# ---- lsu_flat ----
lsu_flat/ff_map.png
(2 px per µm) Other sequential cells in the stronger grey, the rest of the logic in the fainter grey.
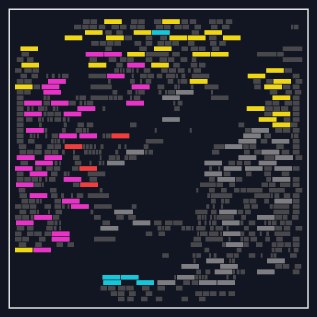

[src/rtl/lsu_if.sv]
// rtl/lsu_if.sv - memory bus interface between the LSU (master) and the data memory (slave)
`ifndef ADDR_LEN
`define ADDR_LEN 32
`endif
`ifndef REG_LENGTH_32I
`define REG_LENGTH_32I 32
`endif

interface lsu_if;
  logic                 bus_req_;
  logic                 bus_we;
  logic [`ADDR_LEN-1:0] bus_addr;
  logic [31:0]          bus_wdata;
  logic [3:0]           bus_be;
  logic                 bus_ack;
  logic [31:0]          bus_rdata;

  modport master (
    output bus_req_, bus_we, bus_addr, bus_wdata, bus_be,
    input  bus_ack, bus_rdata
  );

  modport slave (
    input  bus_req_, bus_we, bus_addr, bus_wdata, bus_be,
    output bus_ack, bus_rdata
  );
endinterface

[src/rtl/lsu.sv]
// rtl/lsu.sv - load/store unit: IDLE/BUS/DONE sequencer, store lane steering, load alignment; LSU_MISALIGN_EN enables misaligned-access trapping
`ifndef ADDR_LEN
`define ADDR_LEN 32
`endif
`ifndef REG_LENGTH_32I
`define REG_LENGTH_32I 32
`endif

module lsu (
  input  logic                       clk,
  input  logic                       rst_n,
  input  logic                       flush,
  input  logic                       mem_req_,
  input  logic                       mem_rw,
  input  logic [2:0]                 funct3,
  input  logic [`ADDR_LEN-1:0]       addr_i,
  input  logic [`REG_LENGTH_32I-1:0] wdata_i,
  input  logic [4:0]                 wb_addr_i,
  output logic                       stall_o,
  lsu_if.master                      bus,
  output logic                       wb_en_,
  output logic [4:0]                 wb_addr_o,
  output logic [`REG_LENGTH_32I-1:0] wb_data_o,
  output logic                       misalign_o
);

  typedef enum logic [1:0] {IDLE, BUS, DONE} state_t;

  state_t      state, state_nxt;
  logic        accept;
  logic        misaligned;
  logic        rw_q;
  logic [2:0]  f3_q;
  logic [1:0]  off_q;
  logic        flushed_q;
  logic        misalign_q;
  logic [3:0]  be_nxt;
  logic [31:0] wd_nxt;
  logic [1:0]  lane_sh;
  logic [31:0] lane;
  logic [31:0] ld_data;

  // A request is taken only from IDLE and only when the pipeline is not being flushed
  assign accept = rst_n && (state == IDLE) && !mem_req_ && !flush;

`ifdef LSU_MISALIGN_EN
  // funct3[1:0]: 00 byte, 01 half, 1x word
  assign misaligned = ((funct3[1:0] == 2'b01) && addr_i[0]) ||
                      (funct3[1] && (addr_i[1:0] != 2'b00));
  assign misalign_o = (state == DONE) && misalign_q;
`else
  assign misaligned = 1'b0;
  assign misalign_o = 1'b0;
`endif

  assign bus.bus_req_ = (state != BUS);
  assign wb_en_       = !((state == DONE) && !rw_q && !flushed_q && !misalign_q);

  // State register
  always_ff @(posedge clk or negedge rst_n) begin
    if (!rst_n) state <= IDLE;
    else        state <= state_nxt;
  end

  // Next-state and stall decode
  always_comb begin
    state_nxt = state;
    stall_o   = 1'b0;
    case (state)
      IDLE: begin
        if (accept) begin
          stall_o   = 1'b1;
          state_nxt = misaligned ? DONE : BUS;
        end
      end
      BUS: begin
        stall_o = 1'b1;
        if (bus.bus_ack) state_nxt = DONE;
      end
      DONE:    state_nxt = IDLE;
      default: state_nxt = IDLE;
    endcase
  end

  // Store lane steering; loads always fetch the full word
  always_comb begin
    be_nxt = 4'b1111;
    wd_nxt = wdata_i;
    if (mem_rw) begin
      case (funct3[1:0])
        2'b00: begin
          be_nxt = 4'b0001 << addr_i[1:0];
          wd_nxt = {4{wdata_i[7:0]}};
        end
        2'b01: begin
          be_nxt = 4'b0011 << {addr_i[1], 1'b0};
          wd_nxt = {2{wdata_i[15:0]}};
        end
        default: begin
          be_nxt = 4'b1111;
          wd_nxt = wdata_i;
        end
      endcase
    end
  end

  // Load lane select and sign/zero extension from the captured access
  always_comb begin
    case (f3_q[1:0])
      2'b00:   lane_sh = off_q;
      2'b01:   lane_sh = {off_q[1], 1'b0};
      default: lane_sh = 2'b00;
    endcase
    lane = bus.bus_rdata >> {lane_sh, 3'b000};
    case (f3_q[1:0])
      2'b00:   ld_data = f3_q[2] ? {24'h0, lane[7:0]}  : {{24{lane[7]}}, lane[7:0]};
      2'b01:   ld_data = f3_q[2] ? {16'h0, lane[15:0]} : {{16{lane[15]}}, lane[15:0]};
      default: ld_data = lane;
    endcase
  end

  // Capture the request, hold bus fields through BUS, note flushes, latch load data on ack
  always_ff @(posedge clk or negedge rst_n) begin
    if (!rst_n) begin
      rw_q          <= 1'b0;
      f3_q          <= 3'b000;
      off_q         <= 2'b00;
      flushed_q     <= 1'b0;
      misalign_q    <= 1'b0;
      wb_addr_o     <= 5'd0;
      wb_data_o     <= '0;
      bus.bus_we    <= 1'b0;
      bus.bus_addr  <= '0;
      bus.bus_wdata <= 32'h0;
      bus.bus_be    <= 4'b0000;
    end else begin
      if (accept) begin
        rw_q          <= mem_rw;
        f3_q          <= funct3;
        off_q         <= addr_i[1:0];
        flushed_q     <= 1'b0;
        misalign_q    <= misaligned;
        wb_addr_o     <= wb_addr_i;
        bus.bus_we    <= mem_rw;
        bus.bus_addr  <= {addr_i[`ADDR_LEN-1:2], 2'b00};
        bus.bus_wdata <= wd_nxt;
        bus.bus_be    <= be_nxt;
      end
      if (state == BUS) begin
        flushed_q <= flushed_q | flush;
        if (bus.bus_ack) wb_data_o <= ld_data;
      end
    end
  end

endmodule

[src/flat_wrapper.sv]
// flat-port wrapper written by rule: the top's interface ports become plain ports
module lsu_flat 
  (clk, rst_n, flush, mem_req_, mem_rw, funct3, addr_i, wdata_i, wb_addr_i, stall_o, wb_en_, wb_addr_o, wb_data_o, misalign_o, bus_bus_req_, bus_bus_we, bus_bus_addr, bus_bus_wdata, bus_bus_be, bus_bus_ack, bus_bus_rdata);
  lsu_if bus_i ();
  input  logic clk;
  input  logic rst_n;
  input  logic flush;
  input  logic mem_req_;
  input  logic mem_rw;
  input  logic [2:0] funct3;
  input  logic [`ADDR_LEN-1:0] addr_i;
  input  logic [`REG_LENGTH_32I-1:0] wdata_i;
  input  logic [4:0] wb_addr_i;
  output logic stall_o;
  output logic wb_en_;
  output logic [4:0] wb_addr_o;
  output logic [`REG_LENGTH_32I-1:0] wb_data_o;
  output logic misalign_o;
  output wire logic [$bits(bus_i.bus_req_)-1:0] bus_bus_req_;
  output wire logic [$bits(bus_i.bus_we)-1:0] bus_bus_we;
  output wire logic [$bits(bus_i.bus_addr)-1:0] bus_bus_addr;
  output wire logic [$bits(bus_i.bus_wdata)-1:0] bus_bus_wdata;
  output wire logic [$bits(bus_i.bus_be)-1:0] bus_bus_be;
  input wire logic [$bits(bus_i.bus_ack)-1:0] bus_bus_ack;
  input wire logic [$bits(bus_i.bus_rdata)-1:0] bus_bus_rdata;
  assign bus_bus_req_ = bus_i.bus_req_;
  assign bus_bus_we = bus_i.bus_we;
  assign bus_bus_addr = bus_i.bus_addr;
  assign bus_bus_wdata = bus_i.bus_wdata;
  assign bus_bus_be = bus_i.bus_be;
  assign bus_i.bus_ack = bus_bus_ack;
  assign bus_i.bus_rdata = bus_bus_rdata;
  lsu u_core (.clk(clk), .rst_n(rst_n), .flush(flush), .mem_req_(mem_req_), .mem_rw(mem_rw), .funct3(funct3), .addr_i(addr_i), .wdata_i(wdata_i), .wb_addr_i(wb_addr_i), .stall_o(stall_o), .bus(bus_i), .wb_en_(wb_en_), .wb_addr_o(wb_addr_o), .wb_data_o(wb_data_o), .misalign_o(misalign_o));
endmodule
[config.mk]
export PLATFORM = sky130hd
export DESIGN_NAME = lsu_flat
export DESIGN_NICKNAME = d
export VERILOG_FILES = /design/src/rtl/lsu_if.sv /design/src/rtl/lsu.sv /design/src/flat_wrapper.sv
export SDC_FILE = /design/constraint.sdc
export NUM_CORES = 1
export LEC_CHECK = 0
export CORE_MARGIN = 2
export CORE_UTILIZATION = 24
export DETAILED_ROUTE_END_ITERATION = 12
export GPL_TIMING_DRIVEN = 0
export PLACE_DENSITY = 0.65
export SYNTH_ARGS = -nofsm -noshare
export SYNTH_HDL_FRONTEND = slang
export SYNTH_SLANG_ARGS = --single-unit
[constraint.sdc]
create_clock -name clk -period 1.89 [get_ports clk]
set_clock_uncertainty 0.05 [all_clocks]
set_input_delay 0.378 -clock clk [delete_from_list [all_inputs] [get_ports clk]]
set_output_delay 0.378 -clock clk [all_outputs]
set_load 0.01 [all_outputs]
# ---- serial_rx_fifo ----
[src/rtl/serial_rx_fifo.sv]
// serial_rx_fifo: receive byte buffer that sits behind serial_rx.
// Each i_wr/i_data strobe is stored in a circular FIFO. The consumer sees the
// head byte first-word-fall-through on o_valid/o_data and pops it with i_rd.
// The block also reports occupancy, full, and a sticky overrun flag.
// Optional feature: define SERIAL_RX_FIFO_ALMOST_FULL_EN to add a registered
// o_almost_full output that is set when count >= AF_LEVEL.
module serial_rx_fifo #(
  parameter int DEPTH_LOG2 = 4
`ifdef SERIAL_RX_FIFO_ALMOST_FULL_EN
  , parameter int AF_LEVEL = 12
`endif
) (
  input  logic                  i_clk,
  input  logic                  i_rst_n,
  input  logic                  i_wr,
  input  logic [7:0]            i_data,
  input  logic                  i_rd,
  input  logic                  i_clr,
  output logic                  o_valid,
  output logic [7:0]            o_data,
  output logic                  o_full,
  output logic [DEPTH_LOG2:0]   o_count,
  output logic                  o_overrun
`ifdef SERIAL_RX_FIFO_ALMOST_FULL_EN
  , output logic                o_almost_full
`endif
);

  localparam int                DEPTH    = 1 << DEPTH_LOG2;
  localparam logic [DEPTH_LOG2:0] FULL_CNT = (DEPTH_LOG2 + 1)'(DEPTH);
  localparam logic [DEPTH_LOG2:0] ONE_CNT  = (DEPTH_LOG2 + 1)'(1);

  logic [7:0]            mem_q [DEPTH];
  logic [DEPTH_LOG2-1:0] wptr_q, wptr_d;
  logic [DEPTH_LOG2-1:0] rptr_q, rptr_d;
  logic [DEPTH_LOG2-1:0] rptr_nxt;
  logic [DEPTH_LOG2:0]   count_q, count_d;
  logic [7:0]            data_q, data_d;
  logic                  overrun_q, overrun_d;
  logic                  empty, full;
  logic                  rd_acc, wr_acc, drop;

  // Handshake decode: a read is honoured only while non-empty. A write is
  // accepted when there is room, or when a read frees a slot in the same cycle.
  always_comb begin
    empty  = (count_q == '0);
    full   = (count_q == FULL_CNT);
    rd_acc = i_rd & ~empty;
    wr_acc = i_wr & (~full | rd_acc);
    drop   = i_wr & ~wr_acc;
  end

  // Next-state for pointers, occupancy, head register, and overrun flag.
  always_comb begin
    wptr_d    = wptr_q;
    rptr_d    = rptr_q;
    rptr_nxt  = rptr_q + 1'b1;
    count_d   = count_q;
    data_d    = data_q;
    overrun_d = drop | (overrun_q & ~i_clr);

    if (wr_acc) wptr_d = wptr_q + 1'b1;
    if (rd_acc) rptr_d = rptr_nxt;

    case ({wr_acc, rd_acc})
      2'b10:   count_d = count_q + 1'b1;
      2'b01:   count_d = count_q - 1'b1;
      default: count_d = count_q;
    endcase

    // When popping the last stored byte while a new one arrives, the new
    // byte becomes the head before it has reached memory, so it is bypassed.
    if (rd_acc) begin
      if (wr_acc && (count_q == ONE_CNT)) data_d = i_data;
      else                                data_d = mem_q[rptr_nxt];
    end else if (wr_acc && empty) begin
      data_d = i_data;
    end
  end

  // Storage array; contents are intentionally not reset.
  always_ff @(posedge i_clk) begin
    if (wr_acc) mem_q[wptr_q] <= i_data;
  end

  // Control and head-output registers.
  always_ff @(posedge i_clk or negedge i_rst_n) begin
    if (!i_rst_n) begin
      wptr_q    <= '0;
      rptr_q    <= '0;
      count_q   <= '0;
      data_q    <= 8'h00;
      overrun_q <= 1'b0;
    end else begin
      wptr_q    <= wptr_d;
      rptr_q    <= rptr_d;
      count_q   <= count_d;
      data_q    <= data_d;
      overrun_q <= overrun_d;
    end
  end

`ifdef SERIAL_RX_FIFO_ALMOST_FULL_EN
  localparam logic [DEPTH_LOG2:0] AF_CNT = (DEPTH_LOG2 + 1)'(AF_LEVEL);
  logic af_q;

  // Flow-control hint: tracks the post-edge occupancy against the threshold.
  always_ff @(posedge i_clk or negedge i_rst_n) begin
    if (!i_rst_n) af_q <= 1'b0;
    else          af_q <= (count_d >= AF_CNT);
  end

  assign o_almost_full = af_q;
`endif

  assign o_valid   = ~empty;
  assign o_full    = full;
  assign o_count   = count_q;
  assign o_data    = data_q;
  assign o_overrun = overrun_q;

endmodule

[config.mk]
export PLATFORM = sky130hd
export DESIGN_NAME = serial_rx_fifo
export DESIGN_NICKNAME = d
export VERILOG_FILES = /design/src/rtl/serial_rx_fifo.sv
export SDC_FILE = /design/constraint.sdc
export NUM_CORES = 1
export LEC_CHECK = 0
export ABC_AREA = 1
export CAP_MARGIN = 20
export CORE_ASPECT_RATIO = 0.8
export CORE_MARGIN = 2
export CORE_UTILIZATION = 60
export CTS_CLUSTER_DIAMETER = 80
export DETAILED_ROUTE_END_ITERATION = 6
export GPL_ROUTABILITY_DRIVEN = 0
export PLACE_DENSITY = 0.79
export SYNTH_ARGS = -nofsm -noshare
export SYNTH_HDL_FRONTEND = slang
export SYNTH_SLANG_ARGS = --single-unit
[constraint.sdc]
create_clock -name i_clk -period 4.3 [get_ports i_clk]
set_input_delay 0.86 -clock i_clk [delete_from_list [all_inputs] [get_ports i_clk]]
set_output_delay 0.86 -clock i_clk [all_outputs]
set_load 0.005 [all_outputs]

## Gallery

Sizing map.
shot_01.png
(4 px per µm)
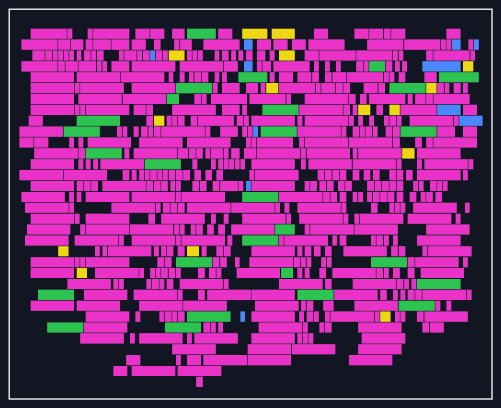
shot_02.png
(3 px per µm)
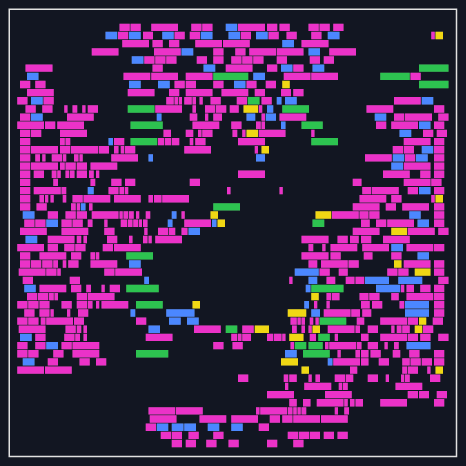
- lsu_flat = shot_02.png
- serial_rx_fifo = shot_01.png
- largest die: shot_02.png
- most cells: shot_02.png

lsu_flat/route_heat.png
(2 px per µm) 30 x 30 tiles, from black (low) to pale yellow (high), scaled to the fullest tile. Values are wire area over tile area, all layers added.
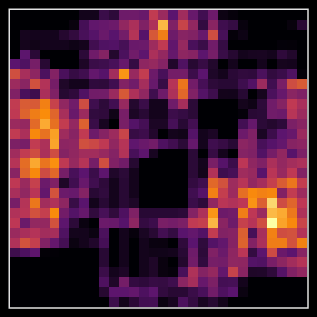
13% of the tiles are over half the peak. The densest ninth of the die: west. The mean over all tiles is 0.12. The fullest tile reaches 0.51. 21% of the tiles are nearly empty.

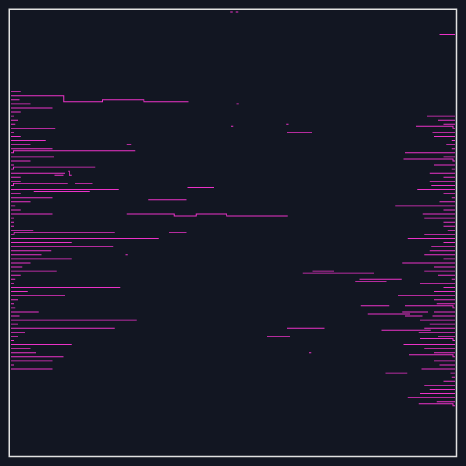
lsu_flat/m3.png
(3 px per µm)
The layer carries 1650 µm of wire. 161 nets have wire on it. The layer holds 10% of the routed length. The longest straight run is 49.0 µm.

Notes on lsu_flat/ff_map.png above:
Key: red = u_core.bus.bus_be [sequential cells 4, where west]; magenta = u_core.bus.bus_wdata [sequential cells 32]; yellow = u_core.bus.bus_addr [sequential cells 30]; cyan = u_core.wb_addr_o [sequential cells 5]

==> impl_metrics.yaml, lsu_flat <==
# flow metrics
power:
  seq_power_mw: 3.55
  power.leakage_nw: 3.39
  combinationalPowerShare_pct: 37.8
  peakVddDrop_v: 0.000413
  p_clk_share_pct: 24.9
  finalPower_mw: 9.52
logic_synthesis:
  yosys.area_share.aoi_pct: 10.5
  edf_count: 0
  synth.largest_area_cell: "dfrtp_1"
  mux_share_pct: 20.1
  ys_top_cells_by_count: "112 x dfrtp_1, 54 x mux2_2, 43 x o21ai_0, 36 x nor2_1, 31 x nand2_1"
  area_leaders: "dfrtp_1 56%, mux2_2 12%, o21ai_0 4.3%"
  xor_share_pct: 0
  ys_ff: 112
layout:
  seq_share_pct: 34.5
  comb_area_share_pct: 25.4
  final-clk-cell-share_pct: 4.56
  drive_gt1_share_pct: 19.7
  largest_class: "sequential cells"
  flops: 112
  final_core_util_pct: 39.9
  fin_cells: 931
final_timing:
  holdWs_ns: 0.0221
  finalHoldViolCount: 0
  maxSlewViolCount: 0
  finalSetupTns_ns: 0
  worst_slack_ns: 0.0377
floorplan:
  tapCellCount: 270
  die_w_um: 149
  die_area_um2: 22100
  io_pins: 220
  core_util_floorplan_pct: 24.6
  core_area_um2: 20400
global_routing:
  grt_use_total_pct: 14.4
  grt_pass1_wl_mm: 24.4
  grt_max_degree: 49
setup_path:
  crit_required_ns: 1.46
  worstSetupPathType: "reg -> out"
  cpLargestDelayFamily: "simple AND/OR/NAND/NOR gates"
  crit_arrival_ns: 1.42
  max_stage_delay_ns: 0.54
clock_tree:
  cts.root.buffer_cell: "clkbuf_16"
  postCtsSetupBuffers: 3
  cts.repair.resized: 21
route:
  via_per_inst: 4.45
  wl_per_cell_um: 17.3
  drtPass1Iterations: 4
placed_design:
  place_inst: 903
status:
  status: "finished clean"
-- lsu_flat: metal layers --
layer | vias up | track usage, % | wire (µm)
li1 | 1951 | - | -
met1 | 1987 | 18.7 | 6910
met2 | 188 | 22.8 | 7320
met3 | 15 | 5.21 | 1650
met4 | 0 | 4.14 | 210
met5 | - | 0 | 0
-- lsu_flat: path summary, 6_finish.rpt --
kind,from,slack (ns),cells after the start,endpoint
max,u_core.state[0],0.04,2,wb_en_
min,rst_n,0.02,3,u_core.bus.bus_be[3]
min in group clk,u_core.bus.bus_wdata[29],0.43,2,u_core.bus.bus_wdata[29]
max in group asynchronous,rst_n,0.96,3,u_core.f3_q[0]
max reg2reg,u_core.off_q[0],0.06,5,u_core.wb_data_o[3]
min reg2reg,u_core.bus.bus_wdata[29],0.43,2,u_core.bus.bus_wdata[29]
-- lsu_flat: kinds of logic after synthesis --
group,Yosys count
other,1
buffers and inverters,36
multiplexers,84
flip-flops,112
AND/OR/NAND/NOR,98
AND-OR/OR-AND,84
-- lsu_flat: worst register-to-register path: stages (launching register included) --
cell     delay, ns
dfrtp_1       0.40
nor2b_4       0.20
nor2b_4       0.16
buf_6         0.14
mux4_2        0.51
mux2_4        0.27
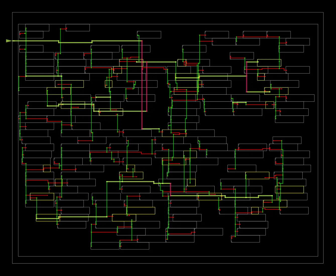
serial_rx_fifo/clock_nets.png
Clk. pwr: 1.51 mW
Clock Sinks: 150

==> impl_metrics.yaml, serial_rx_fifo <==
# flow metrics
route:
  via_per_inst: 6.00
  drtPass1Iterations: 5
layout:
  n_all_buffers: 31
  syn2layout_area_growth_pct: 14.8
  inverters: 31
  fin_nets: 618
  mostFrequentLayoutCells: "148 x nand2_1, 128 x edfxtp_1, 117 x nand3_1, 33 x nor2_1, 28 x clkdlybuf4s50_1"
  fillCellCount: 699
  final-clk-cell-share_pct: 8.24
  drive_gt1_share_pct: 8.70
  clock_buffers: 18
job:
  warnings: 32
clock_tree:
  clk_pin_slew_ns: 0.06
  hold_buffers: 0
setup_path:
  crit_required_ns: 3.44
  cp_cell_sequence: "inv_1, ha_1, inv_1, nor3_1, clkdlybuf4s50_1"
  worstSetupPathType: "reg -> out"
  crit_path_start: "o_count[0]"
final_timing:
  maxSlewViolCount: 0
  rsz0062_at_grt: "no"
  post-route-period-util_pct: 68.6
  final-setup-viol-count: 0
global_routing:
  gr-usage-met1_pct: 39.6
  grt_use_total_pct: 27.3
  grt_util_met3_pct: 8.22
floorplan:
  core_util_floorplan_pct: 62.4
  fp-row-count: 33
logic_synthesis:
  ys_sh_adder_pct: 1.73
  ys_seq_share_pct: 67.7
  ys_types: 32
  mux_share_pct: 0
  ys_ff: 150
status:
  status: "finished clean"
[serial_rx_fifo: layer usage]
metal	share of wire [%]	wire length, µm
met1	43	6390
met2	46	6840
met3	9.3	1400
met4	2.2	336
met5	0	0
[serial_rx_fifo: flip-flops by register name (all words and copies together), names as in the netlist]
name / cells
o_data: 8
wptr_q: 4
o_overrun: 1
o_count: 5
rptr_q: 4
mem_q: 128
[serial_rx_fifo: metrics by stage]
step	hold slack [ns]	power (mW)	util, %	setup slack [ns]	instances
after floorplan	0.479	3.44	-	2.24	571
after global placement	0.499	4.01	65.5	1.43	716
after detailed placement	0.531	4.06	65.5	1.38	716
after global routing	0.565	5.93	71.6	1.19	749
after CTS	0.545	5.58	71.4	1.35	748
final	0.542	5.63	71.6	1.35	749
[serial_rx_fifo: final timing paths]
check | endpoint | cells after the start
worst max-delay path | o_full | 5
worst min-delay path | o_data[5] | 2
worst max register to register | o_data[2] | 8
worst min register to register | o_data[5] | 2
max in group asynchronous | rptr_q[0] | 2
min in group asynchronous | o_data[7] | 1
[serial_rx_fifo: report_power, final]
group / switching (mW) / total [mW] / internal, mW
combinational: 1.47 / 2.17 / 0.698
sequential: 0.140 / 1.95 / 1.81
clock: 0.579 / 1.51 / 0.930

# ---- attn_seq_ctrl ----
attn_seq_ctrl/m3.png
(1 px per µm)
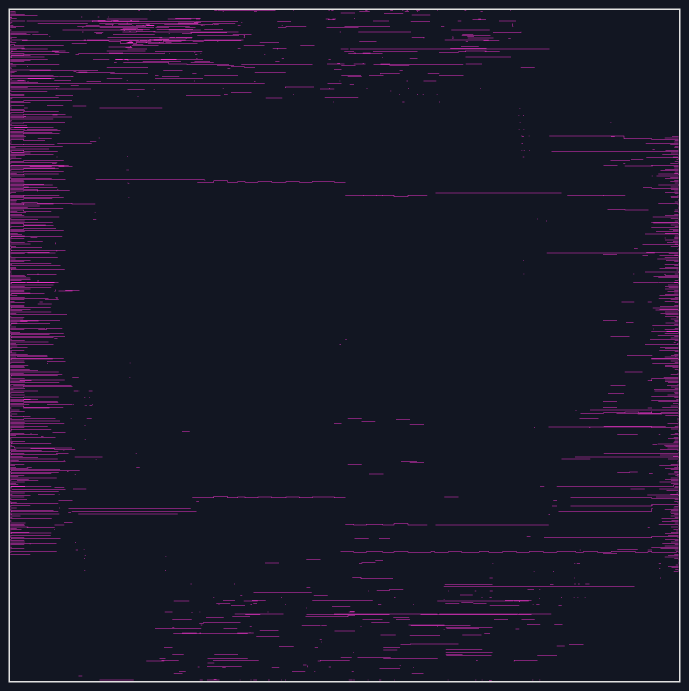

$ cat config.mk
export PLATFORM = sky130hd
export DESIGN_NAME = attn_seq_ctrl
export DESIGN_NICKNAME = d
export VERILOG_FILES = /design/src/rtl/attn_seq_ctrl.sv
export SDC_FILE = /design/constraint.sdc
export NUM_CORES = 2
export LEC_CHECK = 0
export CAP_MARGIN = 20
export CORE_AREA = 2 2 667 669
export CTS_CLUSTER_DIAMETER = 60
export DETAILED_ROUTE_END_ITERATION = 8
export DIE_AREA = 0 0 669 671
export SLEW_MARGIN = 20
export SYNTH_ARGS = -nofsm -noshare
export SYNTH_HDL_FRONTEND = slang
export SYNTH_SLANG_ARGS = --single-unit
$ cat constraint.sdc
create_clock -name clk -period 3 [get_ports clk]
set_input_delay 0.3 -clock clk [delete_from_list [all_inputs] [get_ports clk]]
set_output_delay 0.3 -clock clk [all_outputs]
set_load 0.005 [all_outputs]
$ cat src/rtl/attn_seq_ctrl.sv
// Token sequencer for the attention pipeline: assembles Q/K/V frames and tracks in-flight valids.
// Optional macro ATTN_SEQ_FRAME_CNT_EN adds a 16-bit completed-frame counter output.
module attn_seq_ctrl #(
    parameter int DATA_WIDTH  = 16,
    parameter int TOKEN_DIM   = 4,
    parameter int TOKEN_NUM   = 8,
    parameter int PIPE_STAGES = 3
) (
    input  logic                                  clk,
    input  logic                                  rst_n,
    input  logic                                  flush,
    input  logic                                  tok_valid,
    output logic                                  tok_ready,
    input  logic                                  tok_last,
    input  logic [DATA_WIDTH*TOKEN_DIM-1:0]       tok_q,
    input  logic [DATA_WIDTH*TOKEN_DIM-1:0]       tok_k,
    input  logic [DATA_WIDTH*TOKEN_DIM-1:0]       tok_v,
    output logic [DATA_WIDTH*TOKEN_DIM*TOKEN_NUM-1:0] Q_buf,
    output logic [DATA_WIDTH*TOKEN_DIM*TOKEN_NUM-1:0] K_buf,
    output logic [DATA_WIDTH*TOKEN_DIM*TOKEN_NUM-1:0] V_buf,
    output logic                                  pipe_en,
    output logic                                  out_valid,
    input  logic                                  out_ready,
    output logic                                  err_frame
`ifdef ATTN_SEQ_FRAME_CNT_EN
    ,
    output logic [15:0]                           frame_cnt
`endif
);

    localparam int ROW_W = DATA_WIDTH * TOKEN_DIM;
    localparam int BUF_W = ROW_W * TOKEN_NUM;
    localparam int CNT_W = (TOKEN_NUM > 1) ? $clog2(TOKEN_NUM) : 1;
    localparam logic [CNT_W-1:0] CNT_LAST = CNT_W'(TOKEN_NUM - 1);

    typedef enum logic {LOAD = 1'b0, ISSUE = 1'b1} state_t;

    state_t                 state_q, state_d;
    logic [CNT_W-1:0]       cnt_q, cnt_d;
    logic [PIPE_STAGES-1:0] v_q, v_d;
    logic                   err_q, err_d;
    logic [BUF_W-1:0]       q_buf_q, k_buf_q, v_buf_q;
    logic                   accept;
    logic                   issue_fire;
    logic                   wr_en;

    always_comb begin
        state_d    = state_q;
        cnt_d      = cnt_q;
        v_d        = v_q;
        err_d      = err_q;
        tok_ready  = (state_q == LOAD);
        pipe_en    = !v_q[PIPE_STAGES-1] || out_ready;
        accept     = tok_valid && tok_ready;
        issue_fire = (state_q == ISSUE) && pipe_en;
        wr_en      = accept && !flush;

        if (pipe_en) begin
            v_d[0] = issue_fire;
            for (int i = 1; i < PIPE_STAGES; i++) begin
                v_d[i] = v_q[i-1];
            end
        end

        // flush wins over any accept or issue on the same cycle
        if (flush) begin
            state_d = LOAD;
            cnt_d   = '0;
            v_d     = '0;
        end else if (state_q == LOAD) begin
            if (accept) begin
                if (cnt_q == CNT_LAST) begin
                    cnt_d   = '0;
                    state_d = ISSUE;
                    if (!tok_last) begin
                        err_d = 1'b1;
                    end
                end else if (tok_last) begin
                    cnt_d = '0;
                    err_d = 1'b1;
                end else begin
                    cnt_d = cnt_q + 1'b1;
                end
            end
        end else if (issue_fire) begin
            state_d = LOAD;
        end
    end

    always_ff @(posedge clk or negedge rst_n) begin
        if (!rst_n) begin
            state_q <= LOAD;
            cnt_q   <= '0;
            v_q     <= '0;
            err_q   <= 1'b0;
        end else begin
            state_q <= state_d;
            cnt_q   <= cnt_d;
            v_q     <= v_d;
            err_q   <= err_d;
        end
    end

    // Each row is written only by the accept that lands on its counter slot.
    always_ff @(posedge clk or negedge rst_n) begin
        if (!rst_n) begin
            q_buf_q <= '0;
            k_buf_q <= '0;
            v_buf_q <= '0;
        end else begin
            for (int i = 0; i < TOKEN_NUM; i++) begin
                if (wr_en && (cnt_q == CNT_W'(i))) begin
                    q_buf_q[i*ROW_W +: ROW_W] <= tok_q;
                    k_buf_q[i*ROW_W +: ROW_W] <= tok_k;
                    v_buf_q[i*ROW_W +: ROW_W] <= tok_v;
                end
            end
        end
    end

    assign Q_buf     = q_buf_q;
    assign K_buf     = k_buf_q;
    assign V_buf     = v_buf_q;
    assign out_valid = v_q[PIPE_STAGES-1];
    assign err_frame = err_q;

`ifdef ATTN_SEQ_FRAME_CNT_EN
    logic [15:0] frame_cnt_q;

    always_ff @(posedge clk or negedge rst_n) begin
        if (!rst_n) begin
            frame_cnt_q <= '0;
        end else if (out_valid && out_ready) begin
            frame_cnt_q <= frame_cnt_q + 16'd1;
        end
    end

    assign frame_cnt = frame_cnt_q;
`endif

endmodule
# ---- pipe_stage_skid ----
--- config.mk ---
export PLATFORM = sky130hd
export DESIGN_NAME = pipe_stage_skid
export DESIGN_NICKNAME = d
export VERILOG_FILES = /design/src/rtl/pipe_stage_skid.sv
export SDC_FILE = /design/constraint.sdc
export NUM_CORES = 1
export LEC_CHECK = 0
export CORE_MARGIN = 1.5
export CORE_UTILIZATION = 40
export DETAILED_ROUTE_END_ITERATION = 7
export PLACE_DENSITY = 0.71
export SLEW_MARGIN = 20
export SYNTH_ARGS = -nofsm -noshare
export SYNTH_HDL_FRONTEND = slang
export SYNTH_SLANG_ARGS = --single-unit
--- constraint.sdc ---
create_clock -name clk -period 3.2 [get_ports clk]
set_input_delay 0.96 -clock clk [delete_from_list [all_inputs] [get_ports clk]]
set_output_delay 0.96 -clock clk [all_outputs]
set_load 0.02 [all_outputs]
--- src/rtl/pipe_stage_skid.sv ---
// pipe_stage_skid: pipeline-stage register with a valid/ready handshake.
// A main entry (M) drives the outputs. A skid entry (S) absorbs the one beat
// that arrives while the downstream stage stalls. in_ready comes from a flop,
// so the ready chain does not ripple combinationally through the pipeline.
// Control bits read as zero on bubbles, so an empty stage cannot trigger a
// write or a memory access downstream.
module pipe_stage_skid #(
  parameter int DATA_W  = 64,
  parameter int CTRL_W  = 8,
  parameter int STALL_W = 16
) (
  input  logic               clk,
  input  logic               reset_n,
  input  logic               flush,
  input  logic               in_valid,
  output logic               in_ready,
  input  logic [CTRL_W-1:0]  in_ctrl,
  input  logic [DATA_W-1:0]  in_data,
  output logic               out_valid,
  input  logic               out_ready,
  output logic [CTRL_W-1:0]  out_ctrl,
  output logic [DATA_W-1:0]  out_data,
  output logic [STALL_W-1:0] stall_cnt
);

  // Encodings are chosen so that bit 0 is M.valid and bit 1 is S.valid.
  // The illegal combination "S valid, M empty" (2'b10) has no name.
  typedef enum logic [1:0] {
    EMPTY = 2'b00,
    ONE   = 2'b01,
    FULL  = 2'b11
  } occ_t;

  occ_t              state;
  logic [CTRL_W-1:0] m_ctrl;
  logic [DATA_W-1:0] m_data;
  logic [CTRL_W-1:0] s_ctrl;
  logic [DATA_W-1:0] s_data;
  logic              in_ready_q;

  logic acc;
  logic pop;
  logic m_valid;

  // Occupancy decode and handshake qualifiers. These are bit selects of flops
  // gated only by the handshake inputs, so no input reaches an output.
  always_comb begin
    m_valid = state[0];
    acc     = in_valid && in_ready_q;
    pop     = m_valid && out_ready;
  end

  // Occupancy FSM, entry storage and stall counter. Priority: reset, then flush, then normal.
  always_ff @(posedge clk) begin
    // NOTE: every sequential update uses <= so that all flops sample the pre-edge values of acc/pop/state together.
    if (!reset_n) begin
      state      <= EMPTY;
      m_ctrl     <= '0;
      m_data     <= '0;
      s_ctrl     <= '0;
      s_data     <= '0;
      in_ready_q <= 1'b1;
      stall_cnt  <= '0;
    end else begin
      // The stall counter ignores flush and saturates at all-ones.
      if (m_valid && !out_ready && (stall_cnt != '1))
        stall_cnt <= stall_cnt + 1'b1;

      if (flush) begin
        // Kill both entries. Data flops keep their values because the cleared
        // valid bits and ctrl fields already make the stale payload harmless.
        state      <= EMPTY;
        m_ctrl     <= '0;
        s_ctrl     <= '0;
        in_ready_q <= 1'b1;
      end else begin
        case (state)
          EMPTY: begin
            if (acc) begin
              m_ctrl <= in_ctrl;
              m_data <= in_data;
              state  <= ONE;
            end
          end
          ONE: begin
            if (acc && pop) begin
              m_ctrl <= in_ctrl;
              m_data <= in_data;
            end else if (acc) begin
              s_ctrl     <= in_ctrl;
              s_data     <= in_data;
              state      <= FULL;
              in_ready_q <= 1'b0;
            end else if (pop) begin
              m_ctrl <= '0;
              state  <= EMPTY;
            end
          end
          FULL: begin
            // in_ready is low here, so only a pop can happen.
            if (pop) begin
              m_ctrl     <= s_ctrl;
              m_data     <= s_data;
              s_ctrl     <= '0;
              state      <= ONE;
              in_ready_q <= 1'b1;
            end
          end
          default: begin
            // Unreachable encoding: recover to a clean empty stage.
            state      <= EMPTY;
            m_ctrl     <= '0;
            s_ctrl     <= '0;
            in_ready_q <= 1'b1;
          end
        endcase
      end
    end
  end

  // Output drive. The ctrl gate keeps out_ctrl at zero even if a stale ctrl value were left in M.
  always_comb begin
    in_ready  = in_ready_q;
    out_valid = m_valid;
    out_ctrl  = m_valid ? m_ctrl : '0;
    out_data  = m_data;
  end

endmodule

# ---- image_buffer_ctrl ----
### src/rtl/image_buffer_ctrl.sv
`timescale 1ns/1ps
// image_buffer_ctrl: turns a single-port-per-direction BRAM into a circular byte FIFO between the SPI receiver and the LCD driver.
// Define IMAGE_BUFFER_FRAME_CNT_EN to build the frame byte counter and the frame_done pulse.
module image_buffer_ctrl #(
  parameter int ADDR_W      = 11,
  parameter int FRAME_BYTES = 2048
) (
  input  logic              clk,
  input  logic              rst_n,
  input  logic              frame_start,
  input  logic              s_valid,
  input  logic [7:0]        s_data,
  output logic              s_ready,
  output logic              m_valid,
  output logic [7:0]        m_data,
  input  logic              m_ready,
  output logic              bram_we,
  output logic [14:0]       bram_addr_wr,
  output logic [7:0]        bram_data_wr,
  output logic [14:0]       bram_addr_rd,
  input  logic [7:0]        bram_data_rd,
  output logic [ADDR_W:0]   occupancy,
  output logic              overflow,
  output logic              frame_done
);

  localparam logic [ADDR_W:0] DEPTH = {1'b1, {ADDR_W{1'b0}}};

  logic [ADDR_W-1:0] wr_ptr;
  logic [ADDR_W-1:0] rd_ptr;
  logic [ADDR_W-1:0] rd_addr_q;
  logic [ADDR_W:0]   occ;
  logic              in_flight;
  logic [1:0]        held;
  logic [1:0]        held_nx;
  logic [1:0]        slots;
  logic [7:0]        ent0;
  logic [7:0]        ent1;
  logic [7:0]        ent0_nx;
  logic [7:0]        ent1_nx;
  logic              accept;
  logic              pop;
  logic              issue;

  assign s_ready      = rst_n & (occ != DEPTH) & ~frame_start;
  assign accept       = s_valid & s_ready;
  assign bram_we      = accept;
  assign bram_addr_wr = 15'(wr_ptr);
  assign bram_data_wr = s_data;
  assign occupancy    = occ;

  // The returning byte is presented directly while the stage is empty, giving the two-cycle latency.
  assign m_valid = (held != 2'd0) | in_flight;
  assign m_data  = (held != 2'd0) ? ent0 : (in_flight ? bram_data_rd : 8'h00);
  assign pop     = m_valid & m_ready;

  // Entries still occupied after this cycle; a same-cycle pop frees a slot for back-to-back reads.
  assign slots = held + {1'b0, in_flight} - {1'b0, pop};
  assign issue = (occ != '0) & (slots < 2'd2) & ~frame_start;

  assign bram_addr_rd = 15'(issue ? rd_ptr : rd_addr_q);

  always_comb begin
    ent0_nx = ent0;
    ent1_nx = ent1;
    held_nx = held;
    if (in_flight) begin
      if (held == 2'd0) ent0_nx = bram_data_rd;
      else              ent1_nx = bram_data_rd;
      held_nx = held + 2'd1;
    end
    if (pop) begin
      ent0_nx = ent1_nx;
      held_nx = held_nx - 2'd1;
    end
  end

  always_ff @(posedge clk or negedge rst_n) begin
    if (!rst_n) begin
      wr_ptr    <= '0;
      rd_ptr    <= '0;
      rd_addr_q <= '0;
      occ       <= '0;
      in_flight <= 1'b0;
      held      <= 2'd0;
      overflow  <= 1'b0;
    end else if (frame_start) begin
      wr_ptr    <= '0;
      rd_ptr    <= '0;
      occ       <= '0;
      in_flight <= 1'b0;
      held      <= 2'd0;
      overflow  <= 1'b0;
    end else begin
      if (accept) wr_ptr <= wr_ptr + ADDR_W'(1);
      if (issue) begin
        rd_ptr    <= rd_ptr + ADDR_W'(1);
        rd_addr_q <= rd_ptr;
      end
      occ       <= occ + (ADDR_W+1)'(accept) - (ADDR_W+1)'(issue);
      in_flight <= issue;
      held      <= held_nx;
      if (s_valid & ~s_ready) overflow <= 1'b1;
    end
  end

  // Entry contents need no reset: held gates their visibility.
  always_ff @(posedge clk) begin
    ent0 <= ent0_nx;
    ent1 <= ent1_nx;
  end

`ifdef IMAGE_BUFFER_FRAME_CNT_EN
  localparam int FCW = $clog2(FRAME_BYTES + 1);

  logic [FCW-1:0] frame_cnt;

  always_ff @(posedge clk or negedge rst_n) begin
    if (!rst_n) begin
      frame_cnt  <= '0;
      frame_done <= 1'b0;
    end else if (frame_start) begin
      frame_cnt  <= '0;
      frame_done <= 1'b0;
    end else begin
      frame_done <= 1'b0;
      if (pop) begin
        if (frame_cnt == FCW'(FRAME_BYTES - 1)) begin
          frame_cnt  <= '0;
          frame_done <= 1'b1;
        end else begin
          frame_cnt <= frame_cnt + FCW'(1);
        end
      end
    end
  end
`else
  assign frame_done = 1'b0;
`endif

endmodule
### config.mk
export PLATFORM = sky130hd
export DESIGN_NAME = image_buffer_ctrl
export DESIGN_NICKNAME = d
export VERILOG_FILES = /design/src/rtl/image_buffer_ctrl.sv
export SDC_FILE = /design/constraint.sdc
export NUM_CORES = 1
export LEC_CHECK = 0
export ABC_CLOCK_PERIOD_IN_PS = 4420
export CAP_MARGIN = 20
export CORE_MARGIN = 5
export CORE_UTILIZATION = 47
export CTS_CLUSTER_SIZE = 14
export DETAILED_ROUTE_END_ITERATION = 10
export PLACE_DENSITY = 0.82
export SKIP_CTS_REPAIR_TIMING = 1
export SYNTH_ARGS = -nofsm -noshare
export SYNTH_HDL_FRONTEND = slang
export SYNTH_SLANG_ARGS = --single-unit
### constraint.sdc
create_clock -name clk -period 4.42 [get_ports clk]
set_clock_uncertainty 0.05 [all_clocks]
set_input_delay 1.326 -clock clk [delete_from_list [all_inputs] [get_ports clk]]
set_output_delay 1.326 -clock clk [all_outputs]
set_load 0.1 [all_outputs]
# ---- axi_lite_cpu_bridge ----
--- config.mk ---
export PLATFORM = sky130hd
export DESIGN_NAME = axi_lite_cpu_bridge
export DESIGN_NICKNAME = d
export VERILOG_FILES = /design/src/rtl/axi_lite_cpu_bridge.sv
export SDC_FILE = /design/constraint.sdc
export NUM_CORES = 1
export LEC_CHECK = 0
export CORE_ASPECT_RATIO = 0.8
export CORE_MARGIN = 1.5
export CORE_UTILIZATION = 41
export DETAILED_ROUTE_END_ITERATION = 10
export PLACE_DENSITY = 0.95
export SKIP_CTS_REPAIR_TIMING = 1
export SLEW_MARGIN = 20
export SYNTH_ARGS = -nofsm -noshare
export SYNTH_HDL_FRONTEND = slang
export SYNTH_SLANG_ARGS = --single-unit
--- constraint.sdc ---
create_clock -name clk -period 2.45 [get_ports clk]
set_input_delay 0.3675 -clock clk [delete_from_list [all_inputs] [get_ports clk]]
set_output_delay 0.3675 -clock clk [all_outputs]
set_load 0.03 [all_outputs]
--- src/rtl/axi_lite_cpu_bridge.sv ---
// axi_lite_cpu_bridge: turns a PicoRV32-style native memory request into a
// single AXI-Lite transaction. Writes run AW -> W -> B strictly in order;
// reads hold araddr/arprot until the R handshake so the fabric can route R.
module axi_lite_cpu_bridge #(
   parameter int ADDR_WIDTH = 32,
   parameter int DATA_WIDTH = 32
) (
   input  logic                      clk,
   input  logic                      resetn,
   // CPU native memory port
   input  logic                      mem_valid,
   input  logic                      mem_instr,
   input  logic [ADDR_WIDTH-1:0]     mem_addr,
   input  logic [DATA_WIDTH-1:0]     mem_wdata,
   input  logic [DATA_WIDTH/8-1:0]   mem_wstrb,
   output logic                      mem_ready,
   output logic [DATA_WIDTH-1:0]     mem_rdata,
   output logic                      mem_err,
   // AXI-Lite master port
   output logic                      m_axi_awvalid,
   input  logic                      m_axi_awready,
   output logic [ADDR_WIDTH-1:0]     m_axi_awaddr,
   output logic [2:0]                m_axi_awprot,
   output logic                      m_axi_wvalid,
   input  logic                      m_axi_wready,
   output logic [DATA_WIDTH-1:0]     m_axi_wdata,
   output logic [DATA_WIDTH/8-1:0]   m_axi_wstrb,
   input  logic                      m_axi_bvalid,
   output logic                      m_axi_bready,
   output logic                      m_axi_arvalid,
   input  logic                      m_axi_arready,
   output logic [ADDR_WIDTH-1:0]     m_axi_araddr,
   output logic [2:0]                m_axi_arprot,
   input  logic                      m_axi_rvalid,
   output logic                      m_axi_rready,
   input  logic [DATA_WIDTH-1:0]     m_axi_rdata,
   input  logic [1:0]                m_axi_rresp
);

   typedef enum logic [2:0] {
      S_IDLE,
      S_AW,
      S_W,
      S_B,
      S_AR,
      S_R,
      S_DONE
   } state_t;

   state_t                    state;
   state_t                    state_nx;
   logic [ADDR_WIDTH-1:0]     addr_q;
   logic [DATA_WIDTH-1:0]     wdata_q;
   logic [DATA_WIDTH/8-1:0]   wstrb_q;
   logic [2:0]                prot_q;

   // Request fields are latched once at IDLE exit and held for the whole transaction.
   assign m_axi_awaddr = addr_q;
   assign m_axi_araddr = addr_q;
   assign m_axi_awprot = 3'b000;
   assign m_axi_arprot = prot_q;
   assign m_axi_wdata  = wdata_q;
   assign m_axi_wstrb  = wstrb_q;

   // Next-state decode: each phase only advances on its own handshake input.
   always_comb begin
      state_nx = state;
      case (state)
         S_IDLE: if (mem_valid) state_nx = (mem_wstrb != '0) ? S_AW : S_AR;
         S_AW:   if (m_axi_awready) state_nx = S_W;
         S_W:    if (m_axi_wready)  state_nx = S_B;
         S_B:    if (m_axi_bvalid)  state_nx = S_DONE;
         S_AR:   if (m_axi_arready) state_nx = S_R;
         S_R:    if (m_axi_rvalid)  state_nx = S_DONE;
         S_DONE: state_nx = S_IDLE;
         default: state_nx = S_IDLE;
      endcase
   end

   // State register; handshake outputs are registered decodes of the next state.
   always_ff @(posedge clk or negedge resetn) begin
      if (!resetn) begin
         state         <= S_IDLE;
         m_axi_awvalid <= 1'b0;
         m_axi_wvalid  <= 1'b0;
         m_axi_bready  <= 1'b0;
         m_axi_arvalid <= 1'b0;
         m_axi_rready  <= 1'b0;
         mem_ready     <= 1'b0;
         mem_err       <= 1'b0;
         mem_rdata     <= '0;
         addr_q        <= '0;
         wdata_q       <= '0;
         wstrb_q       <= '0;
         prot_q        <= '0;
      end else begin
         state         <= state_nx;
         m_axi_awvalid <= (state_nx == S_AW);
         m_axi_wvalid  <= (state_nx == S_W);
         m_axi_bready  <= (state_nx == S_B);
         m_axi_arvalid <= (state_nx == S_AR);
         m_axi_rready  <= (state_nx == S_R);
         mem_ready     <= (state_nx == S_DONE);
         // Only a read completion can raise the error flag; write completions clear it.
         mem_err       <= (state == S_R) && m_axi_rvalid && (m_axi_rresp != 2'b00);
         if (state == S_IDLE && mem_valid) begin
            addr_q  <= mem_addr;
            wdata_q <= mem_wdata;
            wstrb_q <= mem_wstrb;
            prot_q  <= {mem_instr, 2'b00};
         end
         if (state == S_R && m_axi_rvalid) begin
            mem_rdata <= m_axi_rdata;
         end
      end
   end

endmodule


==> screenshots <==
M3 wires.
(4 px per µm)
panel A
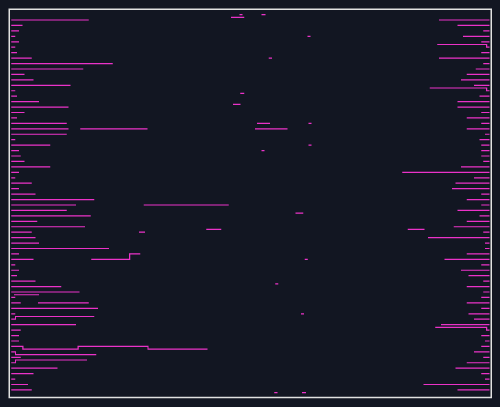
panel B
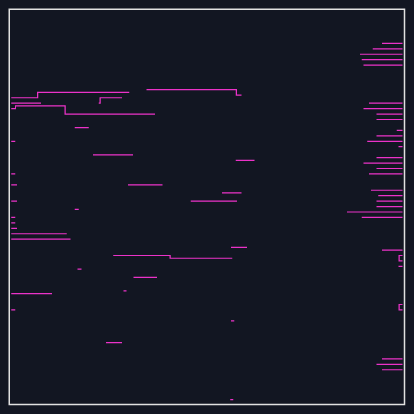
panel C
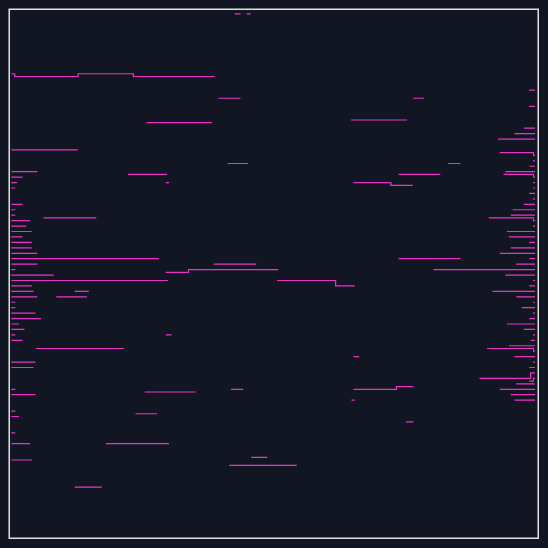
- panel C = pipe_stage_skid
- panel B = image_buffer_ctrl
- panel A = axi_lite_cpu_bridge
- largest die: panel C
- smallest die: panel B

Key to panel B:
The wires run mostly horizontal. The layer holds 5.5% of the routed length. The longest straight run is 22.8 µm. 52 nets have wire on it. The layer carries 433 µm of wire.

axi_lite_cpu_bridge/sizing.png
(4 px per µm)
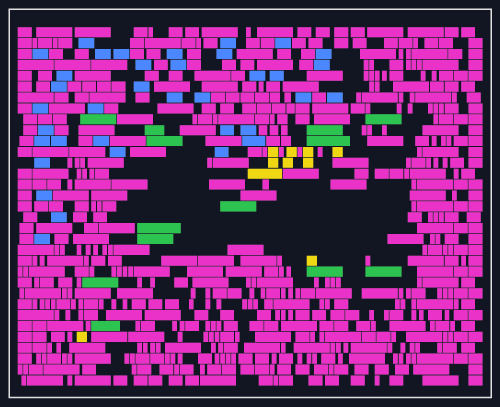
Key: green = x6 and larger [cells 13, share 2.0%]; blue = x2 [cells 36, share 5.5%]; magenta = x1 and smaller [cells 598, share 91%]; yellow = x3 and x4 [cells 10, share 1.5%]

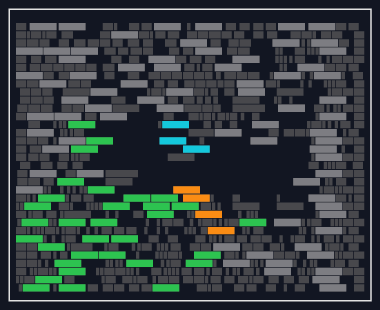
axi_lite_cpu_bridge/ff_map.png
(3 px per µm) Other sequential cells in the stronger grey, the rest of the logic in the fainter grey.
Key: orange = m_axi_wstrb [sequential cells 4]; cyan = state [sequential cells 3]; green = m_axi_wdata [sequential cells 32]

==> impl_metrics.yaml, axi_lite_cpu_bridge <==
# flow metrics
status:
  status: "finished clean"
floorplan:
  core_util_floorplan_pct: 43.1
  die_area_um2: 11600
  io_pins: 256
power:
  power.leakage_nw: 3.37
  peakVddDrop_v: 0.000800
  finalPower_mw: 10.8
logic_synthesis:
  edf_count: 0
  ff_type: "dfrtp_1"
  area_leaders: "dfrtp_1 62%, nand2_1 17%, mux2_2 8.0%"
  syn_inst: 437
  yosysChipArea_um2: 4500
  ys_types: 27
  most_common_cell: "nand2_1"
  synth.largest_area_cell: "dfrtp_1"
  simple_gate_area_share_pct: 19.6
  top_area_share_pct: 61.8
  synthArstFlopShare_pct: 100
  yosys.area_share.aoi_pct: 1.25
final_timing:
  maxSlewViolCount: 0
  slew_headroom_pct: 61.5
  skew_ns: 0.00197
  finalSetupTns_ns: 0
  post-route-period-util_pct: 74.3
  tightestPinTransition_ns: 0.578
  finalHoldViolCount: 0
  rsz0062_at_grt: "no"
clock_tree:
  clk_pin_slew_ns: 0.07
  clockBufferDepth: 2
  cts_sinks: 111
setup_path:
  worstSetupPathType: "reg -> reg"
  path_buffers: 0
route:
  wl_per_cell_um: 15.4
  drtPass1Iterations: 4
  via_per_inst: 4.68
  drc_errors: 0
  vias: 3731
  drt_iter0_markers: 140
placed_design:
  dpl-instance-area_um2: 6890
  io_buffer_count: 250
  gp_congestion: 0.729
layout:
  n_antenna_cell: 0
min_path:
  holdCritPathClass: "in -> async"
global_routing:
  grt_pass1_vias: 3998
==> axi_lite_cpu_bridge: area by class of cell <==
| type | instances | area [µm²] |
|---|---|---|
| fillers | 739 | 3250 |
| flip-flops and latches | 111 | 2780 |
| repair buffers | 258 | 2570 |
| multi-input cells | 267 | 1340 |
| clock buffers | 12 | 246 |
| well taps | 140 | 175 |
| clock inverters | 3 | 67.6 |
| inverters | 6 | 22.5 |
==> axi_lite_cpu_bridge: layout by cell type (no fill, tap or decap), types with 2 or more instances in the layout <==
cell             Yosys  final
clkdlybuf4s50_1      0    249
nor2_1               3      3
nor3_2               2      2
inv_1                6      6
clkbuf_16            0      9
clkbuf_1            10      2
buf_4               37      8
nand2_1            209    209
bufinv_16            0      2
dfrtp_1            111    111
conb_1               1      5
mux2_2              32     32
==> axi_lite_cpu_bridge: layer usage <==
layer  vias up  global-route usage (%)  share of wire (%)
met5         -                       0                  0
met4         0                    6.96                2.3
met3        24                    7.43                8.4
met2       169                    39.7                 52
met1      1791                    23.2                 37
li1       1747                       -                  -
==> axi_lite_cpu_bridge: report_power, final <==
part / internal, mW / switching [mW]
combinational: 2.47 / 3.47
clock: 0.920 / 0.624
sequential: 2.69 / 0.583
total: 6.08 / 4.68
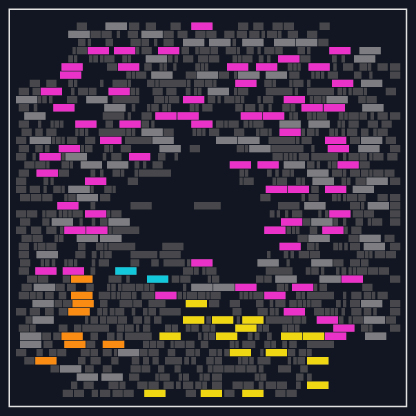
pipe_stage_skid/ff_map.png
(3 px per µm) Other sequential cells in the stronger grey, the rest of the logic in the fainter grey.
Key: orange = s_ctrl [sequential cells 8, where south-west]; yellow = stall_cnt [sequential cells 16]; magenta = s_data [sequential cells 64]; cyan = state [sequential cells 2]
Another 73 sequential cells are not coloured.

==> impl_metrics.yaml, pipe_stage_skid <==
# flow metrics
final_timing:
  slew_headroom_pct: 59.8
  max_freq_ghz: 0.357
logic_synthesis:
  syn_area_um2: 6640
  yosysWarnings: 0
floorplan:
  die_area_um2: 17400
  tapCellCount: 216
setup_path:
  crit_path_start: "state[0]"
  critPathCaptureType: "output pin"
layout:
  inverters: 7
  clock_buffers: 22
status:
  status: "finished clean"
power:
  p_clk_share_pct: 40.8
  combinationalPowerShare_pct: 13.5
clock_tree:
  cts.root.buffer_cell: "clkbuf_16"
  hold_buffers: 0
global_routing:
  grt_max_degree: 77
[pipe_stage_skid: placed cells by master (no fill, tap or decap), drive strengths merged, types with 10 or more instances in the layout]
cell / n
dfxtp: 163
clkbuf: 22
buf: 23
clkdlybuf4s50: 166
mux2i: 66
and2: 10
a22o: 10
a211oi: 64
a21oi: 80
nand2: 136
o21ai: 10
nor2: 68
[pipe_stage_skid: worst max-delay path, delay by kind of cell (launching register included)]
| kind | cells | cell delay, ns |
|---|---|---|
| buf+inv | 1 | 0.60 |
| simple gates | 1 | 0.21 |
| flops | 1 | 0.61 |
[pipe_stage_skid: logic make-up after synthesis]
kind of cell	count (synthesis)	synth area share (%)
simple gates	258	16.9
compound gates	195	19.3
flops	163	49.1
mux	66	9.94
buf+inv	62	3.69
fa+ha+maj	5	0.942
xor+xnor	1	0.132
[pipe_stage_skid: sequential cells by signal, summed over array words and instances (netlist names)]
register   flops
s_data        64
stall_cnt     16
s_ctrl         8
in_ready       1
state          2
m_ctrl         8
out_data      64
[pipe_stage_skid: through the flow]
stage	worst slack, ns	util [%]
after global routing	0.269	57.3
after detailed placement	0.358	53.8
after CTS	0.344	57.3
after global placement	0.393	53.8
final	0.401	57.3
after floorplan	0.842	-
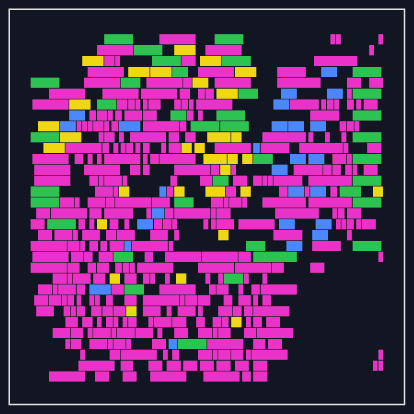
image_buffer_ctrl/sizing.png
(4 px per µm)
Key: magenta = x1 and smaller [cells 339, share 78%]; yellow = x3 and x4 [cells 31, share 7.2%]; green = x6 and larger [cells 36, share 8.3%]; blue = x2 [cells 26, share 6.0%]

==> impl_metrics.yaml, image_buffer_ctrl <==
# flow metrics
logic_synthesis:
  simple_gate_area_share_pct: 16.3
  ys_ff: 65
  avgSynthCellArea_um2: 10.2
  ys_sh_adder_pct: 7.69
  edf_count: 8
  syn_area_um2: 3680
  ys_types: 48
  synth.largest_area_cell: "dfrtp_1"
  topCombFamilyByArea: "simple AND/OR/NAND/NOR gates"
  yosys.area_share.aoi_pct: 7.96
  synthArstFlopShare_pct: 75.4
floorplan:
  tapCellCount: 102
  core_util_floorplan_pct: 47.8
  die_area_um2: 9690
  die_h_um: 98.4
layout:
  largest_class: "logic gates"
  mi_logic_area_um2: 1840
  comb_area_share_pct: 38.1
  ff_latch_area_um2: 1630
  seq_share_pct: 33.7
power:
  peakVddDrop_v: 0.000656
  power.leakage_nw: 2.18
setup_path:
  cp_cell_sequence: "buf_8, or4b_4, buf_6, a21oi_4, o21ai_4, nor2_4, buf_6, mux2_4, buf_12"
  path_max_fanout: 7
  max_stage_delay_ns: 0.46
  reg2reg_from: "held[0]"
  reg2reg_setup_slack_ns: 0.51
  crit_required_ns: 3.04
placed_design:
  io_buffer_count: 58
  pre_cts_ws_ns: -0.644
route:
  wl_per_cell_um: 14.7
  via_per_inst: 5.12
  postRouteWirelength_mm: 7.84
job:
  drv_cap: 0
final_timing:
  final-setup-viol-count: 10
  slew_headroom_pct: 33.5
  holdWs_ns: 0.421
  worst_slack_ns: -0.0288
  post-route-period-util_pct: 101
  rsz0062_at_grt: "yes"
clock_tree:
  cts_sinks: 65
  clk_pin_slew_ns: 0.06
  clk_latency_ns: 0.34
global_routing:
  grt_pass1_wl_mm: 13.3
  grt_max_degree: 50
status:
  violations: "setup timing"
  status: "complete, but fails checks"
-- image_buffer_ctrl: per-layer routing --
layer	share of wire, %	GRT usage [%]	vias to the layer above
li1	-	-	1330
met1	43	20.1	1324
met2	50	28.3	71
met3	5.5	5.17	10
met4	1.0	5.25	0
met5	0	0	-
-- image_buffer_ctrl: cell usage in the layout, fill, tap and decap left out, types with 12 or more instances in the layout --
cell / synthesis / layout
inv_1: 29 / 29
dfrtp_1: 49 / 49
ha_1: 21 / 21
clkdlybuf4s50_1: 0 / 34
nor2_1: 37 / 35
buf_12: 0 / 22
xor2_1: 12 / 12
buf_4: 17 / 14
mux2_2: 22 / 19
o21ai_0: 15 / 15
nand2_1: 24 / 24
-- image_buffer_ctrl: where the power goes --
part           switching, mW  internal (mW)  total (mW)
Sequential            0.0984          0.784       0.883
Combinational           1.59          0.908        2.50
Clock                  0.224          0.257       0.480
-- image_buffer_ctrl: flip-flops by register name, summed over array words and instances, names as in the netlist --
| signal | cells |
|---|---|
| overflow | 1 |
| wr_ptr | 11 |
| occupancy | 12 |
| held | 2 |
| ent0 | 8 |
| rd_ptr | 11 |
| rd_addr_q | 11 |
| in_flight | 1 |
| ent1 | 8 |
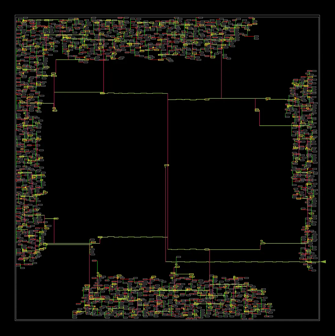
attn_seq_ctrl/clock_nets.png
CTS buffer count: 184
Clk. pwr: 22.7 mW
Clock Skew: 0.0876 ns
clock latency on the worst-skew pair: 0.90 ns
Seq cells: 1544

Notes on attn_seq_ctrl/m3.png above:
The wires run mostly horizontal. The layer holds 8.8% of the routed length. 982 nets have wire on it.

==> impl_metrics.yaml, attn_seq_ctrl <==
# flow metrics
setup_path:
  cp_cell_sequence: "nand2b_1, nor4b_2, buf_4, buf_12, buf_12, mux2_2"
  reg2reg_setup_slack_ns: 0.52
  critical_path_depth: 6
  crit_arrival_ns: 3.17
  cp_common_cell: "buf_12"
  max_stage_delay_ns: 0.46
placed_design:
  place_inst: 11000
clock_tree:
  cts_tree: "built"
  clk_pin_slew_ns: 0.06
  postCtsSetupBuffers: 0
  hold_buffers: 1
  cts.root.buffer_cell: "clkbuf_16"
logic_synthesis:
  synthArstFlopShare_pct: 100
  yosys.area_share.aoi_pct: 0.0742
  area_leaders: "dfrtp_1 67%, mux2_2 27%, mux2_1 3.5%"
  simple_gate_area_share_pct: 0.177
  yosysWarnings: 0
  syn-num-nets: 3492
  ys_ff: 1544
  xor_share_pct: 0.0153
  synth.largest_area_cell: "dfrtp_1"
  ys_top_cells_by_count: "1544 x dfrtp_1, 1357 x mux2_2, 180 x mux2_1, 100 x buf_2, 36 x buf_6"
final_timing:
  finalSetupTns_ns: 0
  holdWs_ns: 0.103
  maxSlewViolCount: 0
  fin_crit_ns: 2.48
  max_freq_ghz: 0.403
global_routing:
  grt_max_degree: 87
  gr-usage-met1_pct: 14.1
  grt_use_met2_pct: 20.0
power:
  peakVddDrop_v: 0.000489
  p_seq_share_pct: 43.3
  p_sw_share_pct: 25.5
  seq_power_mw: 23.6
layout:
  mi_logic_area_um2: 17600
  syn2layout_area_growth_pct: 56.0
  fin_area_um2: 89500
route:
  ant_nets: 0
  drtPass1Iterations: 6
  drt_iter0_markers: 1715
  dr.max_layer_used: "met5"
job:
  drv_cap: 0
status:
  status: "finished clean"
min_path:
  whs_endpoint: "V_buf[504]"
-- attn_seq_ctrl: layout by cell type (no fill, tap or decap), types with 4 or more instances in the layout --
cell | Yosys | final
buf_12 | 0 | 56
buf_2 | 100 | 16
buf_4 | 20 | 154
bufinv_16 | 0 | 8
clkbuf_1 | 16 | 36
clkbuf_16 | 0 | 187
clkbuf_8 | 0 | 45
clkdlybuf4s50_1 | 0 | 1719
clkinv_2 | 0 | 19
clkinv_4 | 0 | 4
clkinv_8 | 0 | 4
clkinvlp_4 | 0 | 7
dfrtp_1 | 1544 | 1544
diode_2 | 0 | 35
ha_1 | 6 | 6
inv_1 | 5 | 5
inv_6 | 0 | 6
inv_8 | 0 | 6
mux2_1 | 180 | 180
mux2_2 | 1357 | 1357
-- attn_seq_ctrl: registers in the layout, summed over array words and instances (netlist names) --
register / cells
K_buf: 512
Q_buf: 512
V_buf: 512
cnt_q: 3
err_frame: 1
state_q: 1
v_q: 3
-- attn_seq_ctrl: cell type report --
type,instances,area share (%)
inverter,6,0.0252
antenna,35,0.0979
multi-input combinational,1566,19.7
timing repair buffer,1947,21.9
sequential,1544,43.2
clock inverter,57,0.758
clock buffer,268,6.07
tap,5904,8.26

# ---- reg_write_arbiter_flat ----
==> config.mk <==
export PLATFORM = sky130hd
export DESIGN_NAME = reg_write_arbiter_flat
export DESIGN_NICKNAME = d
export VERILOG_FILES = /design/src/rtl/reg_write_arbiter_pkg.sv /design/src/rtl/reg_write_arbiter_if.sv /design/src/rtl/reg_write_arbiter_rr_pick.sv /design/src/rtl/reg_write_arbiter.sv /design/src/flat_wrapper.sv
export SDC_FILE = /design/constraint.sdc
export NUM_CORES = 1
export LEC_CHECK = 0
export CAP_MARGIN = 10
export CORE_MARGIN = 4
export CORE_UTILIZATION = 25
export CTS_CLUSTER_SIZE = 16
export DETAILED_ROUTE_END_ITERATION = 8
export GPL_ROUTABILITY_DRIVEN = 0
export GPL_TIMING_DRIVEN = 1
export HOLD_SLACK_MARGIN = 0.12
export PLACE_DENSITY_LB_ADDON = 0.08
export SLEW_MARGIN = 15
export SYNTH_ARGS = -nofsm -noshare
export SYNTH_HDL_FRONTEND = slang
export SYNTH_HIERARCHICAL = 1
export SYNTH_SLANG_ARGS = --single-unit
==> constraint.sdc <==
create_clock -name clk -period 5.2 [get_ports clk]
set_input_delay 1.04 -clock clk [delete_from_list [all_inputs] [get_ports clk]]
set_output_delay 1.04 -clock clk [all_outputs]
set_load 0.03 [all_outputs]
==> src/rtl/reg_write_arbiter_pkg.sv <==
// reg_arb_pkg: shared definitions for the register write arbiter.
//   NUM_REQ_DEFAULT  - default number of write requesters
//   GRANT_CNT_WIDTH  - width of each per-requester accepted-write counter
//   arb_state_t      - output register occupancy (EMPTY / FULL)
//   wrap_idx()       - (base + off) mod n, used for round-robin indexing
package reg_arb_pkg;

    localparam int unsigned NUM_REQ_DEFAULT = 4;
    localparam int unsigned GRANT_CNT_WIDTH = 16;

    typedef enum logic {
        EMPTY = 1'b0,
        FULL  = 1'b1
    } arb_state_t;

    function automatic int unsigned wrap_idx(input int unsigned base,
                                             input int unsigned off,
                                             input int unsigned n);
        return (base + off) % n;
    endfunction

endpackage

==> src/rtl/reg_write_arbiter_if.sv <==
// w_busif: write stream toward the register controller's write port.
//   data  - write data
//   addr  - write address
//   valid - write present (driven by master)
//   ready - sink accepts this cycle (driven by slave)
interface w_busif #(
    parameter int unsigned DATA_WIDTH = 32,
    parameter int unsigned ADDR_WIDTH = 8
);

    logic [DATA_WIDTH-1:0] data;
    logic [ADDR_WIDTH-1:0] addr;
    logic                  valid;
    logic                  ready;

    modport master (output data, output addr, output valid, input ready);
    modport slave  (input data, input addr, input valid, output ready);

endinterface

==> src/rtl/reg_write_arbiter_rr_pick.sv <==
// rr_pick: combinational round-robin priority picker.
//   i_req   - request vector
//   i_ptr   - index with highest priority this cycle
//   o_grant - one-hot grant (all zero when nothing requests)
//   o_idx   - index of the granted requester
//   o_any   - at least one request present
module rr_pick
    import reg_arb_pkg::*;
#(
    parameter  int unsigned NUM_REQ = NUM_REQ_DEFAULT,
    localparam int unsigned PTR_W   = $clog2(NUM_REQ)
) (
    input  logic [NUM_REQ-1:0] i_req,
    input  logic [PTR_W-1:0]   i_ptr,
    output logic [NUM_REQ-1:0] o_grant,
    output logic [PTR_W-1:0]   o_idx,
    output logic               o_any
);

    // Scan NUM_REQ slots starting at i_ptr, wrapping; first hit wins.
    always_comb begin
        o_grant = '0;
        o_idx   = '0;
        o_any   = 1'b0;
        for (int unsigned k = 0; k < NUM_REQ; k++) begin
            if (!o_any && i_req[PTR_W'(wrap_idx(32'(i_ptr), k, NUM_REQ))]) begin
                o_any = 1'b1;
                o_grant[PTR_W'(wrap_idx(32'(i_ptr), k, NUM_REQ))] = 1'b1;
                o_idx = PTR_W'(wrap_idx(32'(i_ptr), k, NUM_REQ));
            end
        end
    end

endmodule

==> src/rtl/reg_write_arbiter.sv <==
// reg_write_arbiter: merges NUM_REQ register write requesters into one
// write stream through a single output register, round-robin fair.
//   clk        - clock, all logic on posedge
//   rstn       - synchronous active-low reset
//   req_data   - per-requester write data
//   req_addr   - per-requester write address
//   req_valid  - per-requester write request
//   req_ready  - per-requester accept (at most one bit high)
//   w_out      - merged write stream (master side)
//   grant_cnt  - per-requester accepted-write counters (wrapping)
module reg_write_arbiter
    import reg_arb_pkg::*;
#(
    parameter int unsigned NUM_REQ    = NUM_REQ_DEFAULT,
    parameter int unsigned DATA_WIDTH = 32,
    parameter int unsigned ADDR_WIDTH = 8
) (
    input  logic                                     clk,
    input  logic                                     rstn,
    input  logic [NUM_REQ-1:0][DATA_WIDTH-1:0]       req_data,
    input  logic [NUM_REQ-1:0][ADDR_WIDTH-1:0]       req_addr,
    input  logic [NUM_REQ-1:0]                       req_valid,
    output logic [NUM_REQ-1:0]                       req_ready,
    w_busif.master                                   w_out,
    output logic [NUM_REQ-1:0][GRANT_CNT_WIDTH-1:0]  grant_cnt
);

    localparam int unsigned PTR_W = $clog2(NUM_REQ);

    arb_state_t                              r_state;
    arb_state_t                              w_state_nxt;
    logic [PTR_W-1:0]                        r_rr_ptr;
    logic [DATA_WIDTH-1:0]                   r_data;
    logic [ADDR_WIDTH-1:0]                   r_addr;
    logic [NUM_REQ-1:0][GRANT_CNT_WIDTH-1:0] r_grant_cnt;

    logic                                    w_load_en;
    logic                                    w_accept;
    logic                                    w_any;
    logic [NUM_REQ-1:0]                      w_grant;
    logic [PTR_W-1:0]                        w_idx;

    rr_pick #(
        .NUM_REQ (NUM_REQ)
    ) u_rr_pick (
        .i_req   (req_valid),
        .i_ptr   (r_rr_ptr),
        .o_grant (w_grant),
        .o_idx   (w_idx),
        .o_any   (w_any)
    );

    // Output register can take a new write when empty or draining this cycle.
    assign w_load_en = (r_state == EMPTY) || w_out.ready;
    // rstn gates acceptance so nothing is handshaken during reset.
    assign w_accept  = w_load_en && w_any && rstn;
    assign req_ready = w_accept ? w_grant : '0;

    always_ff @(posedge clk) begin
        if (!rstn) begin
            r_state <= EMPTY;
        end else begin
            r_state <= w_state_nxt;
        end
    end

    always_comb begin
        w_state_nxt = r_state;
        case (r_state)
            EMPTY: if (w_any)                  w_state_nxt = FULL;
            FULL:  if (w_out.ready && !w_any)  w_state_nxt = EMPTY;
            default: w_state_nxt = EMPTY;
        endcase
    end

    always_ff @(posedge clk) begin
        if (!rstn) begin
            r_data      <= '0;
            r_addr      <= '0;
            r_rr_ptr    <= '0;
            r_grant_cnt <= '0;
        end else if (w_accept) begin
            r_data             <= req_data[w_idx];
            r_addr             <= req_addr[w_idx];
            r_rr_ptr           <= PTR_W'(wrap_idx(32'(w_idx), 1, NUM_REQ));
            r_grant_cnt[w_idx] <= r_grant_cnt[w_idx] + GRANT_CNT_WIDTH'(1);
        end
    end

    assign w_out.data  = r_data;
    assign w_out.addr  = r_addr;
    assign w_out.valid = (r_state == FULL);
    assign grant_cnt   = r_grant_cnt;

endmodule

==> src/flat_wrapper.sv <==
// flat-port wrapper written by rule: the top's interface ports become plain ports
module reg_write_arbiter_flat import reg_arb_pkg::*;
#(
    parameter int unsigned NUM_REQ    = NUM_REQ_DEFAULT,
    parameter int unsigned DATA_WIDTH = 32,
    parameter int unsigned ADDR_WIDTH = 8
)
  (clk, rstn, req_data, req_addr, req_valid, req_ready, grant_cnt, w_out_data, w_out_addr, w_out_valid, w_out_ready);
  w_busif #(.DATA_WIDTH(DATA_WIDTH), .ADDR_WIDTH(ADDR_WIDTH)) w_out_i ();
  input  logic clk;
  input  logic rstn;
  input  logic [NUM_REQ-1:0][DATA_WIDTH-1:0] req_data;
  input  logic [NUM_REQ-1:0][ADDR_WIDTH-1:0] req_addr;
  input  logic [NUM_REQ-1:0] req_valid;
  output logic [NUM_REQ-1:0] req_ready;
  output logic [NUM_REQ-1:0][GRANT_CNT_WIDTH-1:0] grant_cnt;
  output wire logic [$bits(w_out_i.data)-1:0] w_out_data;
  output wire logic [$bits(w_out_i.addr)-1:0] w_out_addr;
  output wire logic [$bits(w_out_i.valid)-1:0] w_out_valid;
  input wire logic [$bits(w_out_i.ready)-1:0] w_out_ready;
  assign w_out_data = w_out_i.data;
  assign w_out_addr = w_out_i.addr;
  assign w_out_valid = w_out_i.valid;
  assign w_out_i.ready = w_out_ready;
  reg_write_arbiter #(.NUM_REQ(NUM_REQ), .DATA_WIDTH(DATA_WIDTH), .ADDR_WIDTH(ADDR_WIDTH)) u_core (.clk(clk), .rstn(rstn), .req_data(req_data), .req_addr(req_addr), .req_valid(req_valid), .req_ready(req_ready), .w_out(w_out_i), .grant_cnt(grant_cnt));
endmodule
# ---- bpsk_burst_scheduler ----
### src/rtl/bpsk_burst_scheduler.sv
// Burst framer for the BPSK transmit chain: preamble chips, spread payload, silent guard.
// Define BPSK_SCHED_DIFF_EN to differentially encode the payload bits.
module bpsk_burst_scheduler #(
    parameter int DIV_W       = 16,
    parameter int LEN_W       = 12,
    parameter int PRE_CHIPS   = 64,
    parameter int CPB         = 31,
    parameter int GUARD_CHIPS = 16
) (
    input  logic             sys_clk,
    input  logic             reset_n,
    input  logic             start,
    input  logic             abort,
    input  logic [DIV_W-1:0] chip_div,
    input  logic [LEN_W-1:0] n_bits,
    input  logic             bit_data,
    input  logic             bit_valid,
    output logic             bit_ready,
    input  logic             gold_chip,
    output logic             code_load,
    output logic             chip_en,
    output logic             mod_data,
    output logic             tx_en,
    output logic             busy,
    output logic             done,
    output logic             underrun
);

    localparam int MAX_PG    = (PRE_CHIPS > GUARD_CHIPS) ? PRE_CHIPS : GUARD_CHIPS;
    localparam int MAX_CHIPS = (MAX_PG > CPB) ? MAX_PG : CPB;
    localparam int CHIP_W    = $clog2(MAX_CHIPS + 1);

    typedef enum logic [2:0] {IDLE, LOAD, PREAMBLE, PAYLOAD, GUARD} state_t;

    state_t            state_q, state_d;
    logic [DIV_W-1:0]  div_q, div_d, cnt_q, cnt_d;
    logic [LEN_W-1:0]  nbits_q, nbits_d, bit_q, bit_d;
    logic [CHIP_W-1:0] chip_q, chip_d;
    logic              buf_full_q, buf_full_d, buf_bit_q, buf_bit_d;
    logic              cur_bit_q, cur_bit_d;
    logic              boundary, burst_end, data_in;
    logic              underrun_d, bit_ready_d, code_load_d, chip_en_d, tx_en_d, busy_d, done_d;

    always_comb begin
        // NOTE: every signal gets its default first so no path can infer a latch.
        state_d    = state_q;
        div_d      = div_q;
        nbits_d    = nbits_q;
        cnt_d      = cnt_q;
        chip_d     = chip_q;
        bit_d      = bit_q;
        buf_full_d = buf_full_q;
        buf_bit_d  = buf_bit_q;
        cur_bit_d  = cur_bit_q;
        underrun_d = underrun;
        boundary   = 1'b0;
        burst_end  = 1'b0;
        data_in    = 1'b0;

        if (bit_valid && bit_ready) begin
            buf_full_d = 1'b1;
            buf_bit_d  = bit_data;
        end

        // chip_en is the registered terminal count of cnt_q, so it doubles as the chip tick.
        if (state_q inside {PREAMBLE, PAYLOAD, GUARD})
            cnt_d = chip_en ? '0 : cnt_q + DIV_W'(1);

        unique case (state_q)
            IDLE: begin
                if (start && !abort) begin
                    state_d    = LOAD;
                    div_d      = chip_div;
                    nbits_d    = n_bits;
                    underrun_d = 1'b0;
                end
            end
            LOAD: begin
                state_d    = PREAMBLE;
                cnt_d      = '0;
                chip_d     = '0;
                bit_d      = '0;
                buf_full_d = 1'b0;
                cur_bit_d  = 1'b0;
            end
            PREAMBLE: begin
                if (chip_en) begin
                    if (chip_q == CHIP_W'(PRE_CHIPS - 1)) begin
                        chip_d = '0;
                        if (nbits_q == '0) begin
                            state_d = GUARD;
                        end else begin
                            state_d  = PAYLOAD;
                            boundary = 1'b1;
                        end
                    end else begin
                        chip_d = chip_q + CHIP_W'(1);
                    end
                end
            end
            PAYLOAD: begin
                if (chip_en) begin
                    if (chip_q == CHIP_W'(CPB - 1)) begin
                        chip_d = '0;
                        if (bit_q == nbits_q - LEN_W'(1)) begin
                            state_d = GUARD;
                        end else begin
                            bit_d    = bit_q + LEN_W'(1);
                            boundary = 1'b1;
                        end
                    end else begin
                        chip_d = chip_q + CHIP_W'(1);
                    end
                end
            end
            GUARD: begin
                if (chip_en) begin
                    if (chip_q == CHIP_W'(GUARD_CHIPS - 1)) begin
                        state_d   = IDLE;
                        burst_end = 1'b1;
                    end else begin
                        chip_d = chip_q + CHIP_W'(1);
                    end
                end
            end
            default: state_d = IDLE;
        endcase

        // Buffer is never refilled on the edge it drains: bit_ready is low while it is full.
        if (boundary) begin
            if (buf_full_q) begin
                data_in    = buf_bit_q;
                buf_full_d = 1'b0;
            end else begin
                underrun_d = 1'b1;
            end
`ifdef BPSK_SCHED_DIFF_EN
            cur_bit_d = data_in ^ cur_bit_q;
`else
            cur_bit_d = data_in;
`endif
        end

        if (abort && state_q != IDLE) begin
            state_d    = IDLE;
            buf_full_d = 1'b0;
            underrun_d = underrun;
            burst_end  = 1'b0;
        end

        code_load_d = (state_d == LOAD);
        busy_d      = (state_d != IDLE);
        tx_en_d     = (state_d inside {PREAMBLE, PAYLOAD});
        chip_en_d   = (state_d inside {PREAMBLE, PAYLOAD, GUARD}) && (cnt_d == div_d);
        bit_ready_d = tx_en_d && !buf_full_d;
        done_d      = burst_end;
    end

    always_ff @(posedge sys_clk or negedge reset_n) begin
        if (!reset_n) begin
            state_q    <= IDLE;
            div_q      <= '0;
            nbits_q    <= '0;
            cnt_q      <= '0;
            chip_q     <= '0;
            bit_q      <= '0;
            buf_full_q <= 1'b0;
            buf_bit_q  <= 1'b0;
            cur_bit_q  <= 1'b0;
            underrun   <= 1'b0;
            bit_ready  <= 1'b0;
            code_load  <= 1'b0;
            chip_en    <= 1'b0;
            tx_en      <= 1'b0;
            busy       <= 1'b0;
            done       <= 1'b0;
        end else begin
            // NOTE: non-blocking only, so every register updates from the same pre-edge values.
            state_q    <= state_d;
            div_q      <= div_d;
            nbits_q    <= nbits_d;
            cnt_q      <= cnt_d;
            chip_q     <= chip_d;
            bit_q      <= bit_d;
            buf_full_q <= buf_full_d;
            buf_bit_q  <= buf_bit_d;
            cur_bit_q  <= cur_bit_d;
            underrun   <= underrun_d;
            bit_ready  <= bit_ready_d;
            code_load  <= code_load_d;
            chip_en    <= chip_en_d;
            tx_en      <= tx_en_d;
            busy       <= busy_d;
            done       <= done_d;
        end
    end

    // The chip must follow gold_chip within the same cycle; tx_en gates it to 0 outside the burst.
    assign mod_data = tx_en & (gold_chip ^ cur_bit_q);

endmodule

### config.mk
export PLATFORM = sky130hd
export DESIGN_NAME = bpsk_burst_scheduler
export DESIGN_NICKNAME = d
export VERILOG_FILES = /design/src/rtl/bpsk_burst_scheduler.sv
export SDC_FILE = /design/constraint.sdc
export NUM_CORES = 1
export LEC_CHECK = 0
export CAP_MARGIN = 5
export CORE_ASPECT_RATIO = 0.6
export CORE_MARGIN = 2
export CORE_UTILIZATION = 59
export DETAILED_ROUTE_END_ITERATION = 10
export PLACE_DENSITY = 0.88
export SLEW_MARGIN = 20
export SYNTH_ARGS = -nofsm -noshare
export SYNTH_HDL_FRONTEND = slang
export SYNTH_SLANG_ARGS = --single-unit
export TNS_END_PERCENT = 1
### constraint.sdc
create_clock -name sys_clk -period 8.77 [get_ports sys_clk]
set_input_delay 0.877 -clock sys_clk [delete_from_list [all_inputs] [get_ports sys_clk]]
set_output_delay 0.877 -clock sys_clk [all_outputs]
set_load 0.05 [all_outputs]
# ---- bin_to_disp_chars ----
--- src/rtl/bin_to_disp_chars.sv ---
// ---------------------------------------------------------------------------
// bin_to_disp_chars
//   Converts a signed two's-complement value into four 4-bit character codes
//   for the multiplexed 7-segment driver: sign in char3, magnitude digits in
//   char2..char0 with leading zeros blanked. The magnitude is converted with an
//   iterative shift-add-3 (double dabble), one bit per clock.
//
//   Character codes: 0-9 digit, 10 = '-', 11 = 'F' (overflow), 12 = blank.
//
// Ports
//   clk        in   1      system clock, rising edge
//   reset      in   1      asynchronous, active-high reset
//   start      in   1      conversion request, sampled only while idle
//   value      in   WIDTH  signed operand, captured on the accepting edge
//   busy       out  1      conversion in progress
//   done       out  1      one-cycle pulse, char3..char0 just updated
//   char3..0   out  4      sign, hundreds, tens, units character codes
//   dbg_state  out  2      current FSM state (IDLE/ABS/SHIFT/FORMAT)
//
// Handshake: start is a request that is honoured only when the block is idle;
// a request seen while busy is dropped, not queued. Once accepted, the block
// runs for a fixed WIDTH+2 edges and raises done for exactly one cycle on the
// edge that loads the characters. Holding start high therefore yields a new
// conversion every WIDTH+3 cycles.
// ---------------------------------------------------------------------------
module bin_to_disp_chars #(
  parameter int WIDTH   = 11,
  parameter int MAX_MAG = 999
) (
  input  logic             clk,
  input  logic             reset,
  input  logic             start,
  input  logic [WIDTH-1:0] value,
  output logic             busy,
  output logic             done,
  output logic [3:0]       char3,
  output logic [3:0]       char2,
  output logic [3:0]       char1,
  output logic [3:0]       char0,
  output logic [1:0]       dbg_state
);

  localparam logic [3:0] C_MINUS = 4'd10;
  localparam logic [3:0] C_F     = 4'd11;
  localparam logic [3:0] C_BLANK = 4'd12;

  typedef enum logic [1:0] {
    S_IDLE   = 2'd0,
    S_ABS    = 2'd1,
    S_SHIFT  = 2'd2,
    S_FORMAT = 2'd3
  } state_t;

  state_t           r_state;
  state_t           w_next;

  logic [WIDTH-1:0] r_value;
  logic [WIDTH-1:0] r_shift;
  logic [11:0]      r_bcd;
  logic [4:0]       r_cnt;
  logic             r_neg;
  logic             r_ovf;
  logic             r_done;
  logic [3:0]       r_c3, r_c2, r_c1, r_c0;

  logic [WIDTH:0]   w_ext;
  logic [WIDTH:0]   w_mag;
  logic [11:0]      w_bcd_adj;
  logic             w_load;
  logic             w_last;
  logic [3:0]       w_c3, w_c2, w_c1, w_c0;

  // One extra bit so that negating the most negative value is exact.
  assign w_ext = {r_value[WIDTH-1], r_value};
  assign w_mag = r_value[WIDTH-1] ? -w_ext : w_ext;

  // Add-3 correction applied to every digit before the shift.
  always_comb begin
    w_bcd_adj = r_bcd;
    for (int d = 0; d < 3; d++) begin
      if (r_bcd[d*4 +: 4] >= 4'd5) w_bcd_adj[d*4 +: 4] = r_bcd[d*4 +: 4] + 4'd3;
    end
  end

  assign w_last = (r_cnt == 5'(WIDTH - 1));

  // ---- state register ----
  always_ff @(posedge clk or posedge reset) begin
    if (reset) r_state <= S_IDLE;
    else       r_state <= w_next;
  end

  // ---- next-state logic ----
  always_comb begin
    w_next = r_state;
    case (r_state)
      S_IDLE:   if (start) w_next = S_ABS;
      S_ABS:    w_next = S_SHIFT;
      S_SHIFT:  if (w_last) w_next = S_FORMAT;
      S_FORMAT: w_next = S_IDLE;
      default:  w_next = S_IDLE;
    endcase
  end

  // ---- state-decoded outputs ----
  always_comb begin
    busy      = (r_state != S_IDLE);
    w_load    = (r_state == S_FORMAT);
    dbg_state = r_state;
  end

  // Character formatting from the finished BCD digits.
  always_comb begin
    w_c3 = r_neg ? C_MINUS : C_BLANK;
    w_c2 = (r_bcd[11:8] == 4'd0) ? C_BLANK : r_bcd[11:8];
    w_c1 = (r_bcd[11:8] == 4'd0 && r_bcd[7:4] == 4'd0) ? C_BLANK : r_bcd[7:4];
    w_c0 = r_bcd[3:0];
    if (r_ovf) begin
      w_c3 = C_F;
      w_c2 = C_F;
      w_c1 = C_F;
      w_c0 = C_F;
    end
  end

  // ---- datapath ----
  always_ff @(posedge clk or posedge reset) begin
    if (reset) begin
      r_value <= '0;
      r_shift <= '0;
      r_bcd   <= '0;
      r_cnt   <= '0;
      r_neg   <= 1'b0;
      r_ovf   <= 1'b0;
      r_done  <= 1'b0;
      r_c3    <= C_BLANK;
      r_c2    <= C_BLANK;
      r_c1    <= C_BLANK;
      r_c0    <= C_BLANK;
    end else begin
      r_done <= 1'b0;
      case (r_state)
        S_IDLE: begin
          if (start) r_value <= value;
        end
        S_ABS: begin
          r_neg   <= r_value[WIDTH-1];
          r_shift <= w_mag[WIDTH-1:0];
          r_ovf   <= (32'(w_mag) > 32'(MAX_MAG));
          r_bcd   <= '0;
          r_cnt   <= '0;
        end
        S_SHIFT: begin
          {r_bcd, r_shift} <= {w_bcd_adj[10:0], r_shift, 1'b0};
          // A carry out of the hundreds digit means the magnitude cannot be
          // shown in three digits; keep it as overflow.
          if (w_bcd_adj[11]) r_ovf <= 1'b1;
          r_cnt <= r_cnt + 5'd1;
        end
        S_FORMAT: begin
          if (w_load) begin
            r_c3   <= w_c3;
            r_c2   <= w_c2;
            r_c1   <= w_c1;
            r_c0   <= w_c0;
            r_done <= 1'b1;
          end
        end
        default: ;
      endcase
    end
  end

  assign done  = r_done;
  assign char3 = r_c3;
  assign char2 = r_c2;
  assign char1 = r_c1;
  assign char0 = r_c0;

endmodule

--- config.mk ---
export PLATFORM = sky130hd
export DESIGN_NAME = bin_to_disp_chars
export DESIGN_NICKNAME = d
export VERILOG_FILES = /design/src/rtl/bin_to_disp_chars.sv
export SDC_FILE = /design/constraint.sdc
export NUM_CORES = 1
export LEC_CHECK = 0
export ABC_AREA = 1
export CORE_ASPECT_RATIO = 0.5
export CORE_UTILIZATION = 56
export CTS_CLUSTER_SIZE = 24
export DETAILED_ROUTE_END_ITERATION = 7
export HOLD_SLACK_MARGIN = 0.03
export PLACE_DENSITY = 0.8
export SYNTH_ARGS = -nofsm -noshare
export SYNTH_HDL_FRONTEND = slang
export SYNTH_SLANG_ARGS = --single-unit
--- constraint.sdc ---
create_clock -name clk -period 2.2 [get_ports clk]
set_clock_uncertainty 0.1 [all_clocks]
set_input_delay 0.22 -clock clk [delete_from_list [all_inputs] [get_ports clk]]
set_output_delay 0.22 -clock clk [all_outputs]
set_load 0.005 [all_outputs]
# ---- axis_stream_arbiter_flat ----
==> src/rtl/axis_stream_arbiter_if.sv <==
// Bundles the N producer streams, the shared consumer stream and the arbiter status.
// The arbiter connects through the master modport; the surrounding fabric uses slave.
interface axis_stream_arbiter_if #(
  parameter int unsigned N_SRC  = 4,
  parameter int unsigned DATA_W = 8,
  parameter int unsigned ID_W   = $clog2(N_SRC)
);
  localparam int unsigned CNT_W = 16;

  logic [N_SRC-1:0]        s_valid;
  logic [N_SRC*DATA_W-1:0] s_data;
  logic [N_SRC-1:0]        s_last;
  logic [N_SRC-1:0]        s_ready;
  logic                    m_valid;
  logic [DATA_W-1:0]       m_data;
  logic                    m_last;
  logic                    m_ready;
  logic [ID_W-1:0]         m_id;
  logic                    busy;
  logic [CNT_W-1:0]        pkt_cnt;

  modport master (
    input  s_valid, s_data, s_last, m_ready,
    output s_ready, m_valid, m_data, m_last, m_id, busy, pkt_cnt
  );

  modport slave (
    output s_valid, s_data, s_last, m_ready,
    input  s_ready, m_valid, m_data, m_last, m_id, busy, pkt_cnt
  );
endinterface

==> src/rtl/axis_stream_arbiter.sv <==
// Packet-level round-robin arbiter: one grant is held from the first beat through
// the last beat of a packet, so packets from different sources never interleave.
module axis_stream_arbiter #(
  parameter int unsigned N_SRC  = 4,
  parameter int unsigned DATA_W = 8,
  parameter int unsigned ID_W   = $clog2(N_SRC)
) (
  input  logic                 clk,
  input  logic                 rst,
  axis_stream_arbiter_if.master bus
);
  localparam int unsigned CNT_W = 16;

  typedef enum logic {
    ST_IDLE = 1'b0,
    ST_BUSY = 1'b1
  } state_e;

  state_e            state_q, state_d;
  logic [ID_W-1:0]   grant_q, grant_d;
  logic [ID_W-1:0]   last_grant_q, last_grant_d;
  logic [CNT_W-1:0]  pkt_cnt_q, pkt_cnt_d;
  logic              busy_q, busy_d;

  logic              any_req_c;
  logic [ID_W-1:0]   winner_c;
  logic              m_valid_c;
  logic              m_last_c;
  logic [DATA_W-1:0] m_data_c;
  logic [N_SRC-1:0]  s_ready_c;
  logic              last_xfer_c;

  // Round-robin search starting just above the previous winner, wrapping modulo N_SRC.
  always_comb begin
    any_req_c = 1'b0;
    winner_c  = '0;
    for (int unsigned k = 1; k <= N_SRC; k++) begin
      if (!any_req_c && bus.s_valid[ID_W'((32'(last_grant_q) + k) % N_SRC)]) begin
        any_req_c = 1'b1;
        winner_c  = ID_W'((32'(last_grant_q) + k) % N_SRC);
      end
    end
  end

  // Zero-latency path from the granted source to the shared slave.
  always_comb begin
    m_valid_c = 1'b0;
    m_last_c  = 1'b0;
    m_data_c  = '0;
    s_ready_c = '0;
    if (state_q == ST_BUSY) begin
      m_valid_c          = bus.s_valid[grant_q];
      m_last_c           = bus.s_last[grant_q];
      m_data_c           = bus.s_data[32'(grant_q) * DATA_W +: DATA_W];
      s_ready_c[grant_q] = bus.m_ready;
    end
  end

  assign last_xfer_c = m_valid_c & bus.m_ready & m_last_c;

  // Next-state: grant in IDLE, release only on the accepted last beat.
  always_comb begin
    state_d      = state_q;
    grant_d      = grant_q;
    last_grant_d = last_grant_q;
    pkt_cnt_d    = pkt_cnt_q;
    busy_d       = busy_q;
    case (state_q)
      ST_IDLE: begin
        if (any_req_c) begin
          state_d      = ST_BUSY;
          grant_d      = winner_c;
          last_grant_d = winner_c;
          busy_d       = 1'b1;
        end
      end
      ST_BUSY: begin
        if (last_xfer_c) begin
          state_d   = ST_IDLE;
          pkt_cnt_d = pkt_cnt_q + CNT_W'(1);
          busy_d    = 1'b0;
        end
      end
      default: begin
        state_d = ST_IDLE;
        busy_d  = 1'b0;
      end
    endcase
  end

  always_ff @(posedge clk) begin
    if (rst) begin
      state_q      <= ST_IDLE;
      grant_q      <= '0;
      last_grant_q <= ID_W'(N_SRC - 1);
      pkt_cnt_q    <= '0;
      busy_q       <= 1'b0;
    end else begin
      state_q      <= state_d;
      grant_q      <= grant_d;
      last_grant_q <= last_grant_d;
      pkt_cnt_q    <= pkt_cnt_d;
      busy_q       <= busy_d;
    end
  end

  assign bus.m_valid = m_valid_c;
  assign bus.m_last  = m_last_c;
  assign bus.m_data  = m_data_c;
  assign bus.s_ready = s_ready_c;
  assign bus.m_id    = grant_q;
  assign bus.busy    = busy_q;
  assign bus.pkt_cnt = pkt_cnt_q;

endmodule

==> src/flat_wrapper.sv <==
// flat-port wrapper written by rule: the top's interface ports become plain ports
module axis_stream_arbiter_flat 
#(
  parameter int unsigned N_SRC  = 4,
  parameter int unsigned DATA_W = 8,
  parameter int unsigned ID_W   = $clog2(N_SRC)
)
  (clk, rst, bus_s_valid, bus_s_data, bus_s_last, bus_m_ready, bus_s_ready, bus_m_valid, bus_m_data, bus_m_last, bus_m_id, bus_busy, bus_pkt_cnt);
  axis_stream_arbiter_if #(.N_SRC(N_SRC), .DATA_W(DATA_W), .ID_W(ID_W)) bus_i ();
  input  logic clk;
  input  logic rst;
  input wire logic [$bits(bus_i.s_valid)-1:0] bus_s_valid;
  input wire logic [$bits(bus_i.s_data)-1:0] bus_s_data;
  input wire logic [$bits(bus_i.s_last)-1:0] bus_s_last;
  input wire logic [$bits(bus_i.m_ready)-1:0] bus_m_ready;
  output wire logic [$bits(bus_i.s_ready)-1:0] bus_s_ready;
  output wire logic [$bits(bus_i.m_valid)-1:0] bus_m_valid;
  output wire logic [$bits(bus_i.m_data)-1:0] bus_m_data;
  output wire logic [$bits(bus_i.m_last)-1:0] bus_m_last;
  output wire logic [$bits(bus_i.m_id)-1:0] bus_m_id;
  output wire logic [$bits(bus_i.busy)-1:0] bus_busy;
  output wire logic [$bits(bus_i.pkt_cnt)-1:0] bus_pkt_cnt;
  assign bus_i.s_valid = bus_s_valid;
  assign bus_i.s_data = bus_s_data;
  assign bus_i.s_last = bus_s_last;
  assign bus_i.m_ready = bus_m_ready;
  assign bus_s_ready = bus_i.s_ready;
  assign bus_m_valid = bus_i.m_valid;
  assign bus_m_data = bus_i.m_data;
  assign bus_m_last = bus_i.m_last;
  assign bus_m_id = bus_i.m_id;
  assign bus_busy = bus_i.busy;
  assign bus_pkt_cnt = bus_i.pkt_cnt;
  axis_stream_arbiter #(.N_SRC(N_SRC), .DATA_W(DATA_W), .ID_W(ID_W)) u_core (.clk(clk), .rst(rst), .bus(bus_i));
endmodule
==> config.mk <==
export PLATFORM = sky130hd
export DESIGN_NAME = axis_stream_arbiter_flat
export DESIGN_NICKNAME = d
export VERILOG_FILES = /design/src/rtl/axis_stream_arbiter_if.sv /design/src/rtl/axis_stream_arbiter.sv /design/src/flat_wrapper.sv
export SDC_FILE = /design/constraint.sdc
export NUM_CORES = 1
export LEC_CHECK = 0
export ABC_AREA = 1
export CAP_MARGIN = 20
export CORE_MARGIN = 3
export CORE_UTILIZATION = 47
export CTS_BUF_LIST = sky130_fd_sc_hd__clkbuf_4
export DETAILED_ROUTE_END_ITERATION = 8
export GPL_TIMING_DRIVEN = 0
export PLACE_DENSITY = 0.9
export SYNTH_ARGS = -nofsm -noshare
export SYNTH_HDL_FRONTEND = slang
export SYNTH_SLANG_ARGS = --single-unit
==> constraint.sdc <==
create_clock -name clk -period 4.2 [get_ports clk]
set_input_delay 0.63 -clock clk [delete_from_list [all_inputs] [get_ports clk]]
set_output_delay 0.63 -clock clk [all_outputs]
set_load 0.01 [all_outputs]

==> layout pictures side by side <==
Clock wiring as the flow saved it.
image #1
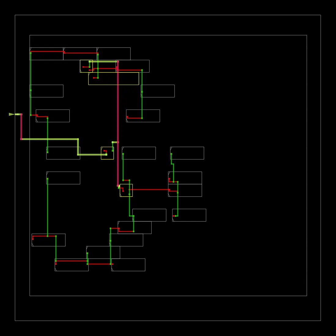
image #2
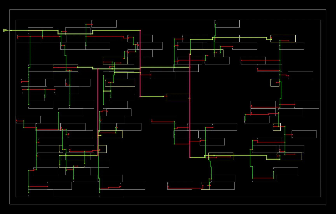
image #3
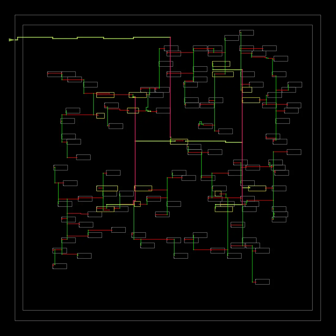
image #4
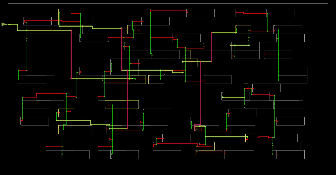
Of these, fewest sequential cells: image #1
| from | picture |
|---|---|
| axis_stream_arbiter_flat | image #1 |
| reg_write_arbiter_flat | image #3 |
| bin_to_disp_chars | image #4 |
| bpsk_burst_scheduler | image #2 |

bpsk_burst_scheduler/ff_map.png
(4 px per µm) Other sequential cells in the stronger grey, the rest of the logic in the fainter grey.
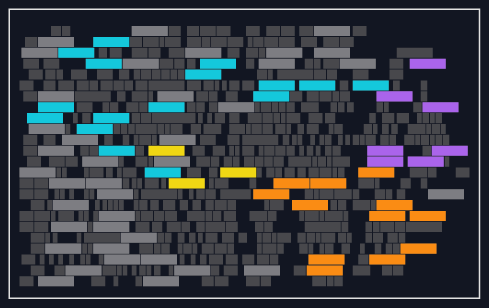
Key: purple = chip_q [sequential cells 7, where east]; yellow = state_q [sequential cells 3]; orange = bit_q [sequential cells 12]; cyan = cnt_q [sequential cells 16]

==> impl_metrics.yaml, bpsk_burst_scheduler <==
# flow metrics
final_timing:
  maxSlewViolCount: 0
  holdWs_ns: 0.506
  skew_ns: 0.00744
  final-setup-viol-count: 0
  finalSetupTns_ns: 0
floorplan:
  die_w_um: 117
  fp-row-count: 24
min_path:
  holdCritPathClass: "reg -> reg"
  whs_endpoint: "div_q[11]"
setup_path:
  crit_arrival_ns: 3.86
  rr_endpoint: "chip_en"
  cpMaxStageDelayCell: "dfrtp_1"
  critical_path_depth: 7
  cp_cell_sequence: "nand4bb_1, a211oi_1, mux2_2, xor2_1, a2111oi_0, nand4_1, a2111oi_1"
  reg2reg_from: "state_q[2]"
  max_stage_delay_ns: 0.79
  crit_path_start: "state_q[2]"
logic_synthesis:
  synthArstFlopShare_pct: 100
  xor_share_pct: 5.60
  avgSynthCellArea_um2: 9.22
  syn-num-nets: 532
  yosysWarnings: 0
  topCombFamilyByArea: "simple AND/OR/NAND/NOR gates"
power:
  seq_power_mw: 0.445
  combinationalPowerShare_pct: 22.1
  powerDensity_nw_per_um2: 198
  power.leakage_nw: 2.26
  pg_comb_mw: 0.232
  p_clk_share_pct: 35.6
clock_tree:
  clockBufferDepth: 2
  cts.repair.resized: 0
  cts_made_buffers: 9
  h-tree-depth: 3
  hold_buffers: 0
route:
  via_per_inst: 6.28
  drc_errors: 0
  wl_per_cell_um: 18.3
  drt_iter0_markers: 398
placed_design:
  io_buffer_count: 42
  place_hpwl_mm: 8.08
layout:
  buffer_area_share_pct: 8.42
  comb_area_share_pct: 46.6
  flops: 76
  fillCellCount: 522
  top_regs: "cnt_q (16), div_q (16)"
  ff_latch_area_um2: 1900
  comb.multi_input.count: 375
  drive_gt1_share_pct: 12.5
status:
  status: "finished clean"
job:
  drv_cap: 0
global_routing:
  overflow: 0
==> bpsk_burst_scheduler: through the flow <==
step / cells / total power, mW / util, % / setup WS, ns / area, µm²
after floorplan: 492 / 0.599 / - / 6.02 / 4530
after CTS: 632 / 1.05 / 72.3 / 5.23 / 5320
after detailed placement: 616 / 0.674 / 68.2 / 4.94 / 5020
after global placement: 616 / 0.659 / 68.2 / 4.99 / 5020
after global routing: 632 / 1.10 / 72.3 / 4.93 / 5320
final: 632 / 1.05 / 72.3 / 5.11 / 5320
==> bpsk_burst_scheduler: per-layer routing <==
layer  GRT usage [%]  up-vias  share of wire (%)
li1                -     1847                  -
met1            45.6     1914                 46
met2            42.0      186                 44
met3            8.02       25                8.1
met4            7.84        0                1.8
met5               0        -                  0
==> bpsk_burst_scheduler: synth_stat cells (12+ instances only) <==
library cell / count / share of area [%]
nor3_1: 16 / 1.8
clkbuf_1: 21 / 1.7
dfrtp_1: 76 / 42
xor2_1: 19 / 3.7
mux2_2: 23 / 5.7
inv_1: 15 / 1.2
nand2_1: 76 / 6.3
nor4_1: 17 / 2.3
nor2_1: 20 / 1.7
nand3_1: 20 / 2.2
or2_2: 12 / 1.7
o21ai_0: 21 / 2.3
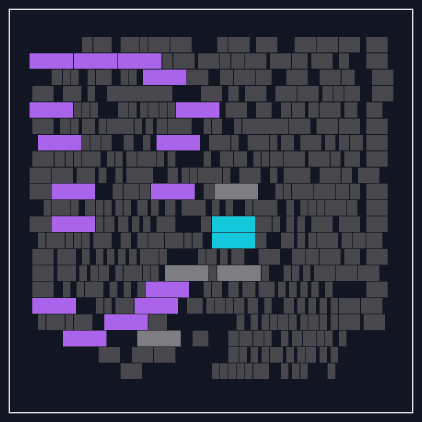
axis_stream_arbiter_flat/ff_map.png
(6 px per µm) Other sequential cells in the stronger grey, the rest of the logic in the fainter grey.
Key: purple = u_core.bus.pkt_cnt [sequential cells 16]; cyan = u_core.bus.m_id [sequential cells 2]

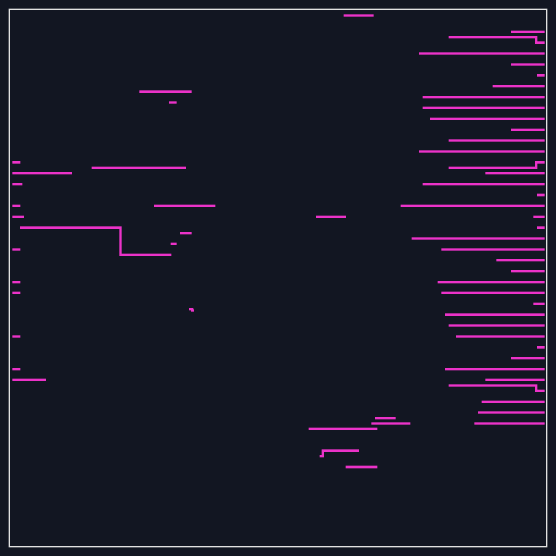
axis_stream_arbiter_flat/m3.png
(8 px per µm)
The wires run mostly horizontal. The layer carries 432 µm of wire. 58 nets have wire on it. The layer holds 7.9% of the routed length.

==> impl_metrics.yaml, axis_stream_arbiter_flat <==
# flow metrics
status:
  status: "finished clean"
logic_synthesis:
  avgSynthCellArea_um2: 6.29
  ys_cells: 278
  ys_types: 31
  edf_count: 0
  simple_gate_area_share_pct: 38.2
  top_area_share_pct: 25.2
  syn-num-nets: 322
  synth.largest_area_cell: "dfxtp_1"
power:
  powerDensity_nw_per_um2: 400
route:
  met3_length_um: 431
  drt_iter0_markers: 105
  postRouteWirelength_mm: 5.47
  dr.max_layer_used: "met4"
layout:
  final_core_util_pct: 74.9
  flops: 22
  ff_latch_area_um2: 440
  clock_buffers: 3
  inverters: 26
  drive_gt1_share_pct: 11.0
  comb.multi_input.count: 218
  n_antenna_cell: 0
floorplan:
  fp-row-count: 21
  core_area_um2: 3470
  io_pins: 76
final_timing:
  final-setup-viol-count: 0
  worst_slack_ns: 1.28
  fin_crit_ns: 2.92
clock_tree:
  cts_tree: "built"
  clk_latency_ns: 0.32
  clockBufferDepth: 2
  cts_sinks: 22
  clk_pin_slew_ns: 0.13
job:
  warnings: 26
setup_path:
  reg2reg_setup_slack_ns: 2.44
  crit_arrival_ns: 2.29
  critPathCapture: "bus_m_data[2]"
  critical_path_depth: 5
min_path:
  holdCritPathClass: "reg -> reg"
global_routing:
  grt_max_degree: 14
-- axis_stream_arbiter_flat: Yosys cell counts (2+ instances only) --
cell type   n
buf_6       4
buf_4       3
clkbuf_1    3
o21ai_1     3
a21oi_2     8
a22oi_1     8
inv_2       7
nor2_2      2
nand4_1     3
dfxtp_1    22
xor2_1      8
nor3_1      6
a21oi_1    13
a31oi_1     8
nand2_1    89
xnor2_1     4
nand3_1    30
o21ai_0     4
nand2_2     6
nor2_1     19
inv_1      18
-- axis_stream_arbiter_flat: registers in the layout, summed over array words and instances (netlist names) --
signal               cells
u_core.last_grant_q      2
u_core.bus.m_id          2
u_core.bus.busy          1
u_core.state_q           1
u_core.bus.pkt_cnt      16
-- axis_stream_arbiter_flat: report_power, final --
part / internal (mW) / total, mW / switching (mW)
Sequential: 0.231 / 0.247 / 0.0163
Clock: 0.0966 / 0.164 / 0.0670
Combinational: 0.264 / 0.629 / 0.364
-- axis_stream_arbiter_flat: stage by stage --
stage               cell area (µm²)  instances  hold WS, ns  power [mW]
global route                   2600        402        0.538        1.12
detailed placement             2550        398        0.477       0.874
CTS                            2600        402        0.496        1.04
finish                         2600        402        0.496        1.04
global placement               2550        398        0.470       0.863
floorplan                      1750        278        0.452       0.655
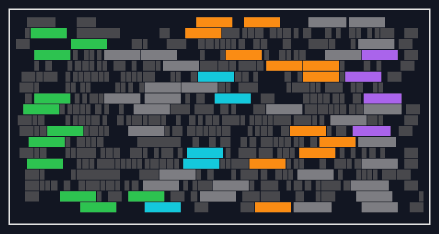
bin_to_disp_chars/ff_map.png
(4 px per µm) Other sequential cells in the stronger grey, the rest of the logic in the fainter grey.
Key: green = r_value [sequential cells 11]; cyan = r_cnt [sequential cells 5]; orange = r_bcd [sequential cells 12]; purple = char1 [sequential cells 4]
Another 27 sequential cells are not coloured.

==> impl_metrics.yaml, bin_to_disp_chars <==
# flow metrics
power:
  powerDensity_nw_per_um2: 1400
  peakVddDrop_v: 0.000767
  p_sw_share_pct: 37.8
setup_path:
  worstSetupStartpointType: "register"
  cpLargestDelayFamily: "buffers and inverters"
  path_max_fanout: 4
  max_stage_delay_ns: 0.49
status:
  status: "finished clean"
logic_synthesis:
  yosysWarnings: 0
  yosys.area_share.aoi_pct: 15.3
  ys_types: 35
  xor_share_pct: 0.296
  synth.largest_area_cell: "dfrtp_1"
  syn_area_um2: 2960
global_routing:
  top_usage_layer: "met2"
  grt_util_met3_pct: 8.13
final_timing:
  finalSetupTns_ns: 0
  post-route-period-util_pct: 89.1
layout:
  fin_area_um2: 3600
  n_all_buffers: 37
floorplan:
  die_h_um: 53.4
  die_area_um2: 5590
job:
  drv_cap: 0
[bin_to_disp_chars: registers in the layout, summed over array words and instances (netlist names), 3 cells and up]
register  flops
char0         4
char3         3
r_bcd        12
char1         4
char2         4
r_value      11
r_shift      11
r_cnt         5
[bin_to_disp_chars: Yosys cell counts, types with 2 or more instances]
library cell	instances
nor2_1	41
a21oi_1	30
ha_1	14
o221ai_1	6
nor3_1	3
o21ai_1	4
a31oi_1	2
o211ai_1	3
or2_1	2
nand3_1	16
nand2_1	72
dfstp_2	7
inv_2	7
dfrtp_1	52
nor2_2	2
clkbuf_1	5
nand4_1	3
o22ai_1	6
a32o_1	2
o21ai_0	19
inv_1	43
buf_2	4
[bin_to_disp_chars: worst min-delay path by stage]
| stage | start | to | slack, ns |
|---|---|---|---|
| 2_1_floorplan | value[0] | r_value[0] | 0.28 |
| 3_3_place_gp | r_neg | char3[2] | 0.35 |
| 3_5_place_dp | r_neg | char3[2] | 0.35 |
| 4_1_cts | reset | r_value[10] | 0.16 |
| 5_1_grt | reset | r_value[10] | 0.18 |
| 6_report | reset | r_value[10] | 0.14 |
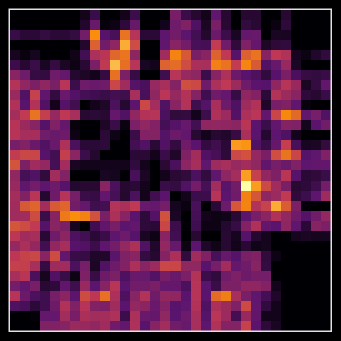
reg_write_arbiter_flat/route_heat.png
(2 px per µm) 32 x 32 tiles, from black (low) to pale yellow (high), scaled to the fullest tile. Values are wire area over tile area, all layers added.
15% of the tiles are nearly empty. 9.1% of the tiles are over half the peak. The mean over all tiles is 0.13. The emptiest ninth of the die: south-east. The fullest tile reaches 0.51. The densest ninth of the die: east.

==> impl_metrics.yaml, reg_write_arbiter_flat <==
# flow metrics
status:
  status: "finished clean"
route:
  met1_length_mm: 8.01
  postRouteWirelength_mm: 20.8
  met2_length_mm: 11.2
  drc_errors: 0
setup_path:
  cpLargestDelayFamily: "buffers and inverters"
  ff2ff_path_depth: 12
  critPathCapture: "req_ready[1]"
  path_buffers: 2
  crit_arrival_ns: 3.77
  cp_cell_sequence: "clkdlybuf4s50_1, mux4_2, nor3_1, nand2b_1, and2_2, and3_1, clkdlybuf4s50_1"
  path_max_fanout: 13
logic_synthesis:
  ys_top_cells_by_count: "107 x dfxtp_1, 92 x nand2_1, 63 x nand3_1, 58 x mux4_2, 47 x o21ai_0"
  ys_seq_share_pct: 37.0
  syn-num-nets: 750
  xor_share_pct: 2.12
  ys_ff: 107
  synth.largest_area_cell: "dfxtp_1"
  ys_cells: 573
  simple_gate_area_share_pct: 16.5
placed_design:
  pre_cts_ws_ns: 0.368
  place_inst: 1097
  place_hpwl_mm: 16.2
clock_tree:
  clk_latency_ns: 0.36
  clk_pin_slew_ns: 0.07
  postCtsSetupBuffers: 0
global_routing:
  top_usage_layer: "met2"
  gr-usage-met1_pct: 17.6
  antenna_found_initial: 1
layout:
  n_antenna_cell: 0
  fillCellCount: 2220
  layout_top_cell: "clkdlybuf4s50_1"
  mostFrequentLayoutCells: "274 x clkdlybuf4s50_1, 107 x dfxtp_1, 92 x nand2_1, 63 x nand3_1, 58 x mux4_2"
floorplan:
  fp-row-count: 55
  core_area_um2: 22700
  core_util_floorplan_pct: 25.5
  io_pins: 276
job:
  warnings: 35
  drv_cap: 0
[reg_write_arbiter_flat: final cells by class]
class / instances / area [µm²] / share of cell area, %
multi-input cells: 407 / 3420 / 37.4
clock inverters: 6 / 105 / 1.15
repair buffers: 289 / 2860 / 31.2
clock buffers: 10 / 239 / 2.61
flip-flops and latches: 107 / 2140 / 23.4
well taps: 285 / 357 / 3.90
inverters: 9 / 33.8 / 0.369
[reg_write_arbiter_flat: power by group]
| group | switching (mW) | total [mW] | internal [mW] |
|---|---|---|---|
| logic | 1.42 | 2.64 | 1.22 |
| clock network | 0.341 | 0.787 | 0.446 |
| registers | 0.119 | 1.12 | 0.996 |
| total | 1.88 | 4.54 | 2.66 |
[reg_write_arbiter_flat: registers in the layout, indices dropped and copies added (netlist names)]
signal / cells
u_core/w_out.data: 32
u_core/grant_cnt: 64
u_core/r_rr_ptr: 2
u_core/w_out.valid: 1
u_core/w_out.addr: 8
[reg_write_arbiter_flat: per-stage QoR]
stage	utilization [%]	hold slack [ns]
after floorplan	-	0.548
after global placement	38.8	0.456
after detailed placement	38.8	0.460
after CTS	40.3	0.472
after global routing	40.3	0.484
final	40.3	0.466


==> gallery <==
Sizing map.
picture 1
(4 px per µm)
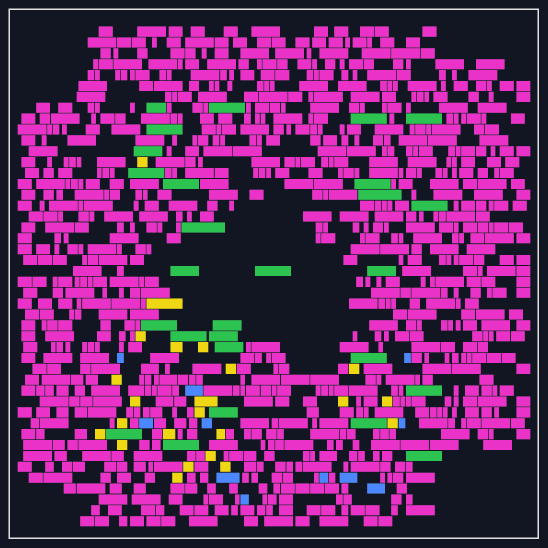
picture 2
(8 px per µm)
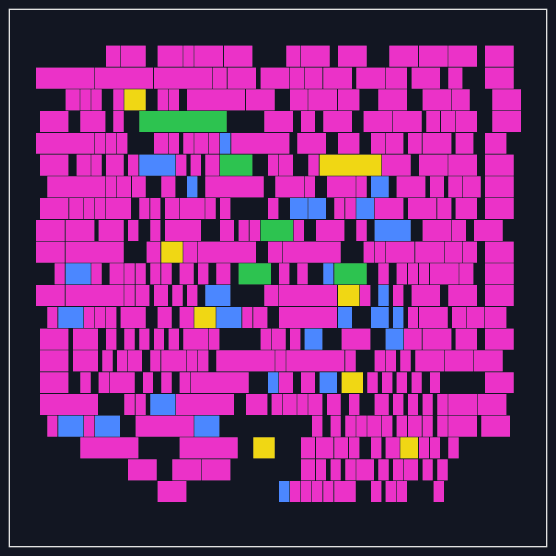
picture 3
(6 px per µm)
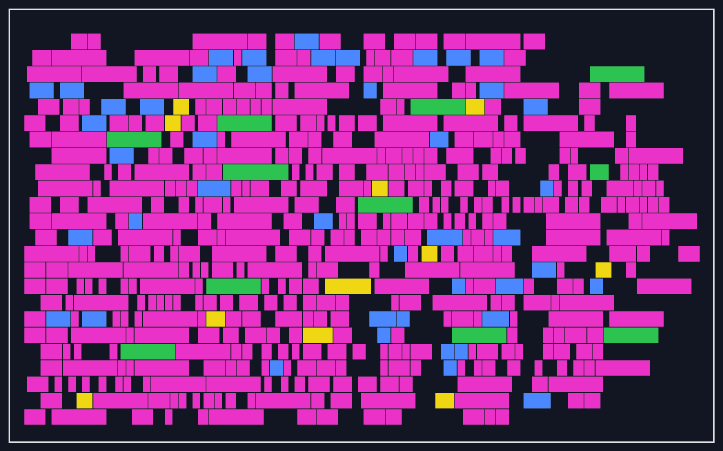
picture 4
(6 px per µm)
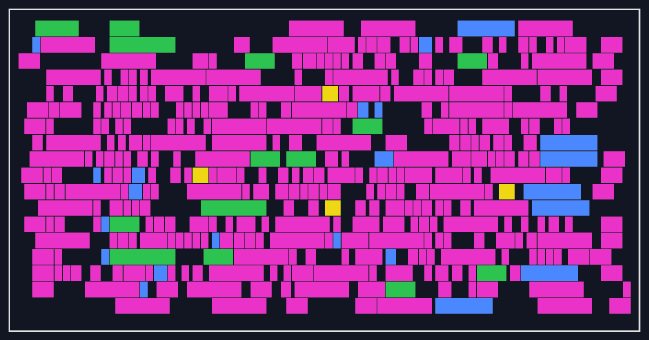
picture 5
(3 px per µm)
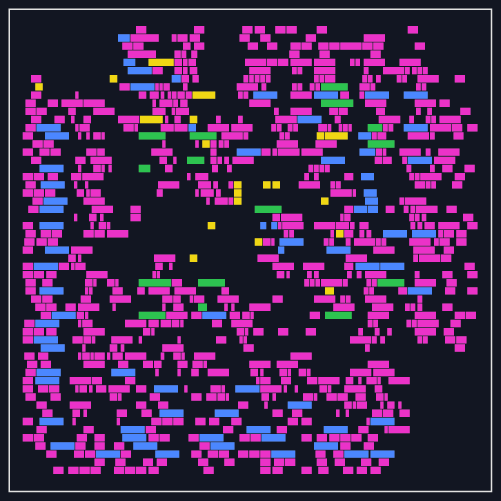
- reg_write_arbiter_flat = picture 5
- axis_stream_arbiter_flat = picture 2
- bin_to_disp_chars = picture 4
- bpsk_burst_scheduler = picture 3
- pipe_stage_skid = picture 1


==> notes/layouts.md <==
Pictures saved along the way, in no particular order.

Where the registers sit.
Plate I
(4 px per µm) Other sequential cells in the stronger grey, the rest of the logic in the fainter grey.
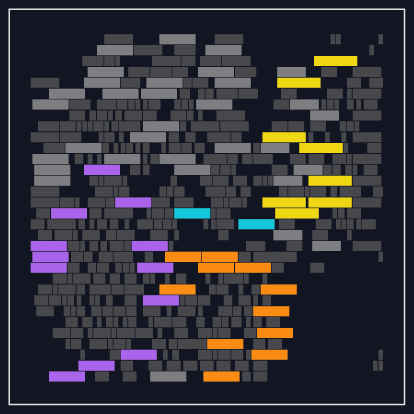
Plate II
(2 px per µm) Other sequential cells in the stronger grey, the rest of the logic in the fainter grey.
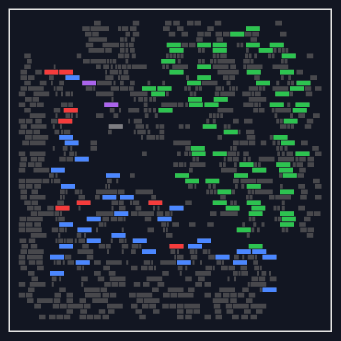
Plate III
(1 px per µm) Other sequential cells in the stronger grey, the rest of the logic in the fainter grey.
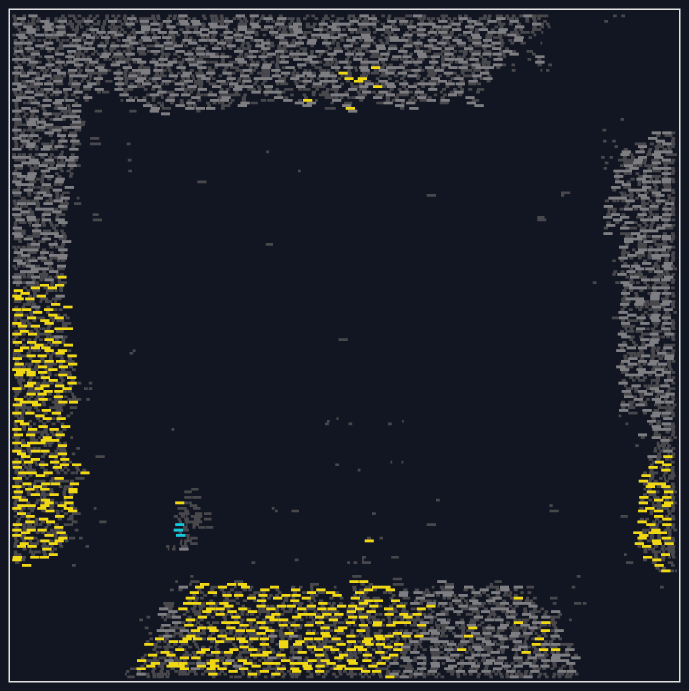
Plate IV
(3 px per µm) Other sequential cells in the stronger grey, the rest of the logic in the fainter grey.
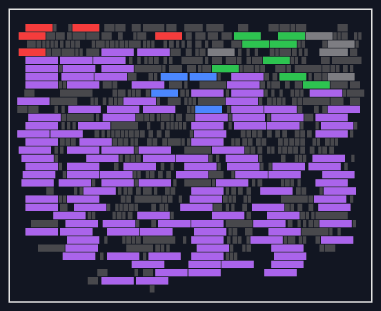
| picture | from |
|---|---|
| Plate III | attn_seq_ctrl |
| Plate I | image_buffer_ctrl |
| Plate II | reg_write_arbiter_flat |
| Plate IV | serial_rx_fifo |
The one with the largest die is Plate III.

Power figures rest on the tool's default switching activity, not on a simulated workload.
